==================== aes_ctr_req
===== src/rtl/aes_pkg.sv =====
// Shared AES types and constants: sparse two-valued signals, counter slicing,
// and the state encoding of the CTR increment requester.
package aes_pkg;

  typedef enum logic [2:0] {
    SP2V_HIGH = 3'b011,
    SP2V_LOW  = 3'b100
  } sp2v_e;

  localparam int NumSlicesCtr  = 8;
  localparam int SliceSizeCtr  = 16;
  localparam int SliceIdxWidth = $clog2(NumSlicesCtr);

  // Slice 0 is the most significant; slice NumSlicesCtr-1 holds the LSBs.
  typedef logic [0:NumSlicesCtr-1][SliceSizeCtr-1:0] ctr_slices_t;

  // Pairwise Hamming distance >= 3 so a single flipped bit cannot alias a state.
  typedef enum logic [5:0] {
    CTR_REQ_IDLE  = 6'b100100,
    CTR_REQ_REQ   = 6'b010010,
    CTR_REQ_BUSY  = 6'b001111,
    CTR_REQ_DONE  = 6'b111001,
    CTR_REQ_ERROR = 6'b000001
  } aes_ctr_req_e;

endpackage


===== src/rtl/aes_ctr_req_chk.sv =====
// Combinational protocol checker over the counter's ready and per-slice write enables.
module aes_ctr_req_chk
  import aes_pkg::*;
(
  input  sp2v_e                    ready_i,
  input  sp2v_e                    ctr_we_i [NumSlicesCtr],
  output logic                     sp2v_err_o,
  output logic                     multi_we_err_o,
  output logic [SliceIdxWidth-1:0] we_idx_o,
  output logic                     we_valid_o
);

  logic                     sp2vErr;
  logic                     seenWe;
  logic                     multiWe;
  logic [SliceIdxWidth-1:0] weIdx;

  always_comb begin
    sp2vErr = (ready_i != SP2V_HIGH) && (ready_i != SP2V_LOW);
    seenWe  = 1'b0;
    multiWe = 1'b0;
    weIdx   = '0;
    for (int k = 0; k < NumSlicesCtr; k++) begin
      if ((ctr_we_i[k] != SP2V_HIGH) && (ctr_we_i[k] != SP2V_LOW)) begin
        sp2vErr = 1'b1;
      end
      if (ctr_we_i[k] == SP2V_HIGH) begin
        multiWe = multiWe | seenWe;
        seenWe  = 1'b1;
        weIdx   = SliceIdxWidth'(k);
      end
    end
  end

  assign sp2v_err_o     = sp2vErr;
  assign multi_we_err_o = multiWe;
  assign we_idx_o       = weIdx;
  assign we_valid_o     = seenWe & ~multiWe;

endmodule


===== src/rtl/aes_ctr_req.sv =====
// Requester side of the AES CTR increment handshake: owns the counter register,
// captures the counter's sliced write-backs and locks up on any protocol violation.
module aes_ctr_req
  import aes_pkg::*;
#(
  parameter int TimeoutCycles = 32
) (
  input  logic                                 clk_i,
  input  logic                                 rst_i,
  input  logic                                 req_i,
  input  logic                                 load_i,
  input  logic [NumSlicesCtr*SliceSizeCtr-1:0] load_data_i,
  output logic                                 ack_o,
  output logic                                 busy_o,
  output logic [NumSlicesCtr*SliceSizeCtr-1:0] ctr_q_o,
  output sp2v_e                                incr_o,
  input  sp2v_e                                ready_i,
  output ctr_slices_t                          ctr_o,
  input  ctr_slices_t                          ctr_i,
  input  sp2v_e                                ctr_we_i [NumSlicesCtr],
  output logic                                 alert_o
);

  localparam int TimerWidth = $clog2(TimeoutCycles + 1);
  localparam int WrCntWidth = $clog2(NumSlicesCtr + 1);

  aes_ctr_req_e             state_q, state_d;
  ctr_slices_t              ctr_q, ctr_d;
  logic [SliceIdxWidth-1:0] exp_idx_q, exp_idx_d;
  logic [WrCntWidth-1:0]    wr_cnt_q, wr_cnt_d;
  logic [TimerWidth-1:0]    timer_q, timer_d;
  logic                     ready_low_seen_q, ready_low_seen_d;

  logic                     sp2vErr, multiWeErr, weValid, err;
  logic [SliceIdxWidth-1:0] weIdx;

  aes_ctr_req_chk u_chk (
    .ready_i        (ready_i),
    .ctr_we_i       (ctr_we_i),
    .sp2v_err_o     (sp2vErr),
    .multi_we_err_o (multiWeErr),
    .we_idx_o       (weIdx),
    .we_valid_o     (weValid)
  );

  always_comb begin
    state_d          = state_q;
    ctr_d            = ctr_q;
    exp_idx_d        = exp_idx_q;
    wr_cnt_d         = wr_cnt_q;
    timer_d          = timer_q;
    ready_low_seen_d = ready_low_seen_q;
    err              = sp2vErr | multiWeErr;

    if (weValid && (state_q != CTR_REQ_BUSY)) begin
      err = 1'b1;
    end

    if ((state_q == CTR_REQ_REQ) || (state_q == CTR_REQ_BUSY)) begin
      if (timer_q == TimerWidth'(TimeoutCycles - 1)) begin
        err = 1'b1;
      end
      if (timer_q != TimerWidth'(TimeoutCycles)) begin
        timer_d = timer_q + 1'b1;
      end
    end

    unique case (state_q)
      CTR_REQ_IDLE: begin
        if (load_i) begin
          ctr_d = load_data_i;
        end else if (req_i) begin
          state_d = CTR_REQ_REQ;
        end
      end
      CTR_REQ_REQ: begin
        if (ready_i == SP2V_HIGH) begin
          state_d = CTR_REQ_BUSY;
        end
      end
      CTR_REQ_BUSY: begin
        if (ready_i == SP2V_LOW) begin
          ready_low_seen_d = 1'b1;
        end
        if (weValid) begin
          if ((weIdx != exp_idx_q) || (wr_cnt_q == WrCntWidth'(NumSlicesCtr))) begin
            err = 1'b1;
          end else begin
            ctr_d[weIdx] = ctr_i[weIdx];
            exp_idx_d    = exp_idx_q - 1'b1;
            wr_cnt_d     = wr_cnt_q + 1'b1;
          end
        end
        // Completion needs the counter to have dropped ready at least once.
        if ((ready_i == SP2V_HIGH) && ready_low_seen_q) begin
          if (wr_cnt_q == '0) begin
            err = 1'b1;
          end else begin
            state_d = CTR_REQ_DONE;
          end
        end
      end
      CTR_REQ_DONE: begin
        exp_idx_d        = SliceIdxWidth'(NumSlicesCtr - 1);
        wr_cnt_d         = '0;
        timer_d          = '0;
        ready_low_seen_d = 1'b0;
        state_d          = CTR_REQ_IDLE;
      end
      CTR_REQ_ERROR: begin
        state_d = CTR_REQ_ERROR;
      end
      default: begin
        err = 1'b1;
      end
    endcase

    if (err) begin
      state_d = CTR_REQ_ERROR;
      ctr_d   = ctr_q;
    end
  end

  always_ff @(posedge clk_i) begin
    if (rst_i) begin
      state_q          <= CTR_REQ_IDLE;
      ctr_q            <= '0;
      exp_idx_q        <= SliceIdxWidth'(NumSlicesCtr - 1);
      wr_cnt_q         <= '0;
      timer_q          <= '0;
      ready_low_seen_q <= 1'b0;
    end else begin
      state_q          <= state_d;
      ctr_q            <= ctr_d;
      exp_idx_q        <= exp_idx_d;
      wr_cnt_q         <= wr_cnt_d;
      timer_q          <= timer_d;
      ready_low_seen_q <= ready_low_seen_d;
    end
  end

  assign incr_o  = (state_q == CTR_REQ_REQ) ? SP2V_HIGH : SP2V_LOW;
  assign ack_o   = (state_q == CTR_REQ_DONE);
  assign busy_o  = (state_q == CTR_REQ_REQ) || (state_q == CTR_REQ_BUSY) ||
                   (state_q == CTR_REQ_DONE);
  assign alert_o = (state_q == CTR_REQ_ERROR);
  assign ctr_o   = ctr_q;
  assign ctr_q_o = ctr_q;

endmodule


===== config.mk =====
export PLATFORM = sky130hd
export DESIGN_NAME = aes_ctr_req
export DESIGN_NICKNAME = d
export VERILOG_FILES = /design/src/rtl/aes_pkg.sv /design/src/rtl/aes_ctr_req_chk.sv /design/src/rtl/aes_ctr_req.sv
export SDC_FILE = /design/constraint.sdc
export NUM_CORES = 1
export LEC_CHECK = 0
export ABC_AREA = 1
export CAP_MARGIN = 0
export CORE_AREA = 2 2 214 216
export CTS_CLUSTER_DIAMETER = 100
export DETAILED_ROUTE_END_ITERATION = 6
export DIE_AREA = 0 0 216 218
export GPL_TIMING_DRIVEN = 0
export PLACE_DENSITY_LB_ADDON = 0.12
export SETUP_SLACK_MARGIN = 0.4
export SYNTH_ARGS = -nofsm -noshare
export SYNTH_HDL_FRONTEND = slang
export SYNTH_SLANG_ARGS = --single-unit

===== constraint.sdc =====
create_clock -name clk_i -period 2.12 [get_ports clk_i]
set_input_delay 0.424 -clock clk_i [delete_from_list [all_inputs] [get_ports clk_i]]
set_output_delay 0.424 -clock clk_i [all_outputs]
set_load 0.02 [all_outputs]

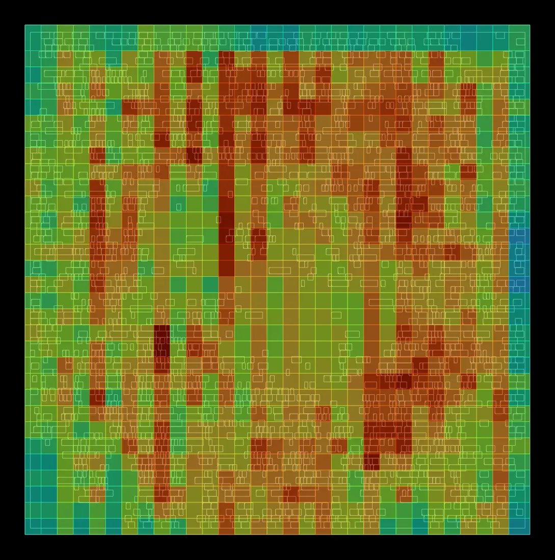
Figure 1: aes_ctr_req, track usage over the die.
routing usage on met2: 0.487
utilization after layout: 0.437
Most Crowded Layer GR: met2
GRT met1 Usage: 0.343

==> run summary <==
run status: finished, violations left
Signal buffers: 881
critical path depth in cells: 18
Non-CTS inverters: 73
final hold violations: 0
Filler Cell Count: 4701
violations in the final reports: setup timing
final-report setup violation count: 76
cell breakdown of the critical path: nor2_4 > nand3_2 > nor2_4 > inv_4 > nand2_4 > nor2_4 > nand2_4 > nand2_4 > nor2_4 > nand2_2 > nor2_4 > buf_12 > buf_12 > buf_12 > buf_16 > nand3_2 > nand2_1 > nor2_1
RSZ-0062 raised after global routing: true
total overflow reported by the global router: 0
largest delay contributor family on the critical path: simple AND/OR/NAND/NOR gates
commonest register cell after synthesis: sky130_fd_sc_hd__dfxtp_1
Final nets: 2656
final worst setup slack: -0.0885 ns
multi-input gate area in the final layout: 6700 um^2
Top-area cell share: 0.283
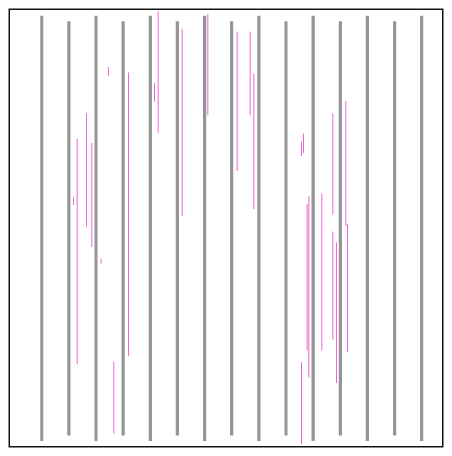
Figure 2: aes_ctr_req, met4 routing.
(2 px per um) Supply wires on this layer in grey.
nets with wire on the layer: 24
share of all routed wire: 2.1%


==================== acc_cpu_param
Figure 3. Signal wires on met1 (acc_cpu_param).
(4 px per um) Supply wires on this layer in grey. Cells faint in the background.
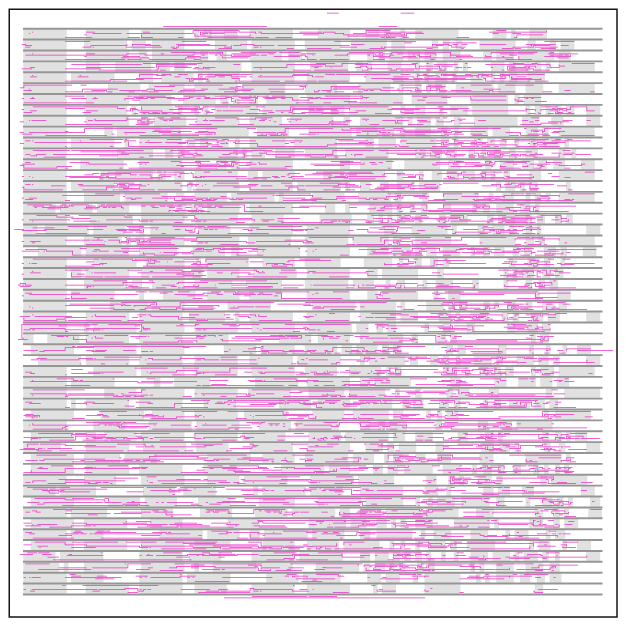
Figure 4. Metal layers overlaid (acc_cpu_param).
(3 px per um) Two of the layers only.
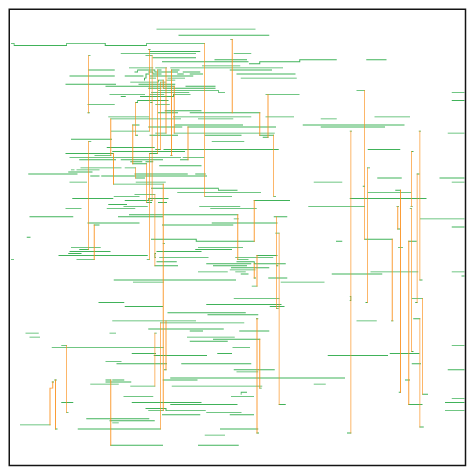
==> src/rtl/acc_cpu_param.sv <==
// acc_cpu_param: parametrised multi-cycle accumulator CPU.
// Each instruction takes three states (FETCH, DECODE, EXEC). Instructions and
// data share one memory, which is loaded through the prog_* port while idle.
// Optional feature macro: ACC_CPU_MUL_EN (opcode 0xD becomes MUL; otherwise NOP).
module acc_cpu_param #(
  parameter  int DATA_W  = 8,
  parameter  int ADDR_W  = 4,
  localparam int INSTR_W = DATA_W + 4,
  localparam int DEPTH   = 1 << ADDR_W
) (
  input  logic               clk,
  input  logic               reset_n,
  input  logic               run,
  input  logic               prog_we,
  input  logic [ADDR_W-1:0]  prog_addr,
  input  logic [INSTR_W-1:0] prog_wdata,
  output logic [DATA_W-1:0]  acc,
  output logic [ADDR_W-1:0]  pc,
  output logic               zero,
  output logic               carry,
  output logic               busy,
  output logic               halted
);

  typedef enum logic [1:0] {S_IDLE, S_FETCH, S_DECODE, S_EXEC} state_t;

  typedef struct packed {
    logic [3:0]        op;
    logic [DATA_W-1:0] opnd;
  } instr_t;

  localparam logic [3:0] OP_LDI  = 4'h1;
  localparam logic [3:0] OP_ADD  = 4'h2;
  localparam logic [3:0] OP_SUB  = 4'h3;
  localparam logic [3:0] OP_AND  = 4'h4;
  localparam logic [3:0] OP_OR   = 4'h5;
  localparam logic [3:0] OP_ST   = 4'h6;
  localparam logic [3:0] OP_JMP  = 4'h7;
  localparam logic [3:0] OP_JZ   = 4'h8;
  localparam logic [3:0] OP_JC   = 4'h9;
  localparam logic [3:0] OP_LD   = 4'hA;
  localparam logic [3:0] OP_XOR  = 4'hB;
  localparam logic [3:0] OP_ADDI = 4'hC;
  localparam logic [3:0] OP_HALT = 4'hF;
`ifdef ACC_CPU_MUL_EN
  localparam logic [3:0] OP_MUL  = 4'hD;
`endif

  logic [INSTR_W-1:0] mem [DEPTH];

  state_t            state;
  instr_t            ir;
  logic [DATA_W-1:0] mdr;
  logic [ADDR_W-1:0] addr;

  logic [DATA_W:0]   sum_m, sum_i, diff;
  logic [DATA_W-1:0] alu_res;
  logic              acc_we, carry_we, carry_nxt;
`ifdef ACC_CPU_MUL_EN
  logic [2*DATA_W-1:0] prod;
`endif

  assign addr = ir.opnd[ADDR_W-1:0];
  assign busy = (state != S_IDLE);

  // One extra bit on each operation captures carry-out / borrow.
  assign sum_m = {1'b0, acc} + {1'b0, mdr};
  assign sum_i = {1'b0, acc} + {1'b0, ir.opnd};
  assign diff  = {1'b0, acc} - {1'b0, mdr};
`ifdef ACC_CPU_MUL_EN
  assign prod  = acc * mdr;
`endif

  // ALU: result and flag-update enables for the instruction held in IR.
  always_comb begin
    alu_res   = acc;
    acc_we    = 1'b0;
    carry_we  = 1'b0;
    carry_nxt = carry;
    case (ir.op)
      OP_LDI:  begin alu_res = ir.opnd; acc_we = 1'b1; end
      OP_LD:   begin alu_res = mdr;     acc_we = 1'b1; end
      OP_ADD:  begin
        alu_res = sum_m[DATA_W-1:0]; acc_we = 1'b1;
        carry_nxt = sum_m[DATA_W]; carry_we = 1'b1;
      end
      OP_ADDI: begin
        alu_res = sum_i[DATA_W-1:0]; acc_we = 1'b1;
        carry_nxt = sum_i[DATA_W]; carry_we = 1'b1;
      end
      OP_SUB:  begin
        alu_res = diff[DATA_W-1:0]; acc_we = 1'b1;
        carry_nxt = diff[DATA_W]; carry_we = 1'b1;
      end
      OP_AND:  begin alu_res = acc & mdr; acc_we = 1'b1; end
      OP_OR:   begin alu_res = acc | mdr; acc_we = 1'b1; end
      OP_XOR:  begin alu_res = acc ^ mdr; acc_we = 1'b1; end
`ifdef ACC_CPU_MUL_EN
      OP_MUL:  begin
        alu_res = prod[DATA_W-1:0]; acc_we = 1'b1;
        carry_nxt = |prod[2*DATA_W-1:DATA_W]; carry_we = 1'b1;
      end
`endif
      default: ;
    endcase
  end

  // Unified memory: program load while idle, STORE during EXEC. Not reset.
  // Reset forces state to IDLE asynchronously, so no STORE lands under reset.
  always_ff @(posedge clk) begin
    if (state == S_IDLE && prog_we)
      mem[prog_addr] <= prog_wdata;
    else if (state == S_EXEC && ir.op == OP_ST)
      mem[addr] <= {4'h0, acc};
  end

  // Control FSM and architectural registers.
  always_ff @(posedge clk or negedge reset_n) begin
    if (!reset_n) begin
      state  <= S_IDLE;
      pc     <= '0;
      acc    <= '0;
      zero   <= 1'b0;
      carry  <= 1'b0;
      halted <= 1'b0;
      ir     <= '0;
      mdr    <= '0;
    end else begin
      case (state)
        S_IDLE: if (run) begin
          state  <= S_FETCH;
          pc     <= '0;
          acc    <= '0;
          zero   <= 1'b0;
          carry  <= 1'b0;
          halted <= 1'b0;
        end
        S_FETCH: begin
          ir    <= mem[pc];
          pc    <= pc + ADDR_W'(1);
          state <= S_DECODE;
        end
        S_DECODE: begin
          mdr   <= mem[addr][DATA_W-1:0];
          state <= S_EXEC;
        end
        S_EXEC: begin
          state <= S_FETCH;
          if (acc_we) begin
            acc  <= alu_res;
            zero <= (alu_res == '0);
          end
          if (carry_we) carry <= carry_nxt;
          case (ir.op)
            OP_JMP:  pc <= addr;
            OP_JZ:   if (zero)  pc <= addr;
            OP_JC:   if (carry) pc <= addr;
            OP_HALT: begin halted <= 1'b1; state <= S_IDLE; end
            default: ;
          endcase
        end
        default: state <= S_IDLE;
      endcase
    end
  end

endmodule

==> config.mk <==
export PLATFORM = sky130hd
export DESIGN_NAME = acc_cpu_param
export DESIGN_NICKNAME = d
export VERILOG_FILES = /design/src/rtl/acc_cpu_param.sv
export SDC_FILE = /design/constraint.sdc
export NUM_CORES = 1
export LEC_CHECK = 0
export CELL_PAD_IN_SITES_DETAIL_PLACEMENT = 1
export CELL_PAD_IN_SITES_GLOBAL_PLACEMENT = 1
export CORE_MARGIN = 3
export CORE_UTILIZATION = 57
export CTS_CLUSTER_SIZE = 28
export DETAILED_ROUTE_END_ITERATION = 8
export PLACE_DENSITY_LB_ADDON = 0.15
export SLEW_MARGIN = 30
export SYNTH_ARGS = -nofsm -noshare
export SYNTH_HDL_FRONTEND = slang
export SYNTH_SLANG_ARGS = --single-unit
==> constraint.sdc <==
create_clock -name clk -period 5 [get_ports clk]
set_input_delay 0.5 -clock clk [delete_from_list [all_inputs] [get_ports clk]]
set_output_delay 0.5 -clock clk [all_outputs]
set_load 0.02 [all_outputs]
==> run summary <==
die outline area: 23000 um^2
total of hold buffers inserted after clock tree synthesis: 0
CP Buf/Inv Count: 3
clock tree sinks: 229
Psw: 3.25 mW
antenna viol nets, final: 0
cell internal pwr: 4.89 mW
peak fanout along the critical path: 28
Netlist Area Pre-Place: 12100 um^2
detailed-route wire length per cell: 33.3 um
total overflow reported by the global router: 0
commonest register cell after synthesis: sky130_fd_sc_hd__edfxtp_1
Cells after DPL: 1092
number of clock buffers in the layout: 32
RSZ-0062 raised after global routing: false
final total negative setup slack: 0 ns
GRT Resource Usage Total: 0.342
required time at the worst-slack endpoint: 5.24 ns
run status: finished clean
routing usage on met2: 0.576
FP Util: 0.589
Worst setup EP type: register
final weighted congestion in routability-driven placement: 0.938
Peak VDD IR: 0.399 mV
About Figure 3:
share of all routed wire: 38%
main direction: horizontal
nets with wire on the layer: 847
wire length on this layer: 14300 um

About Figure 4:
| colour | layer | wire length |
|---|---|---|
| green | metal 3 | 3100 um |
| orange | metal 4 | 1500 um |


==================== ram_arbiter_flat
Figure 5. Sequential cells coloured by netlist name (ram_arbiter_flat).
(4 px per um) Other sequential cells in the stronger grey, the rest of the logic in the fainter grey.
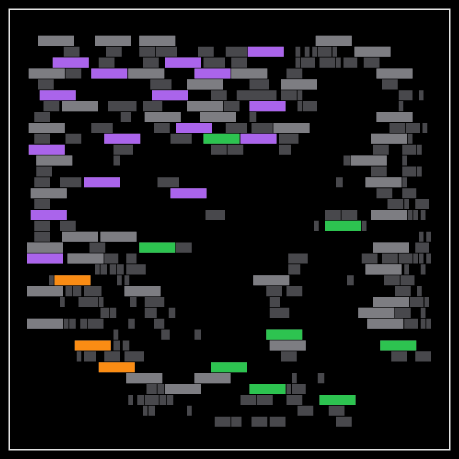
===== src/rtl/ram_arbiter_if.sv =====
// ---------------------------------------------------------------------------
// ram_arbiter_if
//
// Purpose: bundles every bus-level signal around ram_arbiter. This covers
// both requester ports (instruction controller on port 0, loader/DMA on
// port 1), the shared single-port data RAM strobes, and the two status
// flags. Clock and reset are not part of the bundle.
//
// Parameters:
//   AW - RAM address width
//   DW - RAM data width
//
// Signal summary (direction as seen by the arbiter):
//   m0_req/m1_req       in   request, held until the matching done
//   m0_we/m1_we         in   1 = write, 0 = read
//   m0_addr/m1_addr     in   target address
//   m0_wdata/m1_wdata   in   write data
//   m0_gnt/m1_gnt       out  ownership, SETUP through DONE
//   m0_done/m1_done     out  one-cycle completion pulse
//   m0_rdata/m1_rdata   out  read data, held until that port's next read
//   ram_cs/re/we        out  RAM chip select and strobes
//   ram_addr            out  RAM address
//   ram_data_out        out  write data to RAM
//   ram_data_in         in   registered read data from RAM
//   busy                out  arbiter is not idle
//   conflict            out  both ports requested in the same idle cycle
//
// Modports:
//   slave  - the arbiter's view. It serves the requesters and the RAM
//            environment.
//   master - the view of the environment, meaning the requesters plus the RAM.
// ---------------------------------------------------------------------------
interface ram_arbiter_if #(
    parameter int AW = 8,
    parameter int DW = 16
);
    logic          m0_req;
    logic          m0_we;
    logic [AW-1:0] m0_addr;
    logic [DW-1:0] m0_wdata;
    logic          m0_gnt;
    logic          m0_done;
    logic [DW-1:0] m0_rdata;

    logic          m1_req;
    logic          m1_we;
    logic [AW-1:0] m1_addr;
    logic [DW-1:0] m1_wdata;
    logic          m1_gnt;
    logic          m1_done;
    logic [DW-1:0] m1_rdata;

    logic          ram_cs;
    logic          ram_re;
    logic          ram_we;
    logic [AW-1:0] ram_addr;
    logic [DW-1:0] ram_data_out;
    logic [DW-1:0] ram_data_in;

    logic          busy;
    logic          conflict;

    modport slave (
        input  m0_req, m0_we, m0_addr, m0_wdata,
        output m0_gnt, m0_done, m0_rdata,
        input  m1_req, m1_we, m1_addr, m1_wdata,
        output m1_gnt, m1_done, m1_rdata,
        output ram_cs, ram_re, ram_we, ram_addr, ram_data_out,
        input  ram_data_in,
        output busy, conflict
    );

    modport master (
        output m0_req, m0_we, m0_addr, m0_wdata,
        input  m0_gnt, m0_done, m0_rdata,
        output m1_req, m1_we, m1_addr, m1_wdata,
        input  m1_gnt, m1_done, m1_rdata,
        input  ram_cs, ram_re, ram_we, ram_addr, ram_data_out,
        output ram_data_in,
        input  busy, conflict
    );
endinterface


===== src/rtl/ram_arbiter.sv =====
// ---------------------------------------------------------------------------
// ram_arbiter
//
// Purpose: shares the single data RAM between the instruction controller
// (port 0) and the loader/DMA engine (port 1). The arbiter accepts one
// transaction at a time. Each transaction steps the RAM strobes through a
// fixed four-cycle access: SETUP, ACCESS, WAIT, then DONE. A one-cycle done
// pulse returns read data to the winning port, and the RAM is then released.
// The arbiter always returns to IDLE for one cycle between transactions.
//
// Ports:
//   clk  - system clock. All state changes on the rising edge.
//   rst  - asynchronous, active-low reset.
//   bus  - ram_arbiter_if.slave. Carries the requester ports, the RAM
//          strobes, busy and conflict.
//
// Configuration:
//   RAM_ARB_RR_EN - when defined, simultaneous requests are resolved by
//                   round-robin: the port that was not served last wins.
//                   When undefined, port 0 always wins ties and no pointer
//                   is built.
// ---------------------------------------------------------------------------
module ram_arbiter #(
    parameter int AW = 8,
    parameter int DW = 16
) (
    input  logic          clk,
    input  logic          rst,
    ram_arbiter_if.slave  bus
);

    typedef enum logic [2:0] {
        IDLE   = 3'd0,
        SETUP  = 3'd1,
        ACCESS = 3'd2,
        WAIT   = 3'd3,
        DONE   = 3'd4
    } state_t;

    state_t        state;
    logic          owner;
    logic          op_we;

    logic          any_req;
    logic          pick1;
    logic          pick_we;
    logic [AW-1:0] pick_addr;
    logic [DW-1:0] pick_wdata;

`ifdef RAM_ARB_RR_EN
    // Records which port was granted most recently. After reset it reads as
    // port 1, so the first tie goes to port 0.
    logic          last_served;
`endif

    // Choose the winner while idle and mux its request fields. The result
    // matters only in IDLE, because requester inputs are ignored once a
    // transaction is under way.
    always_comb begin
        any_req    = bus.m0_req | bus.m1_req;
        pick1      = 1'b0;
`ifdef RAM_ARB_RR_EN
        if (bus.m0_req && bus.m1_req) begin
            pick1 = ~last_served;
        end else begin
            pick1 = bus.m1_req;
        end
`else
        pick1 = bus.m1_req & ~bus.m0_req;
`endif
        pick_we    = pick1 ? bus.m1_we    : bus.m0_we;
        pick_addr  = pick1 ? bus.m1_addr  : bus.m0_addr;
        pick_wdata = pick1 ? bus.m1_wdata : bus.m0_wdata;
    end

    // conflict must be visible during the idle cycle that does the
    // arbitrating, so it is decoded from the current state rather than
    // registered. It is masked during reset so that every output reads 0
    // while rst is low.
    assign bus.conflict = rst && (state == IDLE) && bus.m0_req && bus.m1_req;

    // Main sequencer. Every other output is registered here. The RAM address
    // and write data are loaded once at grant and then held, which keeps the
    // access stable even if the requester changes its inputs mid-flight.
    always_ff @(posedge clk or negedge rst) begin
        if (!rst) begin
            state            <= IDLE;
            owner            <= 1'b0;
            op_we            <= 1'b0;
            bus.m0_gnt       <= 1'b0;
            bus.m1_gnt       <= 1'b0;
            bus.m0_done      <= 1'b0;
            bus.m1_done      <= 1'b0;
            bus.m0_rdata     <= '0;
            bus.m1_rdata     <= '0;
            bus.ram_cs       <= 1'b0;
            bus.ram_re       <= 1'b0;
            bus.ram_we       <= 1'b0;
            bus.ram_addr     <= '0;
            bus.ram_data_out <= '0;
            bus.busy         <= 1'b0;
`ifdef RAM_ARB_RR_EN
            last_served      <= 1'b1;
`endif
        end else begin
            case (state)
                IDLE: begin
                    if (any_req) begin
                        state            <= SETUP;
                        owner            <= pick1;
                        op_we            <= pick_we;
                        bus.ram_cs       <= 1'b1;
                        bus.ram_addr     <= pick_addr;
                        bus.ram_data_out <= pick_we ? pick_wdata : '0;
                        bus.m0_gnt       <= ~pick1;
                        bus.m1_gnt       <= pick1;
                        bus.busy         <= 1'b1;
`ifdef RAM_ARB_RR_EN
                        last_served      <= pick1;
`endif
                    end
                end
                SETUP: begin
                    state      <= ACCESS;
                    bus.ram_re <= ~op_we;
                    bus.ram_we <= op_we;
                end
                ACCESS: begin
                    state      <= WAIT;
                    bus.ram_re <= 1'b0;
                    bus.ram_we <= 1'b0;
                end
                WAIT: begin
                    // The RAM registered its output on the edge after the
                    // read strobe, so ram_data_in is valid to capture here.
                    state <= DONE;
                    if (!op_we) begin
                        if (owner) begin
                            bus.m1_rdata <= bus.ram_data_in;
                        end else begin
                            bus.m0_rdata <= bus.ram_data_in;
                        end
                    end
                    bus.m0_done <= ~owner;
                    bus.m1_done <= owner;
                end
                DONE: begin
                    state       <= IDLE;
                    bus.m0_done <= 1'b0;
                    bus.m1_done <= 1'b0;
                    bus.m0_gnt  <= 1'b0;
                    bus.m1_gnt  <= 1'b0;
                    bus.ram_cs  <= 1'b0;
                    bus.busy    <= 1'b0;
                end
                default: begin
                    state       <= IDLE;
                    bus.m0_done <= 1'b0;
                    bus.m1_done <= 1'b0;
                    bus.m0_gnt  <= 1'b0;
                    bus.m1_gnt  <= 1'b0;
                    bus.ram_cs  <= 1'b0;
                    bus.ram_re  <= 1'b0;
                    bus.ram_we  <= 1'b0;
                    bus.busy    <= 1'b0;
                end
            endcase
        end
    end

endmodule


===== src/flat_wrapper.sv =====
// flat-port wrapper written by rule: the top's interface ports become plain ports
module ram_arbiter_flat 
#(
    parameter int AW = 8,
    parameter int DW = 16
)
  (clk, rst, bus_m0_req, bus_m0_we, bus_m0_addr, bus_m0_wdata, bus_m0_gnt, bus_m0_done, bus_m0_rdata, bus_m1_req, bus_m1_we, bus_m1_addr, bus_m1_wdata, bus_m1_gnt, bus_m1_done, bus_m1_rdata, bus_ram_cs, bus_ram_re, bus_ram_we, bus_ram_addr, bus_ram_data_out, bus_ram_data_in, bus_busy, bus_conflict);
  ram_arbiter_if #(.AW(AW), .DW(DW)) bus_i ();
  input  logic clk;
  input  logic rst;
  input wire logic [$bits(bus_i.m0_req)-1:0] bus_m0_req;
  input wire logic [$bits(bus_i.m0_we)-1:0] bus_m0_we;
  input wire logic [$bits(bus_i.m0_addr)-1:0] bus_m0_addr;
  input wire logic [$bits(bus_i.m0_wdata)-1:0] bus_m0_wdata;
  output wire logic [$bits(bus_i.m0_gnt)-1:0] bus_m0_gnt;
  output wire logic [$bits(bus_i.m0_done)-1:0] bus_m0_done;
  output wire logic [$bits(bus_i.m0_rdata)-1:0] bus_m0_rdata;
  input wire logic [$bits(bus_i.m1_req)-1:0] bus_m1_req;
  input wire logic [$bits(bus_i.m1_we)-1:0] bus_m1_we;
  input wire logic [$bits(bus_i.m1_addr)-1:0] bus_m1_addr;
  input wire logic [$bits(bus_i.m1_wdata)-1:0] bus_m1_wdata;
  output wire logic [$bits(bus_i.m1_gnt)-1:0] bus_m1_gnt;
  output wire logic [$bits(bus_i.m1_done)-1:0] bus_m1_done;
  output wire logic [$bits(bus_i.m1_rdata)-1:0] bus_m1_rdata;
  output wire logic [$bits(bus_i.ram_cs)-1:0] bus_ram_cs;
  output wire logic [$bits(bus_i.ram_re)-1:0] bus_ram_re;
  output wire logic [$bits(bus_i.ram_we)-1:0] bus_ram_we;
  output wire logic [$bits(bus_i.ram_addr)-1:0] bus_ram_addr;
  output wire logic [$bits(bus_i.ram_data_out)-1:0] bus_ram_data_out;
  input wire logic [$bits(bus_i.ram_data_in)-1:0] bus_ram_data_in;
  output wire logic [$bits(bus_i.busy)-1:0] bus_busy;
  output wire logic [$bits(bus_i.conflict)-1:0] bus_conflict;
  assign bus_i.m0_req = bus_m0_req;
  assign bus_i.m0_we = bus_m0_we;
  assign bus_i.m0_addr = bus_m0_addr;
  assign bus_i.m0_wdata = bus_m0_wdata;
  assign bus_m0_gnt = bus_i.m0_gnt;
  assign bus_m0_done = bus_i.m0_done;
  assign bus_m0_rdata = bus_i.m0_rdata;
  assign bus_i.m1_req = bus_m1_req;
  assign bus_i.m1_we = bus_m1_we;
  assign bus_i.m1_addr = bus_m1_addr;
  assign bus_i.m1_wdata = bus_m1_wdata;
  assign bus_m1_gnt = bus_i.m1_gnt;
  assign bus_m1_done = bus_i.m1_done;
  assign bus_m1_rdata = bus_i.m1_rdata;
  assign bus_ram_cs = bus_i.ram_cs;
  assign bus_ram_re = bus_i.ram_re;
  assign bus_ram_we = bus_i.ram_we;
  assign bus_ram_addr = bus_i.ram_addr;
  assign bus_ram_data_out = bus_i.ram_data_out;
  assign bus_i.ram_data_in = bus_ram_data_in;
  assign bus_busy = bus_i.busy;
  assign bus_conflict = bus_i.conflict;
  ram_arbiter #(.AW(AW), .DW(DW)) u_core (.clk(clk), .rst(rst), .bus(bus_i));
endmodule

===== config.mk =====
export PLATFORM = sky130hd
export DESIGN_NAME = ram_arbiter_flat
export DESIGN_NICKNAME = d
export VERILOG_FILES = /design/src/rtl/ram_arbiter_if.sv /design/src/rtl/ram_arbiter.sv /design/src/flat_wrapper.sv
export SDC_FILE = /design/constraint.sdc
export NUM_CORES = 1
export LEC_CHECK = 0
export CORE_MARGIN = 4
export CORE_UTILIZATION = 30
export DETAILED_ROUTE_END_ITERATION = 16
export DONT_BUFFER_PORTS = 1
export GPL_TIMING_DRIVEN = 0
export PLACE_DENSITY = 0.54
export SYNTH_ARGS = -nofsm -noshare
export SYNTH_HDL_FRONTEND = slang
export SYNTH_SLANG_ARGS = --single-unit

===== constraint.sdc =====
create_clock -name clk -period 4.1 [get_ports clk]
set_input_delay 0.615 -clock clk [delete_from_list [all_inputs] [get_ports clk]]
set_output_delay 0.615 -clock clk [all_outputs]
set_load 0.01 [all_outputs]

==> run summary <==
tally of OpenROAD warnings: 26
run status: finished clean
comb pwr: 0.750 mW
total of hold buffers inserted after clock tree synthesis: 1
Top-area cell share: 0.548
number of register bits inferred by synthesis: 68
PnR Total Power: 2.66 mW
power density over cell area: 765 nW/um^2
site row count: 36
global-route wire length before repair: 10400 um
largest net degree at the start of global routing: 69
GRT met1 Usage: 0.140
post-layout period usage: 0.584
post-placement cell area: 3270 um^2
cell internal pwr: 1.68 mW
number of multi-input combinational cells in the layout: 151
number of clock buffers in the layout: 9
## Picture notes: Figure 5
| colour | netlist name | flops |
|---|---|---|
| purple | u_core.bus.m1_rdata | 16 |
| orange | u_core.state | 3 |
| green | u_core.bus.ram_addr | 8 |


==================== color_frame_tx
File: src/rtl/color_frame_tx.sv
// Frames one colour sample as AA 55 R G B ID CHK and hands the bytes to a UART
// transmitter, one byte per serial character period.
module color_frame_tx #(
    parameter int CLK_FRE   = 50_000_000,
    parameter int BAUD_RATE = 115200
) (
    input  logic       sys_clk,
    input  logic       sys_rst,
    input  logic       start,
    input  logic [7:0] color_r,
    input  logic [7:0] color_g,
    input  logic [7:0] color_b,
    input  logic [7:0] color_id,
    output logic [7:0] po_data,
    output logic       po_flag,
    output logic       busy,
    output logic       done
);

    // One character on the line: start + 8 data + stop bits.
    localparam int BYTE_CYCLES = 10 * (CLK_FRE / BAUD_RATE);
    localparam int CNT_W       = (BYTE_CYCLES > 1) ? $clog2(BYTE_CYCLES) : 1;
    localparam logic [CNT_W-1:0] CNT_LAST = CNT_W'(BYTE_CYCLES - 1);
    localparam logic [2:0]       IDX_LAST = 3'd6;

    typedef enum logic [1:0] {
        S_IDLE,
        S_SEND,
        S_WAIT,
        S_DONE
    } state_t;

    state_t           r_state;
    state_t           w_next;
    logic [CNT_W-1:0] r_cnt;
    logic [2:0]       r_idx;
    logic [2:0]       w_idx_nxt;
    logic [7:0]       r_r;
    logic [7:0]       r_g;
    logic [7:0]       r_b;
    logic [7:0]       r_id;
    logic [7:0]       r_chk;
    logic [7:0]       r_po_data;
    logic [7:0]       w_byte;
    logic             w_accept;

    assign w_accept = (r_state == S_IDLE) && start;

    always_comb begin
        w_next    = r_state;
        w_idx_nxt = r_idx;
        case (r_state)
            S_IDLE: begin
                if (start) begin
                    w_next    = S_SEND;
                    w_idx_nxt = 3'd0;
                end
            end
            S_SEND: w_next = S_WAIT;
            S_WAIT: begin
                if (r_cnt == CNT_LAST) begin
                    if (r_idx == IDX_LAST) begin
                        w_next = S_DONE;
                    end else begin
                        w_next    = S_SEND;
                        w_idx_nxt = r_idx + 3'd1;
                    end
                end
            end
            S_DONE: w_next = S_IDLE;
            default: w_next = S_IDLE;
        endcase
    end

    // Byte 0 comes from a constant, so the same-cycle colour latch is not needed here.
    always_comb begin
        w_byte = 8'hAA;
        case (w_idx_nxt)
            3'd0:    w_byte = 8'hAA;
            3'd1:    w_byte = 8'h55;
            3'd2:    w_byte = r_r;
            3'd3:    w_byte = r_g;
            3'd4:    w_byte = r_b;
            3'd5:    w_byte = r_id;
            3'd6:    w_byte = r_chk;
            default: w_byte = 8'hAA;
        endcase
    end

    always_ff @(posedge sys_clk or posedge sys_rst) begin
        if (sys_rst) begin
            r_state   <= S_IDLE;
            r_cnt     <= '0;
            r_idx     <= 3'd0;
            r_r       <= 8'h00;
            r_g       <= 8'h00;
            r_b       <= 8'h00;
            r_id      <= 8'h00;
            r_chk     <= 8'h00;
            r_po_data <= 8'h00;
        end else begin
            r_state <= w_next;
            if (w_accept) begin
                r_r   <= color_r;
                r_g   <= color_g;
                r_b   <= color_b;
                r_id  <= color_id;
                r_chk <= color_r + color_g + color_b + color_id;
            end
            // po_data only moves with a flag: the transmitter samples it live while shifting.
            if (w_next == S_SEND) begin
                r_po_data <= w_byte;
                r_idx     <= w_idx_nxt;
            end else if (r_state == S_DONE) begin
                r_idx <= 3'd0;
            end
            if (w_next == S_WAIT) begin
                r_cnt <= r_cnt + 1'b1;
            end else begin
                r_cnt <= '0;
            end
        end
    end

    assign po_data = r_po_data;
    assign po_flag = (r_state == S_SEND);
    assign busy    = (r_state == S_SEND) || (r_state == S_WAIT);
    assign done    = (r_state == S_DONE);

endmodule

File: config.mk
export PLATFORM = sky130hd
export DESIGN_NAME = color_frame_tx
export DESIGN_NICKNAME = d
export VERILOG_FILES = /design/src/rtl/color_frame_tx.sv
export SDC_FILE = /design/constraint.sdc
export NUM_CORES = 1
export LEC_CHECK = 0
export ABC_AREA = 1
export CAP_MARGIN = 20
export CORE_ASPECT_RATIO = 1.75
export CORE_MARGIN = 4
export CORE_UTILIZATION = 30
export DETAILED_ROUTE_END_ITERATION = 6
export GPL_ROUTABILITY_DRIVEN = 1
export PLACE_DENSITY = 0.54
export SETUP_SLACK_MARGIN = 0.3
export SLEW_MARGIN = 10
export SYNTH_ARGS = -nofsm -noshare
export SYNTH_HDL_FRONTEND = slang
export SYNTH_SLANG_ARGS = --single-unit
File: constraint.sdc
create_clock -name sys_clk -period 6.6 [get_ports sys_clk]
set_input_delay 1.32 -clock sys_clk [delete_from_list [all_inputs] [get_ports sys_clk]]
set_output_delay 1.32 -clock sys_clk [all_outputs]
set_load 0.005 [all_outputs]
==> run summary <==
Std-Cell Core Area: 13500 um^2
power density over cell area: 207 nW/um^2
total of warnings raised by yosys: 0
clock-pin transition on the worst setup and hold timing paths: 0.06 ns
number of diodes added for antenna fixing: 0
XOR/XNOR Fraction of Synth Area: 0.0234
pre-CTS setup slack: 2.10 ns
metal3 WL: 283 um
most numerous cell types in the synthesized netlist: sky130_fd_sc_hd__nand2_1, sky130_fd_sc_hd__inv_1, sky130_fd_sc_hd__dfrtp_1, sky130_fd_sc_hd__nor2_1, sky130_fd_sc_hd__o21ai_0
detailed-route wire length per cell: 14.0 um
# Post-CTS Setup Buffers: 0
proportion of synthesized area in mux cells: 0
final WL: 10200 um
number of clock buffers in the layout: 11
GRT met1 Usage: 0.147
run status: finished clean
average size of a mapped cell: 8.10 um^2
post-synthesis cell type with the largest combined area: sky130_fd_sc_hd__dfrtp_1
most instantiated logic cell after routing: sky130_fd_sc_hd__nand2_1
largest net degree at the start of global routing: 67
critical path endpoint: r_chk[7]$_DFFE_PP0P_
largest delay contributor family on the critical path: adder cells
top post-synthesis cells by area: sky130_fd_sc_hd__dfrtp_1, sky130_fd_sc_hd__nand2_1, sky130_fd_sc_hd__fa_1, sky130_fd_sc_hd__inv_1, sky130_fd_sc_hd__ha_1
number of max-slew violations in the final report: 0
Filler Cell Count: 1424
met3 track utilization from global routing: 0.0259
routed length on met1: 3650 um
final hold violations: 0
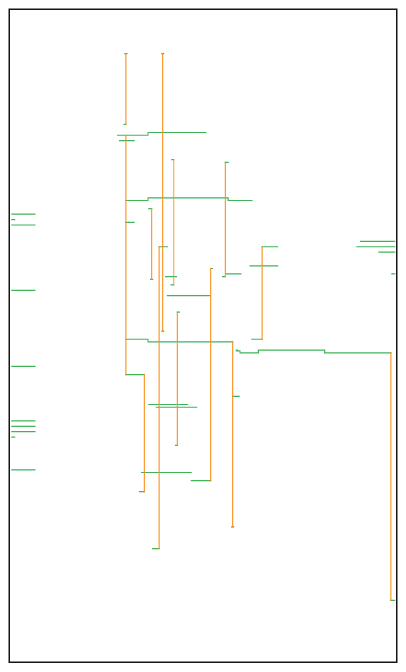
Figure 6: color_frame_tx, metal layers overlaid.
(4 px per um) Two of the layers only.
| colour | layer | wire length |
|---|---|---|
| orange | metal 4 | 547 um |
| green | metal 3 | 284 um |


==================== match_ctrl_flat
`config.mk`:
```
export PLATFORM = sky130hd
export DESIGN_NAME = match_ctrl_flat
export DESIGN_NICKNAME = d
export VERILOG_FILES = /design/src/rtl/match_pkg.sv /design/src/rtl/match_ctrl_if.sv /design/src/rtl/frame_countdown.sv /design/src/rtl/match_ctrl.sv /design/src/flat_wrapper.sv
export SDC_FILE = /design/constraint.sdc
export NUM_CORES = 1
export LEC_CHECK = 0
export CORE_ASPECT_RATIO = 2
export CORE_MARGIN = 4
export CORE_UTILIZATION = 35
export CTS_BUF_LIST = sky130_fd_sc_hd__clkbuf_4
export DETAILED_ROUTE_END_ITERATION = 8
export GPL_ROUTABILITY_DRIVEN = 0
export PLACE_DENSITY = 0.62
export SYNTH_ARGS = -nofsm -noshare
export SYNTH_HDL_FRONTEND = slang
export SYNTH_HIERARCHICAL = 1
export SYNTH_SLANG_ARGS = --single-unit
```
`constraint.sdc`:
```
create_clock -name clk -period 3.6 [get_ports clk]
set_input_delay 1.08 -clock clk [delete_from_list [all_inputs] [get_ports clk]]
set_output_delay 1.08 -clock clk [all_outputs]
set_load 0.005 [all_outputs]
```
`src/rtl/match_pkg.sv`:
```
// match_pkg: shared widths, types and FSM state encoding for the match controller.
//   SCORE_W  - width of each player's score
//   CNT_W    - width of the frame countdown
//   STATE_W  - width of the FSM state / debug state output
package match_pkg;

    localparam int SCORE_W = 4;
    localparam int CNT_W   = 6;
    localparam int STATE_W = 3;

    typedef logic [SCORE_W-1:0] score_t;
    typedef logic [CNT_W-1:0]   cnt_t;
    typedef logic [STATE_W-1:0] state_t;

    localparam logic [2:0] ST_IDLE  = 3'd0;
    localparam logic [2:0] ST_SERVE = 3'd1;
    localparam logic [2:0] ST_PLAY  = 3'd2;
    localparam logic [2:0] ST_PAUSE = 3'd3;
    localparam logic [2:0] ST_OVER  = 3'd4;

endpackage

```
`src/rtl/match_ctrl_if.sv`:
```
// match_ctrl_if: game-control bundle between the match controller and its environment.
//   frame_tick, start_btn, point_valid, point_winner - stimulus into the controller
//   phys_en, ball_reset, serve_side                  - physics control out
//   p1_score, p2_score, match_over, winner, state_o  - match status out
//   master: the side driving stimulus; slave: the controller itself
interface match_ctrl_if;
    import match_pkg::*;

    logic   frame_tick;
    logic   start_btn;
    logic   point_valid;
    logic   point_winner;
    logic   phys_en;
    logic   ball_reset;
    logic   serve_side;
    score_t p1_score;
    score_t p2_score;
    logic   match_over;
    logic   winner;
    state_t state_o;

    modport master (
        output frame_tick, start_btn, point_valid, point_winner,
        input  phys_en, ball_reset, serve_side, p1_score, p2_score,
               match_over, winner, state_o
    );

    modport slave (
        input  frame_tick, start_btn, point_valid, point_winner,
        output phys_en, ball_reset, serve_side, p1_score, p2_score,
               match_over, winner, state_o
    );

endinterface

```
`src/rtl/frame_countdown.sv`:
```
// frame_countdown: saturating frame-tick down counter used for serve and pause delays.
//   clk, rst  - clock, synchronous active-high reset (count cleared to 0)
//   load      - load load_val (takes priority over tick)
//   load_val  - value to load
//   tick      - decrement by one, never below 0
//   zero      - this tick is the one that brings the count to 0
module frame_countdown
    import match_pkg::*;
(
    input  logic clk,
    input  logic rst,
    input  logic load,
    input  cnt_t load_val,
    input  logic tick,
    output logic zero
);

    cnt_t count;

    // Flagging the expiring tick itself lets the FSM leave its wait state on
    // the same edge the count reaches 0, so N loaded frames take exactly N ticks.
    assign zero = tick && (count <= cnt_t'(1));

    always_ff @(posedge clk) begin
        if (rst)
            count <= '0;
        else if (load)
            count <= load_val;
        else if (tick && count != '0)
            count <= count - cnt_t'(1);
    end

endmodule

```
`src/rtl/match_ctrl.sv`:
```
// match_ctrl: serve/play/pause/match-over sequencer and scorekeeper for a two-player ball game.
//   WIN_SCORE    - points that win the match (1..15)
//   SERVE_FRAMES - frames the ball is held before play (1..63)
//   PAUSE_FRAMES - frames of freeze after a point (1..63)
//   clk, rst     - clock, synchronous active-high reset
//   bus          - match_ctrl_if.slave: frame/start/point inputs, physics control and status outputs
module match_ctrl
    import match_pkg::*;
#(
    parameter int WIN_SCORE    = 7,
    parameter int SERVE_FRAMES = 30,
    parameter int PAUSE_FRAMES = 60
) (
    input logic         clk,
    input logic         rst,
    match_ctrl_if.slave bus
);

    localparam score_t WIN = score_t'(WIN_SCORE);
    localparam cnt_t   SRV = cnt_t'(SERVE_FRAMES);
    localparam cnt_t   PSE = cnt_t'(PAUSE_FRAMES);

    state_t state, state_nx;
    score_t p1, p2, p1_nx, p2_nx, pt_new;
    logic   serve, serve_nx, win, win_nx;
    logic   start_prev, start_rise;
    logic   ball_reset;
    logic   load, expire;
    cnt_t   load_val;

    assign start_rise = bus.start_btn && !start_prev;
    assign pt_new     = (bus.point_winner ? p2 : p1) + score_t'(1);

    frame_countdown u_cnt (
        .clk      (clk),
        .rst      (rst),
        .load     (load),
        .load_val (load_val),
        .tick     (bus.frame_tick),
        .zero     (expire)
    );

    always_comb begin
        state_nx = state;
        p1_nx    = p1;
        p2_nx    = p2;
        serve_nx = serve;
        win_nx   = win;
        load     = 1'b0;
        load_val = SRV;
        case (state)
            ST_IDLE, ST_OVER: begin
                if (start_rise) begin
                    state_nx = ST_SERVE;
                    load     = 1'b1;
                    p1_nx    = '0;
                    p2_nx    = '0;
                    // A fresh match from IDLE hands the serve to P2; a rematch
                    // keeps whoever scored last.
                    serve_nx = (state == ST_IDLE) ? 1'b1 : serve;
                end
            end
            ST_SERVE: begin
                if (expire)
                    state_nx = ST_PLAY;
            end
            ST_PLAY: begin
                if (bus.point_valid) begin
                    serve_nx = bus.point_winner;
                    p1_nx    = bus.point_winner ? p1 : pt_new;
                    p2_nx    = bus.point_winner ? pt_new : p2;
                    if (pt_new == WIN) begin
                        state_nx = ST_OVER;
                        win_nx   = bus.point_winner;
                    end else begin
                        state_nx = ST_PAUSE;
                        load     = 1'b1;
                        load_val = PSE;
                    end
                end
            end
            ST_PAUSE: begin
                if (expire) begin
                    state_nx = ST_SERVE;
                    load     = 1'b1;
                end
            end
            default: state_nx = ST_IDLE;
        endcase
    end

    always_ff @(posedge clk) begin
        if (rst) begin
            state      <= ST_IDLE;
            p1         <= '0;
            p2         <= '0;
            serve      <= 1'b1;
            win        <= 1'b0;
            ball_reset <= 1'b0;
            start_prev <= 1'b0;
        end else begin
            state      <= state_nx;
            p1         <= p1_nx;
            p2         <= p2_nx;
            serve      <= serve_nx;
            win        <= win_nx;
            ball_reset <= (state_nx == ST_SERVE) && (state != ST_SERVE);
            start_prev <= bus.start_btn;
        end
    end

    assign bus.phys_en    = bus.frame_tick && (state == ST_PLAY);
    assign bus.ball_reset = ball_reset;
    assign bus.serve_side = serve;
    assign bus.p1_score   = p1;
    assign bus.p2_score   = p2;
    assign bus.match_over = (state == ST_OVER);
    assign bus.winner     = win;
    assign bus.state_o    = state;

endmodule

```
`src/flat_wrapper.sv`:
```
// flat-port wrapper written by rule: the top's interface ports become plain ports
module match_ctrl_flat import match_pkg::*;
#(
    parameter int WIN_SCORE    = 7,
    parameter int SERVE_FRAMES = 30,
    parameter int PAUSE_FRAMES = 60
)
  (clk, rst, bus_frame_tick, bus_start_btn, bus_point_valid, bus_point_winner, bus_phys_en, bus_ball_reset, bus_serve_side, bus_p1_score, bus_p2_score, bus_match_over, bus_winner, bus_state_o);
  match_ctrl_if bus_i ();
  input logic clk;
  input logic rst;
  input wire logic [$bits(bus_i.frame_tick)-1:0] bus_frame_tick;
  input wire logic [$bits(bus_i.start_btn)-1:0] bus_start_btn;
  input wire logic [$bits(bus_i.point_valid)-1:0] bus_point_valid;
  input wire logic [$bits(bus_i.point_winner)-1:0] bus_point_winner;
  output wire logic [$bits(bus_i.phys_en)-1:0] bus_phys_en;
  output wire logic [$bits(bus_i.ball_reset)-1:0] bus_ball_reset;
  output wire logic [$bits(bus_i.serve_side)-1:0] bus_serve_side;
  output wire logic [$bits(bus_i.p1_score)-1:0] bus_p1_score;
  output wire logic [$bits(bus_i.p2_score)-1:0] bus_p2_score;
  output wire logic [$bits(bus_i.match_over)-1:0] bus_match_over;
  output wire logic [$bits(bus_i.winner)-1:0] bus_winner;
  output wire logic [$bits(bus_i.state_o)-1:0] bus_state_o;
  assign bus_i.frame_tick = bus_frame_tick;
  assign bus_i.start_btn = bus_start_btn;
  assign bus_i.point_valid = bus_point_valid;
  assign bus_i.point_winner = bus_point_winner;
  assign bus_phys_en = bus_i.phys_en;
  assign bus_ball_reset = bus_i.ball_reset;
  assign bus_serve_side = bus_i.serve_side;
  assign bus_p1_score = bus_i.p1_score;
  assign bus_p2_score = bus_i.p2_score;
  assign bus_match_over = bus_i.match_over;
  assign bus_winner = bus_i.winner;
  assign bus_state_o = bus_i.state_o;
  match_ctrl #(.WIN_SCORE(WIN_SCORE), .SERVE_FRAMES(SERVE_FRAMES), .PAUSE_FRAMES(PAUSE_FRAMES)) u_core (.clk(clk), .rst(rst), .bus(bus_i));
endmodule
```
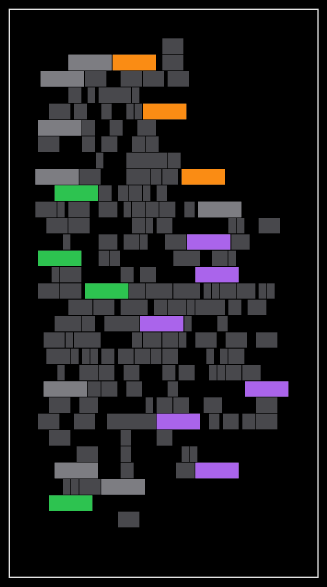
Figure 7: match_ctrl_flat, sequential cells coloured by netlist name.
(6 px per um) Other sequential cells in the stronger grey, the rest of the logic in the fainter grey.
| colour | netlist name | flops |
|---|---|---|
| purple | u_core/u_cnt/count | 6 |
| orange | u_core/bus.state_o | 3 |
| green | u_core/bus.p1_score | 4 |
utilization after layout: 0.453
Sequential Area: 420 um^2
power drawn by the sequential cells: 0.295 mW

==> run summary <==
largest stage delay on the critical path: 0.55 ns
logic gate share of total power: 0.342
clock tree sinks: 21
Switching Share: 0.347
run status: finished clean
critical path endpoint: u_core/u_cnt/count[0]$_SDFFE_PP0P_
critical path depth in cells: 11
Async SR Flop Fraction: 0
Peak VDD IR: 0.244 mV
comb pwr: 0.213 mW
clock network power: 0.116 mW
Boundary Pins: 22
transition at the pin with the smallest max-transition slack: 0.623 ns
# port buffers: 21
sequential share of power: 0.473
total overflow reported by the global router: 0
proportion of synthesized area in mux cells: 0.103
final total negative setup slack: 0 ns
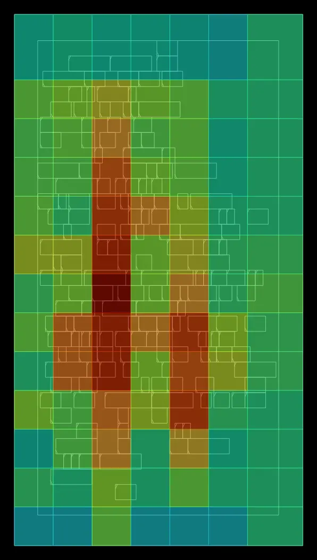
Figure 8: match_ctrl_flat, track usage over the die.
GRT met1 Usage: 0.154
GRT Resource Usage Total: 0.146
met3 track utilization from global routing: 0.0284
Most Crowded Layer GR: met2
routing usage on met2: 0.274


==================== axi4_rd_arbiter
Figure 9. Track usage over the die (axi4_rd_arbiter).
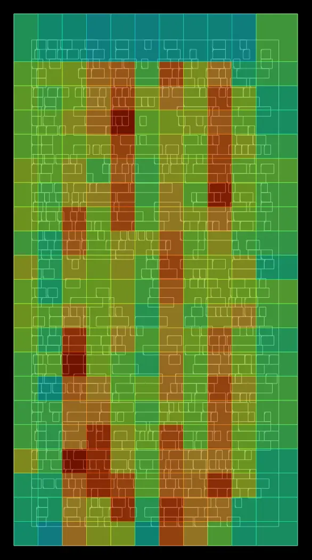
Figure 10. M3 wires (axi4_rd_arbiter).
(3 px per um) Cells faint in the background.
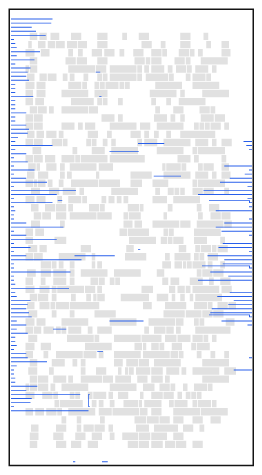
==> config.mk <==
export PLATFORM = sky130hd
export DESIGN_NAME = axi4_rd_arbiter
export DESIGN_NICKNAME = d
export VERILOG_FILES = /design/src/rtl/axi4_rd_arbiter.sv
export SDC_FILE = /design/constraint.sdc
export NUM_CORES = 1
export LEC_CHECK = 0
export CAP_MARGIN = 25
export CORE_ASPECT_RATIO = 2
export CORE_MARGIN = 5
export CORE_UTILIZATION = 31
export CTS_CLUSTER_SIZE = 16
export DETAILED_ROUTE_END_ITERATION = 10
export GPL_TIMING_DRIVEN = 0
export PLACE_DENSITY_LB_ADDON = 0.12
export SYNTH_ARGS = -nofsm -noshare
export SYNTH_HDL_FRONTEND = slang
export SYNTH_SLANG_ARGS = --single-unit
==> constraint.sdc <==
create_clock -name aclk -period 1.3 [get_ports aclk]
set_input_delay 0.26 -clock aclk [delete_from_list [all_inputs] [get_ports aclk]]
set_output_delay 0.26 -clock aclk [all_outputs]
set_load 0.05 [all_outputs]
==> src/rtl/axi4_rd_arbiter.sv <==
// Round-robin arbiter sharing one AXI4 read channel (AR/R) between NUM_REQ requesters.
// One burst in flight: the grant is held from AR acceptance until the RLAST beat handshakes.
module axi4_rd_arbiter #(
  parameter int unsigned NUM_REQ    = 2,
  parameter int unsigned ADDR_WIDTH = 32,
  parameter int unsigned DATA_WIDTH = 32,
  parameter int unsigned ID_WIDTH   = 4,
  parameter int unsigned IDXW       = $clog2(NUM_REQ)
) (
  input  logic                         aclk,
  input  logic                         aresetn,
  input  logic [NUM_REQ-1:0]           s_arvalid,
  output logic [NUM_REQ-1:0]           s_arready,
  input  logic [NUM_REQ*ADDR_WIDTH-1:0] s_araddr,
  input  logic [NUM_REQ*8-1:0]         s_arlen,
  input  logic [NUM_REQ*ID_WIDTH-1:0]  s_arid,
  output logic [NUM_REQ-1:0]           s_rvalid,
  input  logic [NUM_REQ-1:0]           s_rready,
  output logic [DATA_WIDTH-1:0]        s_rdata,
  output logic [1:0]                   s_rresp,
  output logic                         s_rlast,
  output logic [ID_WIDTH-1:0]          s_rid,
  output logic                         m_arvalid,
  input  logic                         m_arready,
  output logic [ADDR_WIDTH-1:0]        m_araddr,
  output logic [7:0]                   m_arlen,
  output logic [2:0]                   m_arsize,
  output logic [1:0]                   m_arburst,
  output logic [ID_WIDTH+IDXW-1:0]     m_arid,
  input  logic                         m_rvalid,
  output logic                         m_rready,
  input  logic [DATA_WIDTH-1:0]        m_rdata,
  input  logic [1:0]                   m_rresp,
  input  logic                         m_rlast,
  input  logic [ID_WIDTH+IDXW-1:0]     m_rid
);

  typedef enum logic [1:0] {IDLE, AR, R} state_t;

  state_t              state, state_nxt;
  logic [IDXW-1:0]     ptr, gnt, win;
  logic [IDXW:0]       cand;
  logic                found;
  logic [ID_WIDTH-1:0] arid_q;

  // Scan from ptr upward with wrap; the extra bit in cand holds ptr+i before the modulo.
  always_comb begin
    found = 1'b0;
    win   = '0;
    cand  = '0;
    for (int unsigned i = 0; i < NUM_REQ; i++) begin
      cand = {1'b0, ptr} + (IDXW+1)'(i);
      if (cand >= (IDXW+1)'(NUM_REQ)) cand = cand - (IDXW+1)'(NUM_REQ);
      if (!found && s_arvalid[cand[IDXW-1:0]]) begin
        found = 1'b1;
        win   = cand[IDXW-1:0];
      end
    end
  end

  always_comb begin
    state_nxt = state;
    s_arready = '0;
    s_rvalid  = '0;
    m_rready  = 1'b0;
    unique case (state)
      IDLE: begin
        if (found && aresetn) begin
          s_arready[win] = 1'b1;
          state_nxt      = AR;
        end
      end
      AR: begin
        if (m_arready) state_nxt = R;
      end
      R: begin
        s_rvalid[gnt] = m_rvalid;
        m_rready      = s_rready[gnt];
        if (m_rvalid && s_rready[gnt] && m_rlast) state_nxt = IDLE;
      end
      default: state_nxt = IDLE;
    endcase
  end

  always_ff @(posedge aclk or negedge aresetn) begin
    if (!aresetn) begin
      state    <= IDLE;
      ptr      <= '0;
      gnt      <= '0;
      m_araddr <= '0;
      m_arlen  <= '0;
      arid_q   <= '0;
    end else begin
      state <= state_nxt;
      if (state == IDLE && found) begin
        gnt      <= win;
        m_araddr <= s_araddr[win*ADDR_WIDTH +: ADDR_WIDTH];
        m_arlen  <= s_arlen[win*8 +: 8];
        arid_q   <= s_arid[win*ID_WIDTH +: ID_WIDTH];
      end
      if (state == R && m_rvalid && m_rready && m_rlast)
        ptr <= (gnt == IDXW'(NUM_REQ - 1)) ? '0 : gnt + 1'b1;
    end
  end

  assign m_arvalid = (state == AR);
  assign m_arsize  = 3'($clog2(DATA_WIDTH / 8));
  assign m_arburst = 2'b01;
  assign m_arid    = {gnt, arid_q};

  assign s_rdata = m_rdata;
  assign s_rresp = m_rresp;
  assign s_rlast = m_rlast;
  assign s_rid   = m_rid[ID_WIDTH-1:0];

`ifndef SYNTHESIS
  a_ar_stable: assert property (@(posedge aclk) disable iff (!aresetn)
    m_arvalid && !m_arready |=> m_arvalid && $stable(m_araddr) && $stable(m_arlen) && $stable(m_arid));
  a_rvalid_1h: assert property (@(posedge aclk) disable iff (!aresetn) $onehot0(s_rvalid));
  a_arready_1h: assert property (@(posedge aclk) disable iff (!aresetn) $onehot0(s_arready));
  a_rid_gnt: assert property (@(posedge aclk) disable iff (!aresetn)
    (state == R && m_rvalid) |-> m_rid[ID_WIDTH+IDXW-1:ID_WIDTH] == gnt);
  a_r_in_r: assert property (@(posedge aclk) disable iff (!aresetn) m_rvalid |-> state == R);
`endif

endmodule
==> run summary <==
FP Util: 0.318
slowest library cell on the worst path: sky130_fd_sc_hd__dfrtp_1
final-report setup violation count: 47
global-route wire length before repair: 18500 um
Largest register FFs: 32
initial antenna violation count: 0
EDFF count, synth: 0
number of max-slew violations in the final report: 0
number of multi-input combinational cells in the layout: 205
final hold violations: 33
main combinational cell family by area after synthesis: AND-OR/OR-AND gates
comb pwr: 9.17 mW
Boundary Pins: 231
registers with the highest flip-flop counts: m_araddr x32, m_arlen x8, arid_q x4
maximum clock insertion buffer count: 2
most frequent cells in the layout: sky130_fd_sc_hd__clkdlybuf4s50_1, sky130_fd_sc_hd__buf_4, sky130_fd_sc_hd__dfrtp_1
power drawn by the sequential cells: 2.72 mW
Psw: 6.55 mW
final worst setup slack: -0.358 ns
violations in the final reports: hold timing, setup timing
reg-to-reg startpoint: state[1]$_DFFE_PN0P_
run status: finished, violations left
total of warnings raised by yosys: 0
share of the final layout cell area in sequential cells: 0.213
Peak VDD IR: 0.943 mV
final hold slack: -0.0558 ns
## Picture notes: Figure 9
detailed-route wire length per cell: 18.0 um
met3 track utilization from global routing: 0.0438
GRT met1 Usage: 0.198
routing usage on met2: 0.386

## Picture notes: Figure 10
share of all routed wire: 7.4%
longest straight run: 25.5 um
wire length on this layer: 911 um
main direction: horizontal
vias after detailed routing: 3329
final WL: 12300 um


==================== l2_port_arbiter
Figure 11. Track usage over the die (l2_port_arbiter).
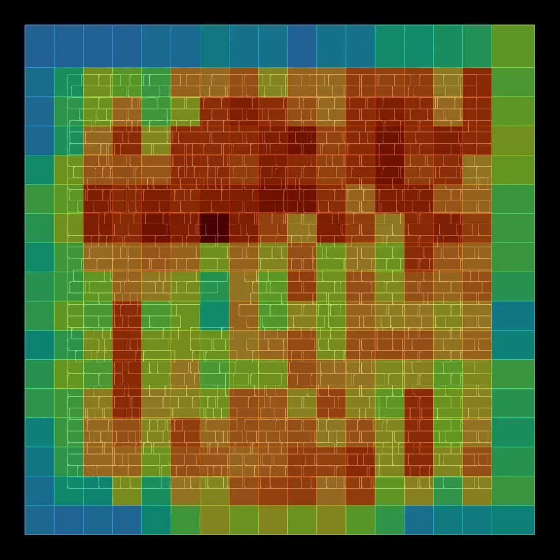
## src/rtl/l2_port_arbiter_pkg.sv

```systemverilog
// ---------------------------------------------------------------------------
// l2_port_arbiter_pkg
// Shared definitions for the L2 L1-side port arbiter:
//   - state_t       : arbiter FSM states (IDLE, REQ, XFER, DONE)
//   - REQ_L1I/L1D   : requester indices (0 = I-cache miss path, 1 = D-cache)
//   - DEF_*         : default address/data widths and block size
// ---------------------------------------------------------------------------
package l2_port_arbiter_pkg;

    localparam int DEF_BW_ADDR     = 24;
    localparam int DEF_BW_DATA     = 32;
    localparam int DEF_BLOCK_WORDS = 16;

    localparam logic REQ_L1I = 1'b0;
    localparam logic REQ_L1D = 1'b1;

    typedef enum logic [1:0] {
        ST_IDLE = 2'd0,
        ST_REQ  = 2'd1,
        ST_XFER = 2'd2,
        ST_DONE = 2'd3
    } state_t;

endpackage

```

## src/rtl/l2_port_arbiter_rr_arbiter_2.sv

```systemverilog
// ---------------------------------------------------------------------------
// rr_arbiter_2
// Combinational two-way round-robin pick. The caller registers the result.
//   req0_i, req1_i : requests from requester 0 / 1
//   last_grant_i   : requester served most recently
//   grant_o        : chosen requester index (valid only when valid_o = 1)
//   valid_o        : at least one request is present
// ---------------------------------------------------------------------------
module rr_arbiter_2
    import l2_port_arbiter_pkg::*;
(
    input  logic req0_i,
    input  logic req1_i,
    input  logic last_grant_i,
    output logic grant_o,
    output logic valid_o
);

    always_comb begin
        valid_o = req0_i | req1_i;
        if (req0_i && req1_i) begin
            // Tie: the requester that was not served last goes first.
            grant_o = ~last_grant_i;
        end else if (req1_i) begin
            grant_o = REQ_L1D;
        end else begin
            grant_o = REQ_L1I;
        end
    end

endmodule

```

## src/rtl/l2_port_arbiter.sv

```systemverilog
// ---------------------------------------------------------------------------
// l2_port_arbiter
// Shares the L2 cache's single L1-side port between the L1 I-cache miss path
// (requester 0) and the L1 D-cache miss path (requester 1). A grant covers a
// whole block transfer (read fill or write-back): the arbiter issues the L2
// request, counts the block's words and returns per-requester strobes.
//
// Ports:
//   clock_i, reset_i          clock, synchronous active-high reset
//   reqN_i/rwN_i/addN_i       request level, direction (1 = write), base addr
//   wdataN_i / wnextN_o       write word in / word consumed strobe
//   rdataN_o / rvalidN_o      read word out (registered, 1 cycle after valid)
//   doneN_o                   one-cycle transfer-complete pulse
//   l2_req_o/l2_rw_o/l2_add_o request, direction and word address to L2
//   l2_data_o                 write word to L2
//   l2_ready_i/l2_valid_i     L2 accepts request / one word moved
//   l2_data_i                 read word from L2
//   busy_o                    transfer in progress
//   err_o                     sticky L2 handshake protocol error
// Optional build macro L2_PORT_ARBITER_PERF_EN adds perf_wait0_o/perf_wait1_o:
// saturating counts of cycles each requester spent waiting for the port.
// ---------------------------------------------------------------------------
module l2_port_arbiter
    import l2_port_arbiter_pkg::*;
#(
    parameter int BW_ADDR     = DEF_BW_ADDR,
    parameter int BW_DATA     = DEF_BW_DATA,
    parameter int BLOCK_WORDS = DEF_BLOCK_WORDS
) (
    input  logic               clock_i,
    input  logic               reset_i,
    input  logic               req0_i,
    input  logic               req1_i,
    input  logic               rw0_i,
    input  logic               rw1_i,
    input  logic [BW_ADDR-1:0] add0_i,
    input  logic [BW_ADDR-1:0] add1_i,
    input  logic [BW_DATA-1:0] wdata0_i,
    input  logic [BW_DATA-1:0] wdata1_i,
    output logic               wnext0_o,
    output logic               wnext1_o,
    output logic [BW_DATA-1:0] rdata0_o,
    output logic [BW_DATA-1:0] rdata1_o,
    output logic               rvalid0_o,
    output logic               rvalid1_o,
    output logic               done0_o,
    output logic               done1_o,
    output logic               l2_req_o,
    output logic               l2_rw_o,
    output logic [BW_ADDR-1:0] l2_add_o,
    output logic [BW_DATA-1:0] l2_data_o,
    input  logic               l2_ready_i,
    input  logic               l2_valid_i,
    input  logic [BW_DATA-1:0] l2_data_i,
`ifdef L2_PORT_ARBITER_PERF_EN
    output logic [31:0]        perf_wait0_o,
    output logic [31:0]        perf_wait1_o,
`endif
    output logic               busy_o,
    output logic               err_o
);

    localparam int                 BW_CNT   = $clog2(BLOCK_WORDS);
    localparam logic [BW_CNT-1:0]  CNT_LAST = BW_CNT'(BLOCK_WORDS - 1);
    localparam logic [BW_ADDR-1:0] LOW_MASK = BW_ADDR'(BLOCK_WORDS - 1);

    state_t               state_q, state_d;
    logic                 grant_q, grant_d;
    logic                 rw_q, rw_d;
    logic [BW_ADDR-1:0]   base_q, base_d;
    logic [BW_CNT-1:0]    cnt_q, cnt_d;
    logic                 last_grant_q, last_grant_d;
    logic                 rvalid_q, rvalid_d;
    logic [BW_DATA-1:0]   rdata_q, rdata_d;
    logic                 err_q, err_d;

    logic arb_grant;
    logic arb_valid;

    rr_arbiter_2 u_rr (
        .req0_i       (req0_i),
        .req1_i       (req1_i),
        .last_grant_i (last_grant_q),
        .grant_o      (arb_grant),
        .valid_o      (arb_valid)
    );

    always_comb begin
        state_d      = state_q;
        grant_d      = grant_q;
        rw_d         = rw_q;
        base_d       = base_q;
        cnt_d        = cnt_q;
        last_grant_d = last_grant_q;
        rvalid_d     = 1'b0;
        rdata_d      = '0;

        case (state_q)
            ST_IDLE: begin
                if (arb_valid) begin
                    grant_d = arb_grant;
                    rw_d    = arb_grant ? rw1_i : rw0_i;
                    base_d  = (arb_grant ? add1_i : add0_i) & ~LOW_MASK;
                    state_d = ST_REQ;
                end
            end
            ST_REQ: begin
                if (l2_ready_i) begin
                    cnt_d   = '0;
                    state_d = ST_XFER;
                end
            end
            ST_XFER: begin
                if (l2_valid_i) begin
                    // Counter wraps to 0 on the last word of the block.
                    cnt_d = cnt_q + 1'b1;
                    if (!rw_q) begin
                        rvalid_d = 1'b1;
                        rdata_d  = l2_data_i;
                    end
                    if (cnt_q == CNT_LAST) begin
                        last_grant_d = grant_q;
                        state_d      = ST_DONE;
                    end
                end
            end
            default: begin
                state_d = ST_IDLE;
            end
        endcase

        err_d = err_q
              | (l2_valid_i && (state_q != ST_XFER))
              | (l2_ready_i && (state_q != ST_REQ));
    end

    always_ff @(posedge clock_i) begin
        if (reset_i) begin
            state_q      <= ST_IDLE;
            grant_q      <= REQ_L1I;
            rw_q         <= 1'b0;
            base_q       <= '0;
            cnt_q        <= '0;
            last_grant_q <= REQ_L1D;
            rvalid_q     <= 1'b0;
            rdata_q      <= '0;
            err_q        <= 1'b0;
        end else begin
            state_q      <= state_d;
            grant_q      <= grant_d;
            rw_q         <= rw_d;
            base_q       <= base_d;
            cnt_q        <= cnt_d;
            last_grant_q <= last_grant_d;
            rvalid_q     <= rvalid_d;
            rdata_q      <= rdata_d;
            err_q        <= err_d;
        end
    end

    // Output decode: everything is gated by the registered state and grant,
    // so the idle/reset state drives all outputs to zero.
    logic in_req, in_xfer, active, wnext;
    logic [BW_DATA-1:0] wdata_g;

    always_comb begin
        in_req  = (state_q == ST_REQ);
        in_xfer = (state_q == ST_XFER);
        active  = in_req | in_xfer;
        wnext   = in_xfer & rw_q & l2_valid_i;
        wdata_g = grant_q ? wdata1_i : wdata0_i;
    end

    assign l2_req_o  = in_req;
    assign l2_rw_o   = active & rw_q;
    assign l2_add_o  = in_req  ? base_q :
                       in_xfer ? (base_q | BW_ADDR'(cnt_q)) : '0;
    assign l2_data_o = (active && rw_q) ? wdata_g : '0;

    assign wnext0_o  = wnext & (grant_q == REQ_L1I);
    assign wnext1_o  = wnext & (grant_q == REQ_L1D);
    assign rvalid0_o = rvalid_q & (grant_q == REQ_L1I);
    assign rvalid1_o = rvalid_q & (grant_q == REQ_L1D);
    assign rdata0_o  = (grant_q == REQ_L1I) ? rdata_q : '0;
    assign rdata1_o  = (grant_q == REQ_L1D) ? rdata_q : '0;
    assign done0_o   = (state_q == ST_DONE) & (grant_q == REQ_L1I);
    assign done1_o   = (state_q == ST_DONE) & (grant_q == REQ_L1D);

    assign busy_o    = (state_q != ST_IDLE);
    assign err_o     = err_q;

`ifdef L2_PORT_ARBITER_PERF_EN
    // A requester is "served" while it owns the port, or in the IDLE cycle
    // where it wins arbitration; any other cycle with its request up is wait.
    logic [31:0] wait0_q, wait0_d, wait1_q, wait1_d;
    logic        served0, served1;

    always_comb begin
        if (state_q == ST_IDLE) begin
            served0 = arb_valid & (arb_grant == REQ_L1I);
            served1 = arb_valid & (arb_grant == REQ_L1D);
        end else begin
            served0 = (grant_q == REQ_L1I);
            served1 = (grant_q == REQ_L1D);
        end
        wait0_d = wait0_q;
        wait1_d = wait1_q;
        if (req0_i && !served0 && (wait0_q != 32'hFFFF_FFFF)) begin
            wait0_d = wait0_q + 32'd1;
        end
        if (req1_i && !served1 && (wait1_q != 32'hFFFF_FFFF)) begin
            wait1_d = wait1_q + 32'd1;
        end
    end

    always_ff @(posedge clock_i) begin
        if (reset_i) begin
            wait0_q <= '0;
            wait1_q <= '0;
        end else begin
            wait0_q <= wait0_d;
            wait1_q <= wait1_d;
        end
    end

    assign perf_wait0_o = wait0_q;
    assign perf_wait1_o = wait1_q;
`endif

endmodule

```

## config.mk

```make
export PLATFORM = sky130hd
export DESIGN_NAME = l2_port_arbiter
export DESIGN_NICKNAME = d
export VERILOG_FILES = /design/src/rtl/l2_port_arbiter_pkg.sv /design/src/rtl/l2_port_arbiter_rr_arbiter_2.sv /design/src/rtl/l2_port_arbiter.sv
export SDC_FILE = /design/constraint.sdc
export NUM_CORES = 1
export LEC_CHECK = 0
export CAP_MARGIN = 0
export CORE_MARGIN = 10
export CORE_UTILIZATION = 34
export CTS_BUF_LIST = sky130_fd_sc_hd__clkbuf_4
export CTS_CLUSTER_DIAMETER = 60
export DETAILED_ROUTE_END_ITERATION = 12
export PLACE_DENSITY = 0.93
export SYNTH_ARGS = -nofsm -noshare
export SYNTH_HDL_FRONTEND = slang
export SYNTH_SLANG_ARGS = --single-unit
```

## constraint.sdc

```tcl
create_clock -name clock_i -period 1.96 [get_ports clock_i]
set_input_delay 0.294 -clock clock_i [delete_from_list [all_inputs] [get_ports clock_i]]
set_output_delay 0.294 -clock clock_i [all_outputs]
set_load 0.1 [all_outputs]
```

==> run summary <==
Switching Share: 0.511
Max H-tree Level: 3
crit-path most repeated cell: sky130_fd_sc_hd__buf_12
run status: finished, violations left
final weighted congestion in routability-driven placement: 0.893
violations in the final reports: setup timing
FP Util: 0.350
post-route DRC violation count: 0
fmax: 485 MHz
Netlist Area Pre-Place: 3430 um^2
PnR Total Power: 8.66 mW
average via count per standard cell: 5.15
required time at the worst-slack endpoint: 1.67 ns
Psw: 4.43 mW
Worst setup EP type: output port
final worst setup slack: -0.0999 ns
final hold violations: 0
transition at the pin with the smallest max-transition slack: 0.597 ns
final-report setup violation count: 58
## Picture notes: Figure 11
utilization after layout: 0.883
met3 track utilization from global routing: 0.101
GRT Resource Usage Total: 0.279
routing usage on met2: 0.531


==================== fifo_ctrl
Figure 12. Metal layers overlaid (fifo_ctrl).
(8 px per um) Two of the layers only.
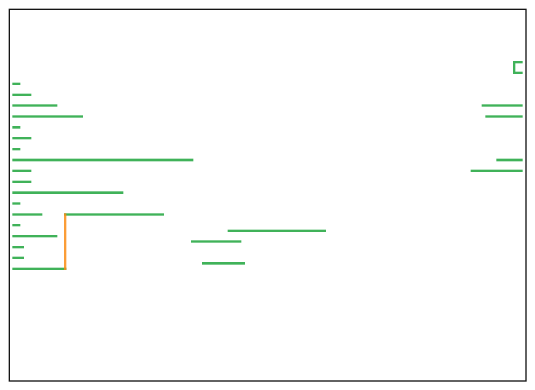
Figure 13. Track usage over the die (fifo_ctrl).
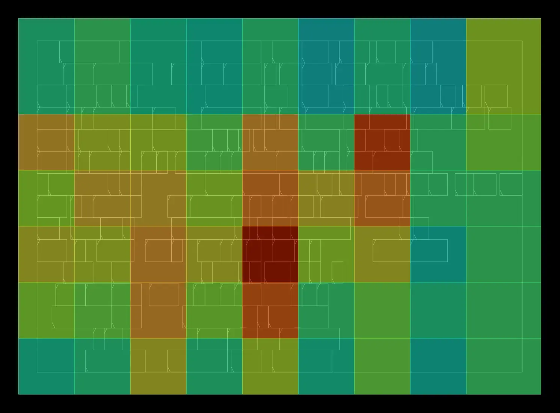
`src/rtl/fifo_ctrl_pkg.sv`:
```
// Shared sizing for the FIFO controller and its occupancy decoder.
package fifo_ctrl_pkg;
    localparam int unsigned DATA_W = 4;
    localparam int unsigned ADDR_N = 3;
    localparam int unsigned DEPTH  = 2 ** ADDR_N;
    localparam int unsigned CNT_W  = ADDR_N + 1;
endpackage

```
`src/rtl/fifo_valid_decode.sv`:
```
// Combinational head/count to occupancy bitmap: bit i set iff i is in [head, head+count) mod depth.
module fifo_valid_decode #(
    parameter int unsigned addressN = 3
) (
    input  logic [addressN-1:0]      head,
    input  logic [addressN:0]        count,
    output logic [2**addressN-1:0]   valid
);
    localparam int unsigned depth = 2 ** addressN;

    logic [addressN-1:0] offset;

    // Distance of each slot from head, modulo depth, compared against occupancy.
    always_comb begin
        valid  = '0;
        offset = '0;
        for (int unsigned i = 0; i < depth; i++) begin
            offset   = addressN'(i) - head;
            valid[i] = {1'b0, offset} < count;
        end
    end
endmodule

```
`src/rtl/fifo_ctrl.sv`:
```
// Circular-FIFO sequencer for the external register file: pointers, occupancy, dequeue data.
module fifo_ctrl
    import fifo_ctrl_pkg::*;
#(
    parameter int unsigned dataWidth = DATA_W,
    parameter int unsigned addressN  = ADDR_N
) (
    input  logic                     clk,
    input  logic                     rst,
    input  logic                     enq,
    input  logic                     deq,
    input  logic [dataWidth-1:0]     din,
    output logic [dataWidth-1:0]     dout,
    output logic                     dout_valid,
    output logic                     full,
    output logic                     empty,
    output logic [addressN:0]        count,
    output logic [2**addressN-1:0]   valid,
    output logic [addressN-1:0]      wa,
    output logic [dataWidth-1:0]     wd,
    output logic                     we,
    output logic [addressN-1:0]      ra0,
    input  logic [dataWidth-1:0]     rd0
);
    localparam int unsigned depth = 2 ** addressN;
    localparam int unsigned cnt_w = addressN + 1;

    logic [addressN-1:0] head;
    logic [addressN-1:0] tail;
    logic                accept_enq;
    logic                accept_deq;

    assign full  = (count == cnt_w'(depth));
    assign empty = (count == '0);

    // Enqueue on a full queue is allowed only when a dequeue frees the slot in the same edge.
    assign accept_enq = enq & (~full | deq);
    assign accept_deq = deq & ~empty;

    assign we  = accept_enq & ~rst;
    assign wa  = tail;
    assign wd  = din;
    assign ra0 = head;

    always_ff @(posedge clk) begin
        if (rst) begin
            head       <= '0;
            tail       <= '0;
            count      <= '0;
            dout       <= '0;
            dout_valid <= 1'b0;
        end else begin
            dout_valid <= accept_deq;
            if (accept_enq) begin
                tail <= tail + addressN'(1);
            end
            if (accept_deq) begin
                dout <= rd0;
                head <= head + addressN'(1);
            end
            case ({accept_enq, accept_deq})
                2'b10:   count <= count + cnt_w'(1);
                2'b01:   count <= count - cnt_w'(1);
                default: count <= count;
            endcase
        end
    end

    fifo_valid_decode #(
        .addressN (addressN)
    ) u_valid_decode (
        .head  (head),
        .count (count),
        .valid (valid)
    );
endmodule

```
`config.mk`:
```
export PLATFORM = sky130hd
export DESIGN_NAME = fifo_ctrl
export DESIGN_NICKNAME = d
export VERILOG_FILES = /design/src/rtl/fifo_ctrl_pkg.sv /design/src/rtl/fifo_valid_decode.sv /design/src/rtl/fifo_ctrl.sv
export SDC_FILE = /design/constraint.sdc
export NUM_CORES = 1
export LEC_CHECK = 0
export CORE_ASPECT_RATIO = 0.7
export CORE_MARGIN = 2
export CORE_UTILIZATION = 43
export CTS_CLUSTER_DIAMETER = 50
export CTS_CLUSTER_SIZE = 40
export DETAILED_ROUTE_END_ITERATION = 12
export PLACE_DENSITY = 0.85
export SLEW_MARGIN = 20
export SYNTH_ARGS = -nofsm -noshare
export SYNTH_HDL_FRONTEND = slang
export SYNTH_SLANG_ARGS = --single-unit
```
`constraint.sdc`:
```
create_clock -name clk -period 3.1 [get_ports clk]
set_input_delay 0.62 -clock clk [delete_from_list [all_inputs] [get_ports clk]]
set_output_delay 0.62 -clock clk [all_outputs]
set_load 0.05 [all_outputs]
```
==> run summary <==
run status: finished clean
final hold violations: 0
number of multi-input combinational cells in the layout: 96
critical path endpoint: full
post-route DRC violation count: 0
fraction of cell area in non-clock buffers: 0.225
total overflow reported by the global router: 0
main combinational cell family by area after synthesis: adder cells
post-synth cell types: 29
die span in x: 64.4 um
post-cts resize count: 2
Synth Area in Simple Gates: 0.189
Worst Setup Path Type: reg2out
Netlist Area Pre-Place: 1100 um^2
worst flop-to-flop path endpoint: count[3]$_SDFFE_PP0P_
Notes on Figure 12 above:
| colour | layer | wire length |
|---|---|---|
| green | metal 3 | 136 um |
| orange | metal 4 | 6.80 um |
final WL: 2330 um
GRT Resource Usage Total: 0.169
vias after detailed routing: 954
detailed-route wire length per cell: 11.8 um

Notes on Figure 13 above:
met3 track utilization from global routing: 0.0367
GRT met1 Usage: 0.198
utilization after layout: 0.592
Most Crowded Layer GR: met2
routing usage on met2: 0.317


==================== mul_float_req_arbiter
`config.mk`:
```
export PLATFORM = sky130hd
export DESIGN_NAME = mul_float_req_arbiter
export DESIGN_NICKNAME = d
export VERILOG_FILES = /design/src/rtl/mul_float_arb_pkg.sv /design/src/rtl/mul_float_arb_tag_fifo.sv /design/src/rtl/mul_float_req_arbiter.sv
export SDC_FILE = /design/constraint.sdc
export NUM_CORES = 1
export LEC_CHECK = 0
export CAP_MARGIN = 20
export CORE_AREA = 2 2 159 161
export DETAILED_ROUTE_END_ITERATION = 7
export DIE_AREA = 0 0 161 163
export GPL_ROUTABILITY_DRIVEN = 0
export HOLD_SLACK_MARGIN = 0.03
export REMOVE_ABC_BUFFERS = 1
export SLEW_MARGIN = 15
export SYNTH_ARGS = -nofsm -noshare
export SYNTH_HDL_FRONTEND = slang
export SYNTH_SLANG_ARGS = --single-unit
```
`constraint.sdc`:
```
create_clock -name iCLOCK -period 4.05 [get_ports iCLOCK]
set_input_delay 0.81 -clock iCLOCK [delete_from_list [all_inputs] [get_ports iCLOCK]]
set_output_delay 0.81 -clock iCLOCK [all_outputs]
set_load 0.05 [all_outputs]
```
`src/rtl/mul_float_arb_pkg.sv`:
```
// mul_float_arb_pkg: shared constants and the round-robin pick function
// for the float multiplier request arbiter.
package mul_float_arb_pkg;

  localparam int FLOAT_W    = 32;
  localparam int STAT_CNT_W = 16;

  // rr_pick works on a fixed 8-wide request vector so one function serves
  // every REQ_N in 2..8. Callers zero-pad the unused upper requests.
  localparam int RR_MAX_N = 8;
  localparam int RR_ID_W  = 3;

  // Pick the first active request after 'last', wrapping modulo n.
  // If nothing is requesting, 'last' is returned; callers ignore the
  // result in that case.
  function automatic logic [RR_ID_W-1:0] rr_pick(
    input logic [RR_MAX_N-1:0] req,
    input logic [RR_ID_W-1:0]  last,
    input int                  n
  );
    logic [RR_ID_W-1:0] pick;
    logic               found;
    int                 idx;
    pick  = last;
    found = 1'b0;
    for (int k = 1; k <= RR_MAX_N; k++) begin
      idx = (int'(last) + k) % n;
      if (!found && (k <= n) && req[RR_ID_W'(idx)]) begin
        pick  = RR_ID_W'(idx);
        found = 1'b1;
      end
    end
    return pick;
  endfunction

endpackage

```
`src/rtl/mul_float_arb_tag_fifo.sv`:
```
// mul_float_arb_tag_fifo: in-order FIFO of requester IDs.
// One entry is pushed for every issued operation and popped when the
// matching product is handed back. The head is read combinationally,
// because the return path must route the product in the same cycle.
module mul_float_arb_tag_fifo
  import mul_float_arb_pkg::*;
#(
  parameter int TAG_W = 2,
  parameter int DEPTH = 8
) (
  input  logic             iCLOCK,
  input  logic             iRESET,
  input  logic             iRESET_SYNC,
  input  logic             iPUSH,
  input  logic [TAG_W-1:0] iPUSH_TAG,
  input  logic             iPOP,
  output logic [TAG_W-1:0] oHEAD,
  output logic             oFULL,
  output logic             oEMPTY
);

  localparam int PTR_W = $clog2(DEPTH);
  localparam int CNT_W = PTR_W + 1;

  logic [TAG_W-1:0] mem [DEPTH];
  logic [PTR_W-1:0] wr_ptr_reg;
  logic [PTR_W-1:0] rd_ptr_reg;
  logic [CNT_W-1:0] count_reg;
  logic             do_push;
  logic             do_pop;

  // Full and empty come from the occupancy count; the pointers wrap freely.
  assign oFULL   = (count_reg == CNT_W'(DEPTH));
  assign oEMPTY  = (count_reg == '0);
  assign do_push = iPUSH && !oFULL;
  assign do_pop  = iPOP && !oEMPTY;
  assign oHEAD   = mem[rd_ptr_reg];

  // Tag storage: no reset needed, the contents are only read when non-empty.
  always_ff @(posedge iCLOCK) begin
    if (do_push) begin
      mem[wr_ptr_reg] <= iPUSH_TAG;
    end
  end

  // Pointers and occupancy. Either reset discards every tag in flight.
  always_ff @(posedge iCLOCK or posedge iRESET) begin
    if (iRESET) begin
      wr_ptr_reg <= '0;
      rd_ptr_reg <= '0;
      count_reg  <= '0;
    end else if (iRESET_SYNC) begin
      wr_ptr_reg <= '0;
      rd_ptr_reg <= '0;
      count_reg  <= '0;
    end else begin
      if (do_push) begin
        wr_ptr_reg <= wr_ptr_reg + 1'b1;
      end
      if (do_pop) begin
        rd_ptr_reg <= rd_ptr_reg + 1'b1;
      end
      case ({do_push, do_pop})
        2'b10:   count_reg <= count_reg + 1'b1;
        2'b01:   count_reg <= count_reg - 1'b1;
        default: count_reg <= count_reg;
      endcase
    end
  end

endmodule

```
`src/rtl/mul_float_req_arbiter.sv`:
```
// mul_float_req_arbiter: shares one pipelined float multiplier among REQ_N
// requesters. Issue slots are granted round-robin, the requester ID of each
// issued operation is queued in order, and every returning product is routed
// to the requester at the head of that queue.
// Optional feature: define MUL_FLOAT_ARB_STATS_EN to add oSTAT_GRANT, one
// 16-bit saturating issue counter per requester.
module mul_float_req_arbiter
  import mul_float_arb_pkg::*;
#(
  parameter int REQ_N     = 4,
  parameter int TAG_DEPTH = 8
) (
  input  logic                       iCLOCK,
  input  logic                       iRESET,
  input  logic                       iRESET_SYNC,
  input  logic [REQ_N-1:0]           iREQ_VALID,
  output logic [REQ_N-1:0]           oREQ_BUSY,
  input  logic [FLOAT_W*REQ_N-1:0]   iREQ_DATA_A,
  input  logic [FLOAT_W*REQ_N-1:0]   iREQ_DATA_B,
  output logic                       oMUL_VALID,
  input  logic                       iMUL_BUSY,
  output logic [FLOAT_W-1:0]         oMUL_DATA_A,
  output logic [FLOAT_W-1:0]         oMUL_DATA_B,
  input  logic                       iMUL_VALID,
  output logic                       oMUL_BUSY,
  input  logic [FLOAT_W-1:0]         iMUL_DATA,
  output logic [REQ_N-1:0]           oRES_VALID,
  input  logic [REQ_N-1:0]           iRES_BUSY,
  output logic [FLOAT_W-1:0]         oRES_DATA,
  output logic                       oERR_UNDERFLOW
`ifdef MUL_FLOAT_ARB_STATS_EN
  ,
  output logic [STAT_CNT_W*REQ_N-1:0] oSTAT_GRANT
`endif
);

  localparam int TAG_W = $clog2(REQ_N);

  logic                clear;
  logic                req_any;
  logic                fifo_full;
  logic                fifo_empty;
  logic [TAG_W-1:0]    head;
  logic [TAG_W-1:0]    last_grant_reg;
  logic [TAG_W-1:0]    grant;
  logic [RR_MAX_N-1:0] req_pad;
  logic [RR_ID_W-1:0]  last_pad;
  logic [RR_ID_W-1:0]  grant_wide;
  logic                issue;
  logic                ret_valid;
  logic                ret_done;
  logic                underflow_reg;

  // A clearing reset blocks issue and return so no tag is half-recorded.
  assign clear   = iRESET || iRESET_SYNC;
  assign req_any = |iREQ_VALID;

  // Round-robin search starting after the last completed grant.
  always_comb begin
    req_pad                 = '0;
    req_pad[REQ_N-1:0]      = iREQ_VALID;
    last_pad                = '0;
    last_pad[TAG_W-1:0]     = last_grant_reg;
    grant_wide              = rr_pick(req_pad, last_pad, REQ_N);
  end
  assign grant = grant_wide[TAG_W-1:0];

  // oMUL_VALID ignores the multiplier stall; issue needs it clear as well.
  assign oMUL_VALID = req_any && !fifo_full && !clear;
  assign issue      = oMUL_VALID && !iMUL_BUSY;

  // Forward the granted requester's operands.
  always_comb begin
    oMUL_DATA_A = iREQ_DATA_A[FLOAT_W-1:0];
    oMUL_DATA_B = iREQ_DATA_B[FLOAT_W-1:0];
    for (int i = 0; i < REQ_N; i++) begin
      if (grant == TAG_W'(i)) begin
        oMUL_DATA_A = iREQ_DATA_A[i*FLOAT_W +: FLOAT_W];
        oMUL_DATA_B = iREQ_DATA_B[i*FLOAT_W +: FLOAT_W];
      end
    end
  end

  // Return path: the head tag selects which requester sees the product.
  assign ret_valid = iMUL_VALID && !fifo_empty && !clear;
  assign oMUL_BUSY = ret_valid && iRES_BUSY[head];
  assign ret_done  = ret_valid && !iRES_BUSY[head];
  assign oRES_DATA = iMUL_DATA;

  genvar gi;
  generate
    for (gi = 0; gi < REQ_N; gi++) begin : g_req
      assign oREQ_BUSY[gi]  = !(issue && (grant == TAG_W'(gi)));
      assign oRES_VALID[gi] = ret_valid && (head == TAG_W'(gi));
    end
  endgenerate

  mul_float_arb_tag_fifo #(
    .TAG_W (TAG_W),
    .DEPTH (TAG_DEPTH)
  ) u_tag_fifo (
    .iCLOCK      (iCLOCK),
    .iRESET      (iRESET),
    .iRESET_SYNC (iRESET_SYNC),
    .iPUSH       (issue),
    .iPUSH_TAG   (grant),
    .iPOP        (ret_done),
    .oHEAD       (head),
    .oFULL       (fifo_full),
    .oEMPTY      (fifo_empty)
  );

  // Last grant advances only on a completed issue; REQ_N-1 makes requester 0 first.
  always_ff @(posedge iCLOCK or posedge iRESET) begin
    if (iRESET) begin
      last_grant_reg <= TAG_W'(REQ_N - 1);
    end else if (iRESET_SYNC) begin
      last_grant_reg <= TAG_W'(REQ_N - 1);
    end else if (issue) begin
      last_grant_reg <= grant;
    end
  end

  // Sticky flag for a product arriving with no tag in flight; that product is dropped.
  always_ff @(posedge iCLOCK or posedge iRESET) begin
    if (iRESET) begin
      underflow_reg <= 1'b0;
    end else if (iRESET_SYNC) begin
      underflow_reg <= 1'b0;
    end else if (iMUL_VALID && fifo_empty) begin
      underflow_reg <= 1'b1;
    end
  end
  assign oERR_UNDERFLOW = underflow_reg;

`ifdef MUL_FLOAT_ARB_STATS_EN
  generate
    for (gi = 0; gi < REQ_N; gi++) begin : g_stat
      logic [STAT_CNT_W-1:0] cnt_reg;
      // Saturating count of issues granted to this requester.
      always_ff @(posedge iCLOCK or posedge iRESET) begin
        if (iRESET) begin
          cnt_reg <= '0;
        end else if (iRESET_SYNC) begin
          cnt_reg <= '0;
        end else if (issue && (grant == TAG_W'(gi)) && (cnt_reg != '1)) begin
          cnt_reg <= cnt_reg + 1'b1;
        end
      end
      assign oSTAT_GRANT[gi*STAT_CNT_W +: STAT_CNT_W] = cnt_reg;
    end
  endgenerate
`endif

endmodule
```
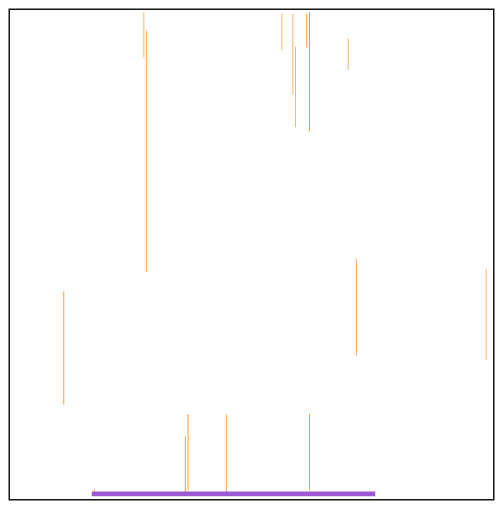
Figure 14: mul_float_req_arbiter, metal layers overlaid.
(3 px per um) Two of the layers only.
| colour | layer | wire length |
|---|---|---|
| orange | metal 4 | 416 um |
| purple | metal 5 | 92.9 um |

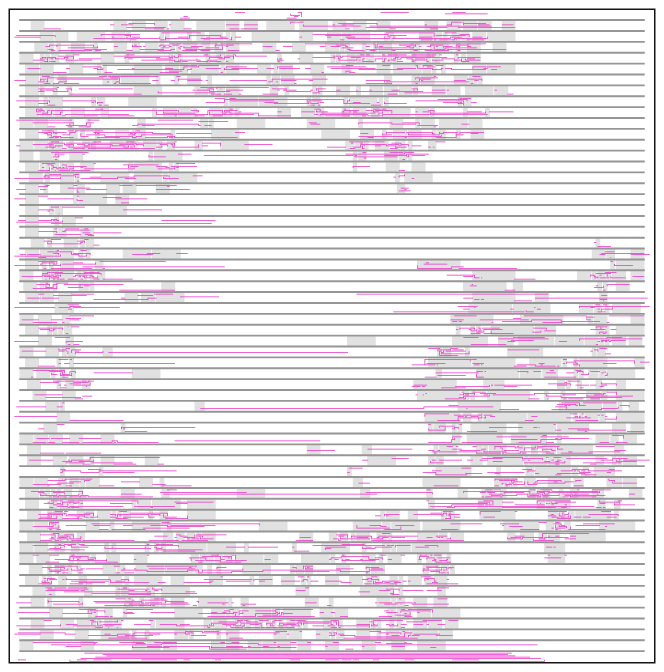
Figure 15: mul_float_req_arbiter, signal wires on met1.
(4 px per um) Supply wires on this layer in grey. Cells faint in the background.
share of all routed wire: 40%
nets with wire on the layer: 1026
main direction: horizontal
longest straight run: 119 um
GRT met1 Usage: 0.181
final WL: 21600 um
vias after detailed routing: 5416

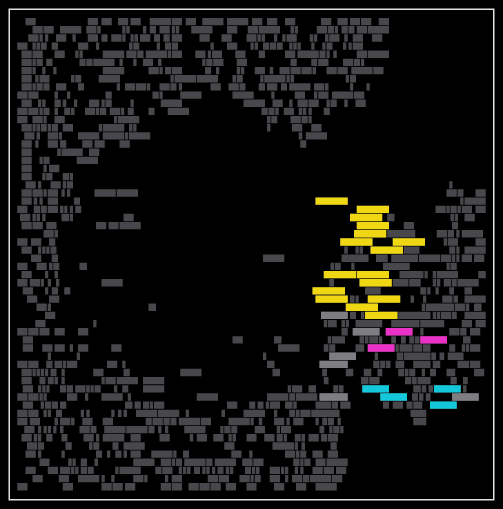
Figure 16: mul_float_req_arbiter, sequential cells coloured by netlist name.
(3 px per um) Other sequential cells in the stronger grey, the rest of the logic in the fainter grey.
| colour | netlist name | flops |
|---|---|---|
| cyan | u_tag_fifo.count_reg | 4 |
| magenta | u_tag_fifo.rd_ptr_reg | 3 |
| yellow | u_tag_fifo.mem | 16 |

==> run summary <==
power drawn by the sequential cells: 0.336 mW
Most Crowded Layer GR: met2
run status: finished clean
final total negative setup slack: 0 ns
final hold slack: 0.501 ns
first-iteration detailed-routing DRC count: 300
final worst setup slack: 0.242 ns
routing usage on met2: 0.246
post-synth cell types: 43
# Post-CTS Setup Buffers: 0
Peak VDD IR: 0.159 mV
Clock Root Buffer: sky130_fd_sc_hd__clkbuf_16
global-route wire length before repair: 31500 um
leakage: 3.56 nW
total cells reported by yosys after synthesis: 617
Worst Setup Path Type: in2out
number of diodes added for antenna fixing: 0
total overflow reported by the global router: 0

==================== fetch_stage
Figure 17. Track usage over the die (fetch_stage).
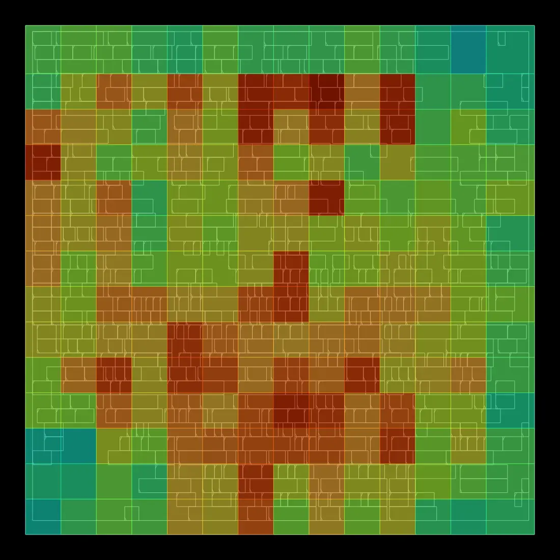
Figure 18. Sequential cells coloured by netlist name (fetch_stage).
(4 px per um) Other sequential cells in the stronger grey, the rest of the logic in the fainter grey.
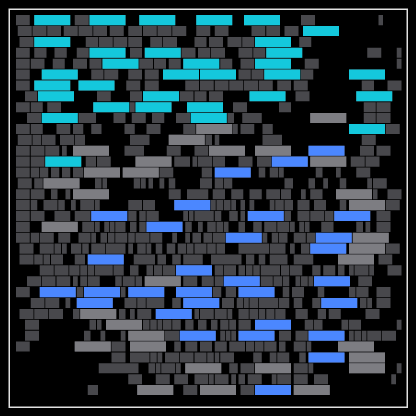
$ cat src/rtl/fetch_stage.sv
// Instruction-fetch stage: owns the PC, addresses the combinational instruction
// memory and fills the IF/ID register. Optional halt-on-zero via FETCH_HALT_ON_ZERO_EN.
module fetch_stage #(
   parameter int          MEM_BYTES = 400,
   parameter logic [31:0] RESET_PC  = 32'h0
) (
   input  logic        clk,
   input  logic        rst_n,
   input  logic        stall,
   input  logic        flush,
   input  logic        br_taken,
   input  logic [31:0] br_target,
   output logic [31:0] addr,
   input  logic [31:0] ins,
   output logic [31:0] ifid_ins,
   output logic [31:0] ifid_pc4,
   output logic        ifid_valid,
   output logic        addr_err,
   output logic        halted,
   output logic        state_dbg
);

   // ifid_valid qualifies ifid_ins/ifid_pc4 on every cycle; there is no ready,
   // downstream backpressure arrives only as stall, which freezes PC and IF/ID.

   localparam logic [31:0] MEM_SIZE  = 32'(MEM_BYTES);
   localparam logic [31:0] LAST_WORD = 32'(MEM_BYTES - 4);

`ifdef FETCH_HALT_ON_ZERO_EN
   typedef enum logic {RUN = 1'b0, HALT = 1'b1} state_t;
`else
   typedef enum logic {RUN = 1'b0} state_t;
`endif

   state_t      state_q, state_d;
   logic [31:0] pc_q, pc_d;
   logic [31:0] ins_q, ins_d;
   logic [31:0] pc4_q, pc4_d;
   logic        valid_q, valid_d;
   logic        err_q, err_d;

   logic [31:0] pc_plus4;
   logic [31:0] pc_inc;
   logic [31:0] tgt;
   logic        tgt_bad;

   assign pc_plus4 = pc_q + 32'd4;
   assign pc_inc   = (pc_plus4 >= MEM_SIZE) ? 32'h0 : pc_plus4;
   assign tgt      = {br_target[31:2], 2'b00};
   assign tgt_bad  = (tgt > LAST_WORD);

   always_ff @(posedge clk or negedge rst_n) begin
      if (!rst_n) begin
         state_q <= RUN;
         pc_q    <= RESET_PC;
         ins_q   <= 32'h0;
         pc4_q   <= 32'h0;
         valid_q <= 1'b0;
         err_q   <= 1'b0;
      end else begin
         state_q <= state_d;
         pc_q    <= pc_d;
         ins_q   <= ins_d;
         pc4_q   <= pc4_d;
         valid_q <= valid_d;
         err_q   <= err_d;
      end
   end

   always_comb begin
      state_d = state_q;
      pc_d    = pc_q;
      ins_d   = ins_q;
      pc4_d   = pc4_q;
      valid_d = valid_q;
      err_d   = err_q;
      if (br_taken) begin
         // Redirect wins over stall; an out-of-range target restarts at reset PC.
         pc_d    = tgt_bad ? RESET_PC : tgt;
         err_d   = err_q | tgt_bad;
         ins_d   = 32'h0;
         valid_d = 1'b0;
         state_d = RUN;
      end else if (flush) begin
         ins_d   = 32'h0;
         valid_d = 1'b0;
         if (!stall && state_q == RUN)
            pc_d = pc_inc;
      end else if (stall) begin
         pc_d = pc_q;
`ifdef FETCH_HALT_ON_ZERO_EN
      end else if (state_q == HALT) begin
         ins_d   = 32'h0;
         valid_d = 1'b0;
`endif
      end else begin
         ins_d   = ins;
         pc4_d   = pc_plus4;
         valid_d = 1'b1;
`ifdef FETCH_HALT_ON_ZERO_EN
         // The end marker is delivered once; the PC parks on its address.
         if (ins == 32'h0)
            state_d = HALT;
         else
            pc_d = pc_inc;
`else
         pc_d = pc_inc;
`endif
      end
   end

   assign addr       = pc_q;
   assign ifid_ins   = ins_q;
   assign ifid_pc4   = pc4_q;
   assign ifid_valid = valid_q;
   assign addr_err   = err_q;
   assign state_dbg  = state_q;

`ifdef FETCH_HALT_ON_ZERO_EN
   assign halted = (state_q == HALT);
`else
   assign halted = 1'b0;
`endif

endmodule

$ cat config.mk
export PLATFORM = sky130hd
export DESIGN_NAME = fetch_stage
export DESIGN_NICKNAME = d
export VERILOG_FILES = /design/src/rtl/fetch_stage.sv
export SDC_FILE = /design/constraint.sdc
export NUM_CORES = 1
export LEC_CHECK = 0
export ABC_CLOCK_PERIOD_IN_PS = 5300
export CAP_MARGIN = 30
export CORE_UTILIZATION = 48
export DETAILED_ROUTE_END_ITERATION = 6
export PLACE_DENSITY = 0.95
export SYNTH_ARGS = -nofsm -noshare
export SYNTH_HDL_FRONTEND = slang
export SYNTH_SLANG_ARGS = --single-unit
$ cat constraint.sdc
create_clock -name clk -period 5.3 [get_ports clk]
set_input_delay 1.06 -clock clk [delete_from_list [all_inputs] [get_ports clk]]
set_output_delay 1.06 -clock clk [all_outputs]
set_load 0.01 [all_outputs]
==> run summary <==
run status: finished clean
power density over cell area: 242 nW/um^2
routed length on met1: 4890 um
slack of the worst reg-to-reg path: 2.07 ns
XOR/XNOR Fraction of Synth Area: 0.0619
global-route wire length before repair: 19500 um
number of register bits inferred by synthesis: 94
remaining max-slew budget at the tightest pin: 0.481
multi-input gate area in the final layout: 2000 um^2
commonest register cell after synthesis: sky130_fd_sc_hd__dfrtp_1
post-route DRC violation count: 0
Max H-tree Level: 3
logic gate share of total power: 0.187
Signal buffers: 165
number of max-slew violations in the final report: 0
clock-pin transition on the worst setup and hold timing paths: 0.10 ns
antenna viol nets, final: 0
Largest register FFs: 32
transition at the pin with the smallest max-transition slack: 0.773 ns
proportion of cell area occupied by multi-input gates: 0.314
## Picture notes: Figure 17
met3 track utilization from global routing: 0.0562
utilization after layout: 0.692

## Picture notes: Figure 18
| colour | netlist name | flops |
|---|---|---|
| blue | addr | 30 |
| cyan | ifid_ins | 32 |


==================== machine_timer
--- config.mk ---
export PLATFORM = sky130hd
export DESIGN_NAME = machine_timer
export DESIGN_NICKNAME = d
export VERILOG_FILES = /design/src/rtl/timer_pkg.sv /design/src/rtl/timer_prescaler.sv /design/src/rtl/machine_timer.sv
export SDC_FILE = /design/constraint.sdc
export NUM_CORES = 1
export LEC_CHECK = 0
export CAP_MARGIN = 25
export CORE_UTILIZATION = 56
export DETAILED_ROUTE_END_ITERATION = 10
export GPL_TIMING_DRIVEN = 0
export PLACE_DENSITY = 0.77
export SLEW_MARGIN = 20
export SYNTH_ARGS = -nofsm -noshare
export SYNTH_HDL_FRONTEND = slang
export SYNTH_SLANG_ARGS = --single-unit
--- constraint.sdc ---
create_clock -name clk -period 2.8 [get_ports clk]
set_input_delay 0.56 -clock clk [delete_from_list [all_inputs] [get_ports clk]]
set_output_delay 0.56 -clock clk [all_outputs]
set_load 0.01 [all_outputs]
--- src/rtl/timer_pkg.sv ---
// Shared register offsets, ctrl bit positions and the mtime type for the
// machine timer.
package timer_pkg;

  typedef logic [63:0] mtime_t;

  localparam logic [4:0] MTIME_LO    = 5'h00;
  localparam logic [4:0] MTIME_HI    = 5'h04;
  localparam logic [4:0] MTIMECMP_LO = 5'h08;
  localparam logic [4:0] MTIMECMP_HI = 5'h0C;
  localparam logic [4:0] CTRL        = 5'h10;

  localparam int unsigned CTRL_EN_BIT  = 0;
  localparam int unsigned CTRL_IRQ_BIT = 1;

endpackage

--- src/rtl/timer_prescaler.sv ---
// Divides the core clock into mtime ticks; the counter and tick both freeze
// while enable is low.
module timer_prescaler #(
  parameter int unsigned PRESCALE = 1
) (
  input  logic clk,
  input  logic rst_n,
  input  logic enable,
  output logic tick
);

  localparam int unsigned CW = (PRESCALE > 1) ? $clog2(PRESCALE) : 1;

  logic [CW-1:0] cnt_q, cnt_d;
  logic          last;

  assign last = (cnt_q == CW'(PRESCALE - 1));
  assign tick = enable && last;

  always_comb begin
    cnt_d = cnt_q;
    if (enable) begin
      cnt_d = last ? '0 : cnt_q + 1'b1;
    end
  end

  always_ff @(posedge clk or negedge rst_n) begin
    if (!rst_n) begin
      cnt_q <= '0;
    end else begin
      cnt_q <= cnt_d;
    end
  end

endmodule

--- src/rtl/machine_timer.sv ---
// Memory-mapped mtime/mtimecmp pair with a registered level interrupt and a
// single-cycle-latency 32-bit bus slave.
module machine_timer
  import timer_pkg::*;
#(
  parameter int unsigned PRESCALE  = 1,
  parameter mtime_t      CMP_RESET = 64'hFFFF_FFFF_FFFF_FFFF
) (
  input  logic        clk,
  input  logic        rst_n,
  input  logic [4:0]  addr,
  input  logic [31:0] wdata,
  input  logic        we,
  input  logic        re,
  output logic [31:0] rdata,
  output logic        rvalid,
  output logic        bus_err,
  output logic [63:0] mtime,
  output logic        timer_irq
);

  mtime_t      mtime_q, mtime_d;
  mtime_t      cmp_q, cmp_d;
  logic        en_q, en_d;
  logic [31:0] hi_shadow_q, hi_shadow_d;
  logic [31:0] rdata_q, rdata_d;
  logic        rvalid_q, rvalid_d;
  logic        bus_err_q, bus_err_d;
  logic        irq_q, irq_d;
  logic        tick;
  logic [4:0]  off;
  logic        mapped;

  timer_prescaler #(.PRESCALE(PRESCALE)) u_prescaler (
    .clk    (clk),
    .rst_n  (rst_n),
    .enable (en_q),
    .tick   (tick)
  );

  assign off    = addr & 5'b11100;
  assign mapped = (off <= CTRL);

  always_comb begin
    mtime_d     = tick ? mtime_q + 64'd1 : mtime_q;
    cmp_d       = cmp_q;
    en_d        = en_q;
    hi_shadow_d = hi_shadow_q;
    rdata_d     = '0;
    rvalid_d    = re;
    bus_err_d   = (re || we) && !mapped;
    irq_d       = (mtime_q >= cmp_q);

    // Reads see pre-write register values when re and we coincide.
    if (re) begin
      case (off)
        MTIME_LO: begin
          rdata_d     = mtime_q[31:0];
          hi_shadow_d = mtime_q[63:32];
        end
        MTIME_HI:    rdata_d = hi_shadow_q;
        MTIMECMP_LO: rdata_d = cmp_q[31:0];
        MTIMECMP_HI: rdata_d = cmp_q[63:32];
        CTRL: begin
          rdata_d[CTRL_EN_BIT]  = en_q;
          rdata_d[CTRL_IRQ_BIT] = irq_q;
        end
        default:     rdata_d = '0;
      endcase
    end

    // A software write to either mtime half wins over the increment.
    if (we) begin
      case (off)
        MTIME_LO:    mtime_d = {mtime_q[63:32], wdata};
        MTIME_HI:    mtime_d = {wdata, mtime_q[31:0]};
        MTIMECMP_LO: cmp_d   = {cmp_q[63:32], wdata};
        MTIMECMP_HI: cmp_d   = {wdata, cmp_q[31:0]};
        CTRL:        en_d    = wdata[CTRL_EN_BIT];
        default:     ;
      endcase
    end
  end

  always_ff @(posedge clk or negedge rst_n) begin
    if (!rst_n) begin
      mtime_q     <= '0;
      cmp_q       <= CMP_RESET;
      en_q        <= 1'b1;
      hi_shadow_q <= '0;
      rdata_q     <= '0;
      rvalid_q    <= 1'b0;
      bus_err_q   <= 1'b0;
      irq_q       <= 1'b0;
    end else begin
      mtime_q     <= mtime_d;
      cmp_q       <= cmp_d;
      en_q        <= en_d;
      hi_shadow_q <= hi_shadow_d;
      rdata_q     <= rdata_d;
      rvalid_q    <= rvalid_d;
      bus_err_q   <= bus_err_d;
      irq_q       <= irq_d;
    end
  end

  assign rdata     = rdata_q;
  assign rvalid    = rvalid_q;
  assign bus_err   = bus_err_q;
  assign mtime     = mtime_q;
  assign timer_irq = irq_q;

endmodule
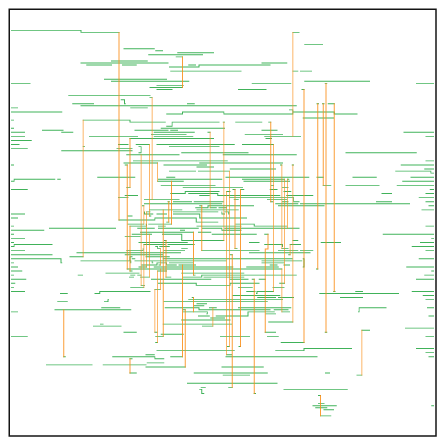
Figure 19: machine_timer, metal layers overlaid.
(3 px per um) Two of the layers only.
| colour | layer | wire length |
|---|---|---|
| orange | metal 4 | 1540 um |
| green | metal 3 | 3470 um |

==> run summary <==
highest-power group: registers
vias after detailed routing: 10100
clock-pin transition on the worst setup and hold timing paths: 0.08 ns
RSZ-0062 raised after global routing: false
Chip Height: 142 um
share of synthesized cell area in full adder, half adder and majority cells: 0.0744
largest net degree at the start of global routing: 100
Clock Root Buffer: sky130_fd_sc_hd__clkbuf_16
logic gate share of total power: 0.284
cell breakdown of the critical path: clkdlybuf4s50_1 > nor3b_2 > and2_1 > clkbuf_1 > clkbuf_1 > nand2_1 > o21ai_0
Flop Count: 196
sequential share of power: 0.453
FP Util: 0.579
leakage: 5.39 nW
pre-CTS setup slack: -0.610 ns
XOR/XNOR Fraction of Synth Area: 0.00881
initial antenna violation count: 0
run status: finished clean
top post-synthesis cells by area: sky130_fd_sc_hd__dfrtp_1, sky130_fd_sc_hd__dfstp_2, sky130_fd_sc_hd__ha_1, sky130_fd_sc_hd__mux2_2, sky130_fd_sc_hd__a22oi_1
well-tap cell count: 260
site row count: 50
Worst Setup Path Type: in2reg
worst flop-to-flop path endpoint: timer_irq$_DFF_PN0_
number of multi-input combinational cells in the layout: 788

==================== fifo_wr_arbiter
--- config.mk ---
export PLATFORM = sky130hd
export DESIGN_NAME = fifo_wr_arbiter
export DESIGN_NICKNAME = d
export VERILOG_FILES = /design/src/rtl/fifo_arb_pkg.sv /design/src/rtl/rr_pick.sv /design/src/rtl/fifo_wr_arbiter.sv
export SDC_FILE = /design/constraint.sdc
export NUM_CORES = 1
export LEC_CHECK = 0
export CORE_ASPECT_RATIO = 0.9
export CORE_MARGIN = 2
export CORE_UTILIZATION = 36
export CTS_CLUSTER_SIZE = 16
export DETAILED_ROUTE_END_ITERATION = 16
export HOLD_SLACK_MARGIN = 0.15
export PLACE_DENSITY_LB_ADDON = 0.08
export SYNTH_ARGS = -nofsm -noshare
export SYNTH_HDL_FRONTEND = slang
export SYNTH_SLANG_ARGS = --single-unit
--- constraint.sdc ---
create_clock -name clk_i -period 2.8 [get_ports clk_i]
set_input_delay 0.28 -clock clk_i [delete_from_list [all_inputs] [get_ports clk_i]]
set_output_delay 0.28 -clock clk_i [all_outputs]
set_load 0.02 [all_outputs]
--- src/rtl/fifo_arb_pkg.sv ---
// Shared types and width helpers for the FIFO write arbiter.
package fifo_arb_pkg;

  typedef enum logic {
    IDLE  = 1'b0,
    BURST = 1'b1
  } arb_state_e;

  // Ceiling log2; clog2(1) == 0. Same helper as used by fifo.
  function automatic int unsigned clog2(input int unsigned value);
    int unsigned r;
    r = 0;
    for (int unsigned i = 0; i < 31; i++) begin
      if ((32'd1 << i) < value) r = i + 1;
    end
    return r;
  endfunction

  // Beat counter must hold 0..MAX_BURST.
  function automatic int unsigned beat_cnt_w(input int unsigned max_burst);
    return clog2(max_burst + 1);
  endfunction

  // Producer index width, never narrower than one bit.
  function automatic int unsigned idx_w(input int unsigned num_req);
    return (num_req > 1) ? clog2(num_req) : 1;
  endfunction

endpackage

--- src/rtl/rr_pick.sv ---
// Combinational round-robin picker: first set request after ptr, wrapping.
module rr_pick #(
  parameter int unsigned N  = 4,
  parameter int unsigned IW = 2
) (
  input  logic [N-1:0]  req,
  input  logic [IW-1:0] ptr,
  output logic [N-1:0]  gnt,
  output logic [IW-1:0] idx
);

  int unsigned    cand_int;
  logic [IW-1:0]  cand;

  // Scan lowest to highest priority so the nearest requester after ptr wins.
  always_comb begin
    gnt      = '0;
    idx      = '0;
    cand_int = 0;
    cand     = '0;
    for (int unsigned k = 0; k < N; k++) begin
      cand_int = 32'(ptr) + (N - k);
      if (cand_int >= N) cand_int = cand_int - N;
      cand = IW'(cand_int);
      if (req[cand]) begin
        gnt       = '0;
        gnt[cand] = 1'b1;
        idx       = cand;
      end
    end
  end

endmodule

--- src/rtl/fifo_wr_arbiter.sv ---
// Round-robin burst arbiter sharing one FIFO write port among NUM_REQ producers.
module fifo_wr_arbiter
  import fifo_arb_pkg::*;
#(
  parameter int unsigned WIDTH     = 8,
  parameter int unsigned NUM_REQ   = 4,
  parameter int unsigned MAX_BURST = 4
) (
  input  logic                     clk_i,
  input  logic                     reset_i,
  input  logic [NUM_REQ-1:0]       req_i,
  input  logic [NUM_REQ-1:0]       last_i,
  input  logic [NUM_REQ*WIDTH-1:0] din_i,
  output logic [NUM_REQ-1:0]       gnt_o,
  output logic [NUM_REQ-1:0]       ack_o,
  input  logic                     fifo_full_i,
  output logic                     fifo_wr_en_o,
  output logic [WIDTH-1:0]         fifo_din_o,
  output logic                     busy_o
);

  localparam int unsigned IW = idx_w(NUM_REQ);
  localparam int unsigned BW = beat_cnt_w(MAX_BURST);

  arb_state_e         state_q;
  logic [NUM_REQ-1:0] gnt_r;
  logic [IW-1:0]      rr_ptr;
  logic [BW-1:0]      beat_cnt;
  logic               busy_r;
  logic               accept;
  logic [NUM_REQ-1:0] pick_gnt;
  logic [IW-1:0]      pick_idx;
  logic [WIDTH-1:0]   din_a [NUM_REQ];

  for (genvar n = 0; n < NUM_REQ; n++) begin : g_slice
    assign din_a[n] = din_i[n*WIDTH +: WIDTH];
  end

  rr_pick #(
    .N  (NUM_REQ),
    .IW (IW)
  ) u_rr_pick (
    .req (req_i),
    .ptr (rr_ptr),
    .gnt (pick_gnt),
    .idx (pick_idx)
  );

  // Write path: while in BURST, rr_ptr is the current owner's index.
  always_comb begin
    accept       = 1'b0;
    ack_o        = '0;
    fifo_wr_en_o = 1'b0;
    fifo_din_o   = '0;
    if (state_q == BURST) begin
      accept         = req_i[rr_ptr] & ~fifo_full_i;
      ack_o[rr_ptr]  = accept;
      fifo_wr_en_o   = accept;
      fifo_din_o     = din_a[rr_ptr];
    end
  end

  // Arbitration FSM: grant in IDLE, count beats and detect burst end in BURST.
  always_ff @(posedge clk_i or posedge reset_i) begin
    if (reset_i) begin
      state_q  <= IDLE;
      gnt_r    <= '0;
      rr_ptr   <= IW'(NUM_REQ - 1);
      beat_cnt <= '0;
      busy_r   <= 1'b0;
    end else begin
      case (state_q)
        IDLE: begin
          if (|req_i) begin
            state_q  <= BURST;
            gnt_r    <= pick_gnt;
            rr_ptr   <= pick_idx;
            beat_cnt <= '0;
            busy_r   <= 1'b1;
          end else begin
            gnt_r <= '0;
          end
        end
        BURST: begin
          if (accept) beat_cnt <= beat_cnt + BW'(1);
          if (!req_i[rr_ptr] ||
              (accept && (last_i[rr_ptr] || beat_cnt == BW'(MAX_BURST - 1)))) begin
            state_q <= IDLE;
            gnt_r   <= '0;
            busy_r  <= 1'b0;
          end
        end
        default: begin
          state_q <= IDLE;
          gnt_r   <= '0;
          busy_r  <= 1'b0;
        end
      endcase
    end
  end

  assign gnt_o  = gnt_r;
  assign busy_o = busy_r;

endmodule

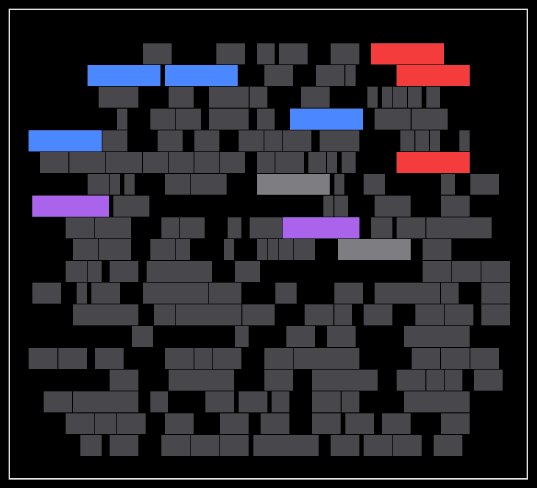
Figure 20: fifo_wr_arbiter, sequential cells coloured by netlist name.
(8 px per um) Other sequential cells in the stronger grey, the rest of the logic in the fainter grey.
| colour | netlist name | flops |
|---|---|---|
| purple | rr_ptr | 2 |
| red | beat_cnt | 3 |
| blue | gnt_o | 4 |
not coloured: 2

==> run summary <==
tally of OpenROAD warnings: 31
clock tree sinks: 11
run status: finished clean
clock-pin transition on the worst setup and hold timing paths: 0.05 ns
critical path depth in cells: 5
fmax: 374 MHz
multi-input gate area in the final layout: 836 um^2
power drawn by the sequential cells: 0.307 mW
met2 wire len: 1620 um
Flop Count: 11
number of register bits inferred by synthesis: 11
total of warnings raised by yosys: 0
met3 track utilization from global routing: 0.0459
PnR Total Power: 1.84 mW
share of synthesized cell area in full adder, half adder and majority cells: 0.0842
share of the final layout cell area in sequential cells: 0.147
sequential area share after synthesis: 0.234
power density over cell area: 973 nW/um^2
final weighted congestion in routability-driven placement: 0.781
Post-Route Skew: 0.00227 ns
post-synth net total: 160
GRT Resource Usage Total: 0.181
Non-CTS inverters: 6
Std-Cell Core Area: 3110 um^2
well-tap cell count: 42
peak fanout along the critical path: 7
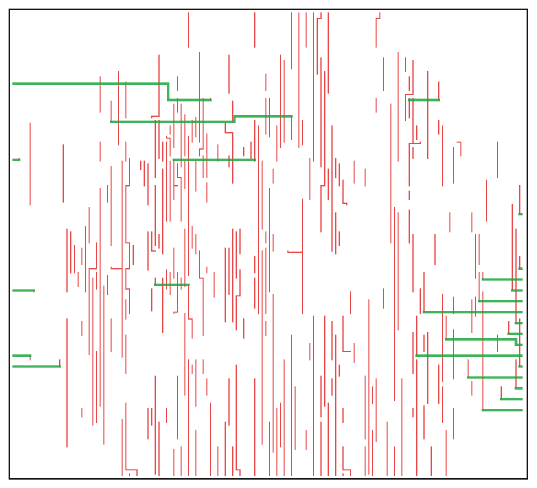
Figure 21: fifo_wr_arbiter, metal layers overlaid.
(8 px per um) Two of the layers only.
| colour | layer | wire length |
|---|---|---|
| green | metal 3 | 143 um |
| red | metal 2 | 1620 um |


==================== adc_avg_filter
$ cat src/rtl/adc_avg_filter.sv
// adc_avg_filter: moving-average filter for one 12-bit ADC channel.
// Keeps the last N = 2**DEPTH_LOG2 samples in a circular buffer with a running
// sum. It publishes the mean, a PWM duty word, an LED thermometer bar and an
// optional hysteretic alarm.
// Optional feature macro: ADC_FILT_ALARM_EN (alarm comparators; ALARM is tied 0 otherwise).
//
// Handshake: SAMPLE is taken on any rising edge where SAMPLE_VALID=1 and
// CLEAR=0. There is no backpressure. AVG_VALID is a one-cycle strobe in the
// cycle after the accepted sample; AVG/DUTY/LEVEL/ALARM change only with it.
module adc_avg_filter #(
  parameter int          DEPTH_LOG2 = 3,
  parameter logic [11:0] ALARM_HI   = 12'd3000,
  parameter logic [11:0] ALARM_LO   = 12'd2500
) (
  input  logic        CLOCK_50,
  input  logic        RESET,
  input  logic        CLEAR,
  input  logic [11:0] SAMPLE,
  input  logic        SAMPLE_VALID,
  output logic [11:0] AVG,
  output logic        AVG_VALID,
  output logic [6:0]  DUTY,
  output logic [7:0]  LEVEL,
  output logic        ALARM,
  output logic        STATE_DBG
);

  localparam int N  = 1 << DEPTH_LOG2;
  localparam int SW = 12 + DEPTH_LOG2;

  typedef enum logic {FILL = 1'b0, RUN = 1'b1} state_t;

  state_t                state_q;
  logic [DEPTH_LOG2-1:0] fill_q;
  logic [DEPTH_LOG2-1:0] wptr_q;
  logic [SW-1:0]         sum_q;
  logic [11:0]           buf_q [N];
  logic [11:0]           avg_q;
  logic                  avg_valid_q;
  logic [6:0]            duty_q;
  logic [7:0]            level_q;

  logic                  accept;
  logic                  publish;
  logic [SW-1:0]         sum_d;
  logic [11:0]           avg_d;
  logic [12:0]           k_wide;
  logic [7:0]            level_d;

  // Next sum, next mean and whether this sample completes a window.
  always_comb begin
    accept  = SAMPLE_VALID & ~CLEAR;
    sum_d   = sum_q + SW'(SAMPLE) - SW'(buf_q[wptr_q]);
    avg_d   = 12'(sum_d >> DEPTH_LOG2);
    publish = accept & ((state_q == RUN) || (fill_q == DEPTH_LOG2'(N - 1)));
    k_wide  = ({1'b0, avg_d} + 13'd256) >> 9;
    level_d = '0;
    // A bit is lit when k exceeds its index; the 8-bit bar saturates k at 8.
    for (int i = 0; i < 8; i++) begin
      level_d[i] = (k_wide > 13'(i));
    end
  end

  // FILL/RUN sequencing: count the first N samples after reset or CLEAR.
  always_ff @(posedge CLOCK_50 or posedge RESET) begin
    if (RESET) begin
      state_q <= FILL;
      fill_q  <= '0;
    end else if (CLEAR) begin
      state_q <= FILL;
      fill_q  <= '0;
    end else if (accept && state_q == FILL) begin
      fill_q <= fill_q + DEPTH_LOG2'(1);
      if (fill_q == DEPTH_LOG2'(N - 1)) begin
        state_q <= RUN;
      end
    end
  end

  // Circular buffer, write pointer and running sum.
  always_ff @(posedge CLOCK_50 or posedge RESET) begin
    if (RESET) begin
      wptr_q <= '0;
      sum_q  <= '0;
      for (int i = 0; i < N; i++) buf_q[i] <= '0;
    end else if (CLEAR) begin
      wptr_q <= '0;
      sum_q  <= '0;
      for (int i = 0; i < N; i++) buf_q[i] <= '0;
    end else if (accept) begin
      sum_q          <= sum_d;
      buf_q[wptr_q]  <= SAMPLE;
      wptr_q         <= wptr_q + DEPTH_LOG2'(1);
    end
  end

  // Registered mean and derived display words; held across CLEAR.
  always_ff @(posedge CLOCK_50 or posedge RESET) begin
    if (RESET) begin
      avg_q       <= '0;
      avg_valid_q <= 1'b0;
      duty_q      <= '0;
      level_q     <= '0;
    end else begin
      avg_valid_q <= publish;
      if (publish) begin
        avg_q   <= avg_d;
        duty_q  <= avg_d[11:5];
        level_q <= level_d;
      end
    end
  end

`ifdef ADC_FILT_ALARM_EN
  logic alarm_q;

  // Hysteretic alarm, re-evaluated only when a new mean is published.
  always_ff @(posedge CLOCK_50 or posedge RESET) begin
    if (RESET) begin
      alarm_q <= 1'b0;
    end else if (publish) begin
      if (avg_d >= ALARM_HI) begin
        alarm_q <= 1'b1;
      end else if (avg_d < ALARM_LO) begin
        alarm_q <= 1'b0;
      end
    end
  end

  assign ALARM = alarm_q;
`else
  assign ALARM = 1'b0;
`endif

  assign AVG       = avg_q;
  assign AVG_VALID = avg_valid_q;
  assign DUTY      = duty_q;
  assign LEVEL     = level_q;
  assign STATE_DBG = state_q;

endmodule

$ cat config.mk
export PLATFORM = sky130hd
export DESIGN_NAME = adc_avg_filter
export DESIGN_NICKNAME = d
export VERILOG_FILES = /design/src/rtl/adc_avg_filter.sv
export SDC_FILE = /design/constraint.sdc
export NUM_CORES = 1
export LEC_CHECK = 0
export ABC_AREA = 1
export CAP_MARGIN = 20
export CORE_ASPECT_RATIO = 1.2
export CORE_MARGIN = 1.5
export CORE_UTILIZATION = 45
export CTS_BUF_LIST = sky130_fd_sc_hd__clkbuf_2 sky130_fd_sc_hd__clkbuf_4 sky130_fd_sc_hd__clkbuf_8
export DETAILED_ROUTE_END_ITERATION = 8
export PLACE_DENSITY = 0.7
export SLEW_MARGIN = 30
export SYNTH_ARGS = -nofsm -noshare
export SYNTH_HDL_FRONTEND = slang
export SYNTH_SLANG_ARGS = --single-unit
$ cat constraint.sdc
create_clock -name CLOCK_50 -period 8 [get_ports CLOCK_50]
set_input_delay 1.6 -clock CLOCK_50 [delete_from_list [all_inputs] [get_ports CLOCK_50]]
set_output_delay 1.6 -clock CLOCK_50 [all_outputs]
set_load 0.01 [all_outputs]
==> run summary <==
Sequential Area: 3480 um^2
# Post-CTS Setup Buffers: 0
total overflow reported by the global router: 0
worst flop-to-flop path endpoint: LEVEL[2]$_DFFE_PP0P_
final weighted congestion in routability-driven placement: 0.862
Psw: 1.09 mW
Largest register FFs: 96
met3 track utilization from global routing: 0.0549
routed length on met1: 7960 um
number of diodes added for antenna fixing: 0
CP Launch Type: register
clock tree from TritonCTS: yes
Flop Count: 139
power density over cell area: 316 nW/um^2
sequential area share after synthesis: 0.480
number of global-route vias before repair: 5896
multi-input gate area in the final layout: 2990 um^2
site row count: 50
Clk Latency, worst-skew pair: 0.47 ns
post-synth cell types: 40
pre-CTS setup slack: 3.13 ns
cell internal pwr: 1.49 mW
Post-DP HPWL: 12800 um
most numerous cell types in the synthesized netlist: sky130_fd_sc_hd__dfrtp_1, sky130_fd_sc_hd__inv_1, sky130_fd_sc_hd__nand2_1, sky130_fd_sc_hd__o21ai_0, sky130_fd_sc_hd__nand3_1
run status: finished clean
final-report setup violation count: 0
transition at the pin with the smallest max-transition slack: 0.812 ns
Async SR Flop Fraction: 1.00
post-route DRC violation count: 0
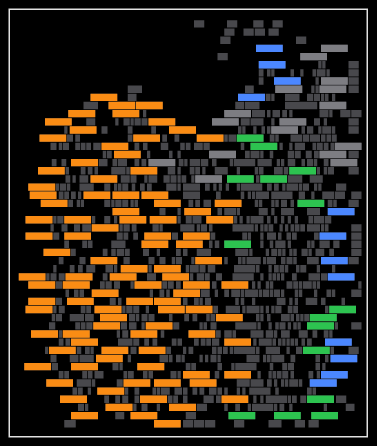
Figure 22: adc_avg_filter, sequential cells coloured by netlist name.
(3 px per um) Other sequential cells in the stronger grey, the rest of the logic in the fainter grey.
| colour | netlist name | flops |
|---|---|---|
| orange | buf_q | 96 |
| blue | AVG | 12 |
| green | sum_q | 15 |

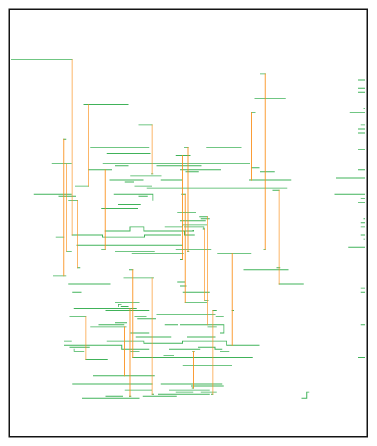
Figure 23: adc_avg_filter, metal layers overlaid.
(3 px per um) Two of the layers only.
| colour | layer | wire length |
|---|---|---|
| orange | metal 4 | 702 um |
| green | metal 3 | 1230 um |
final WL: 18800 um
GRT Resource Usage Total: 0.237



==> notes/layouts.md <==
Pictures saved along the way, in no particular order.

M3 wires.
picture 1
(6 px per um) Cells faint in the background.
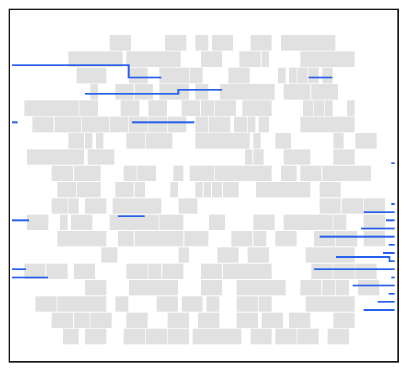
picture 2
(6 px per um) Cells faint in the background.
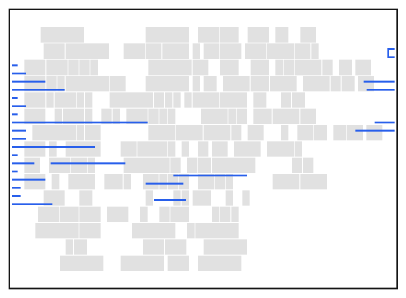
picture 3
(4 px per um) Cells faint in the background.
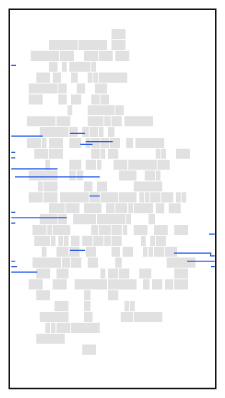
- fifo_wr_arbiter = picture 1
- match_ctrl_flat = picture 3
- fifo_ctrl = picture 2


==> notes/layouts.md <==
Pictures saved along the way, in no particular order.

Sequential cells coloured by netlist name.
Plate I
(4 px per um) Other sequential cells in the stronger grey, the rest of the logic in the fainter grey.
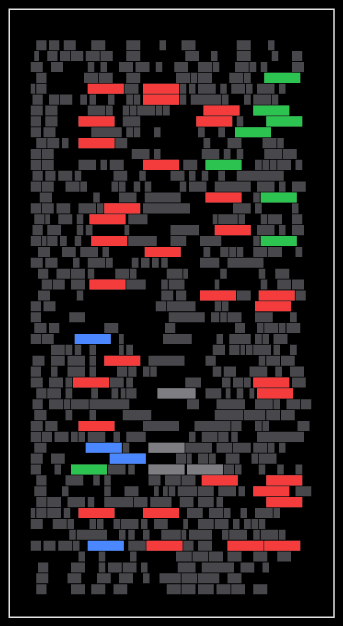
Plate II
(3 px per um) Other sequential cells in the stronger grey, the rest of the logic in the fainter grey.
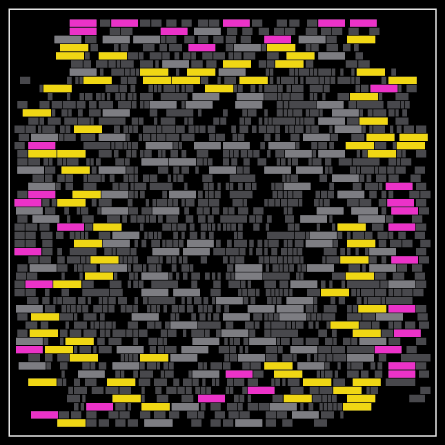
Plate III
(4 px per um) Other sequential cells in the stronger grey, the rest of the logic in the fainter grey.
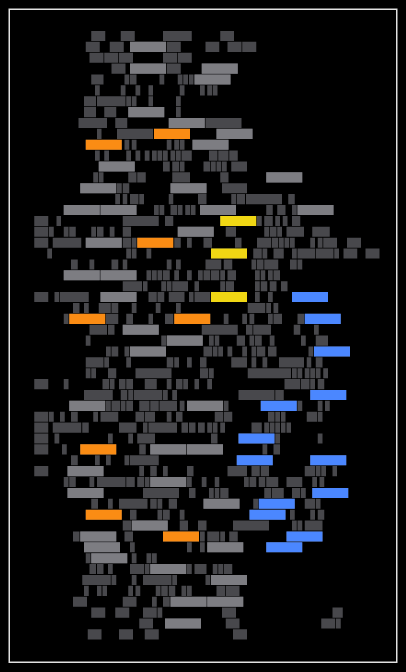
Plate IV
(8 px per um) Other sequential cells in the stronger grey, the rest of the logic in the fainter grey.
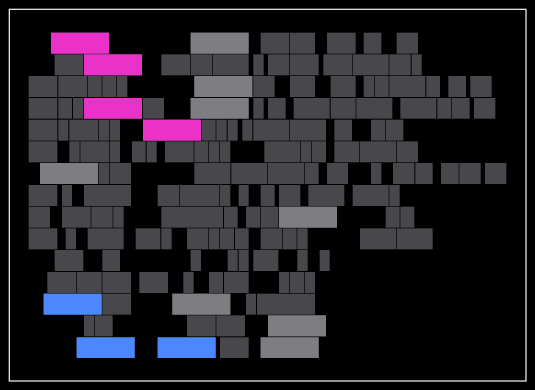
Plate V
(3 px per um) Other sequential cells in the stronger grey, the rest of the logic in the fainter grey.
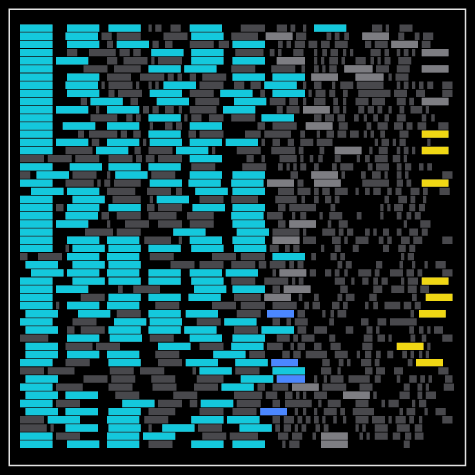
Plate VI
(4 px per um) Other sequential cells in the stronger grey, the rest of the logic in the fainter grey.
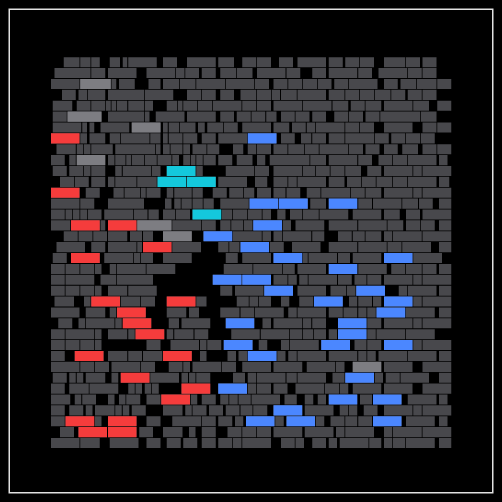
Plate II is machine_timer.
Plate III is color_frame_tx.
Plate IV is fifo_ctrl.
Plate V is acc_cpu_param.
Plate I is axi4_rd_arbiter.
Plate VI is l2_port_arbiter.
Of these, fewest sequential cells: Plate IV
Of these, fewest cells: Plate IV

Power is estimated from default activity; no workload was simulated.
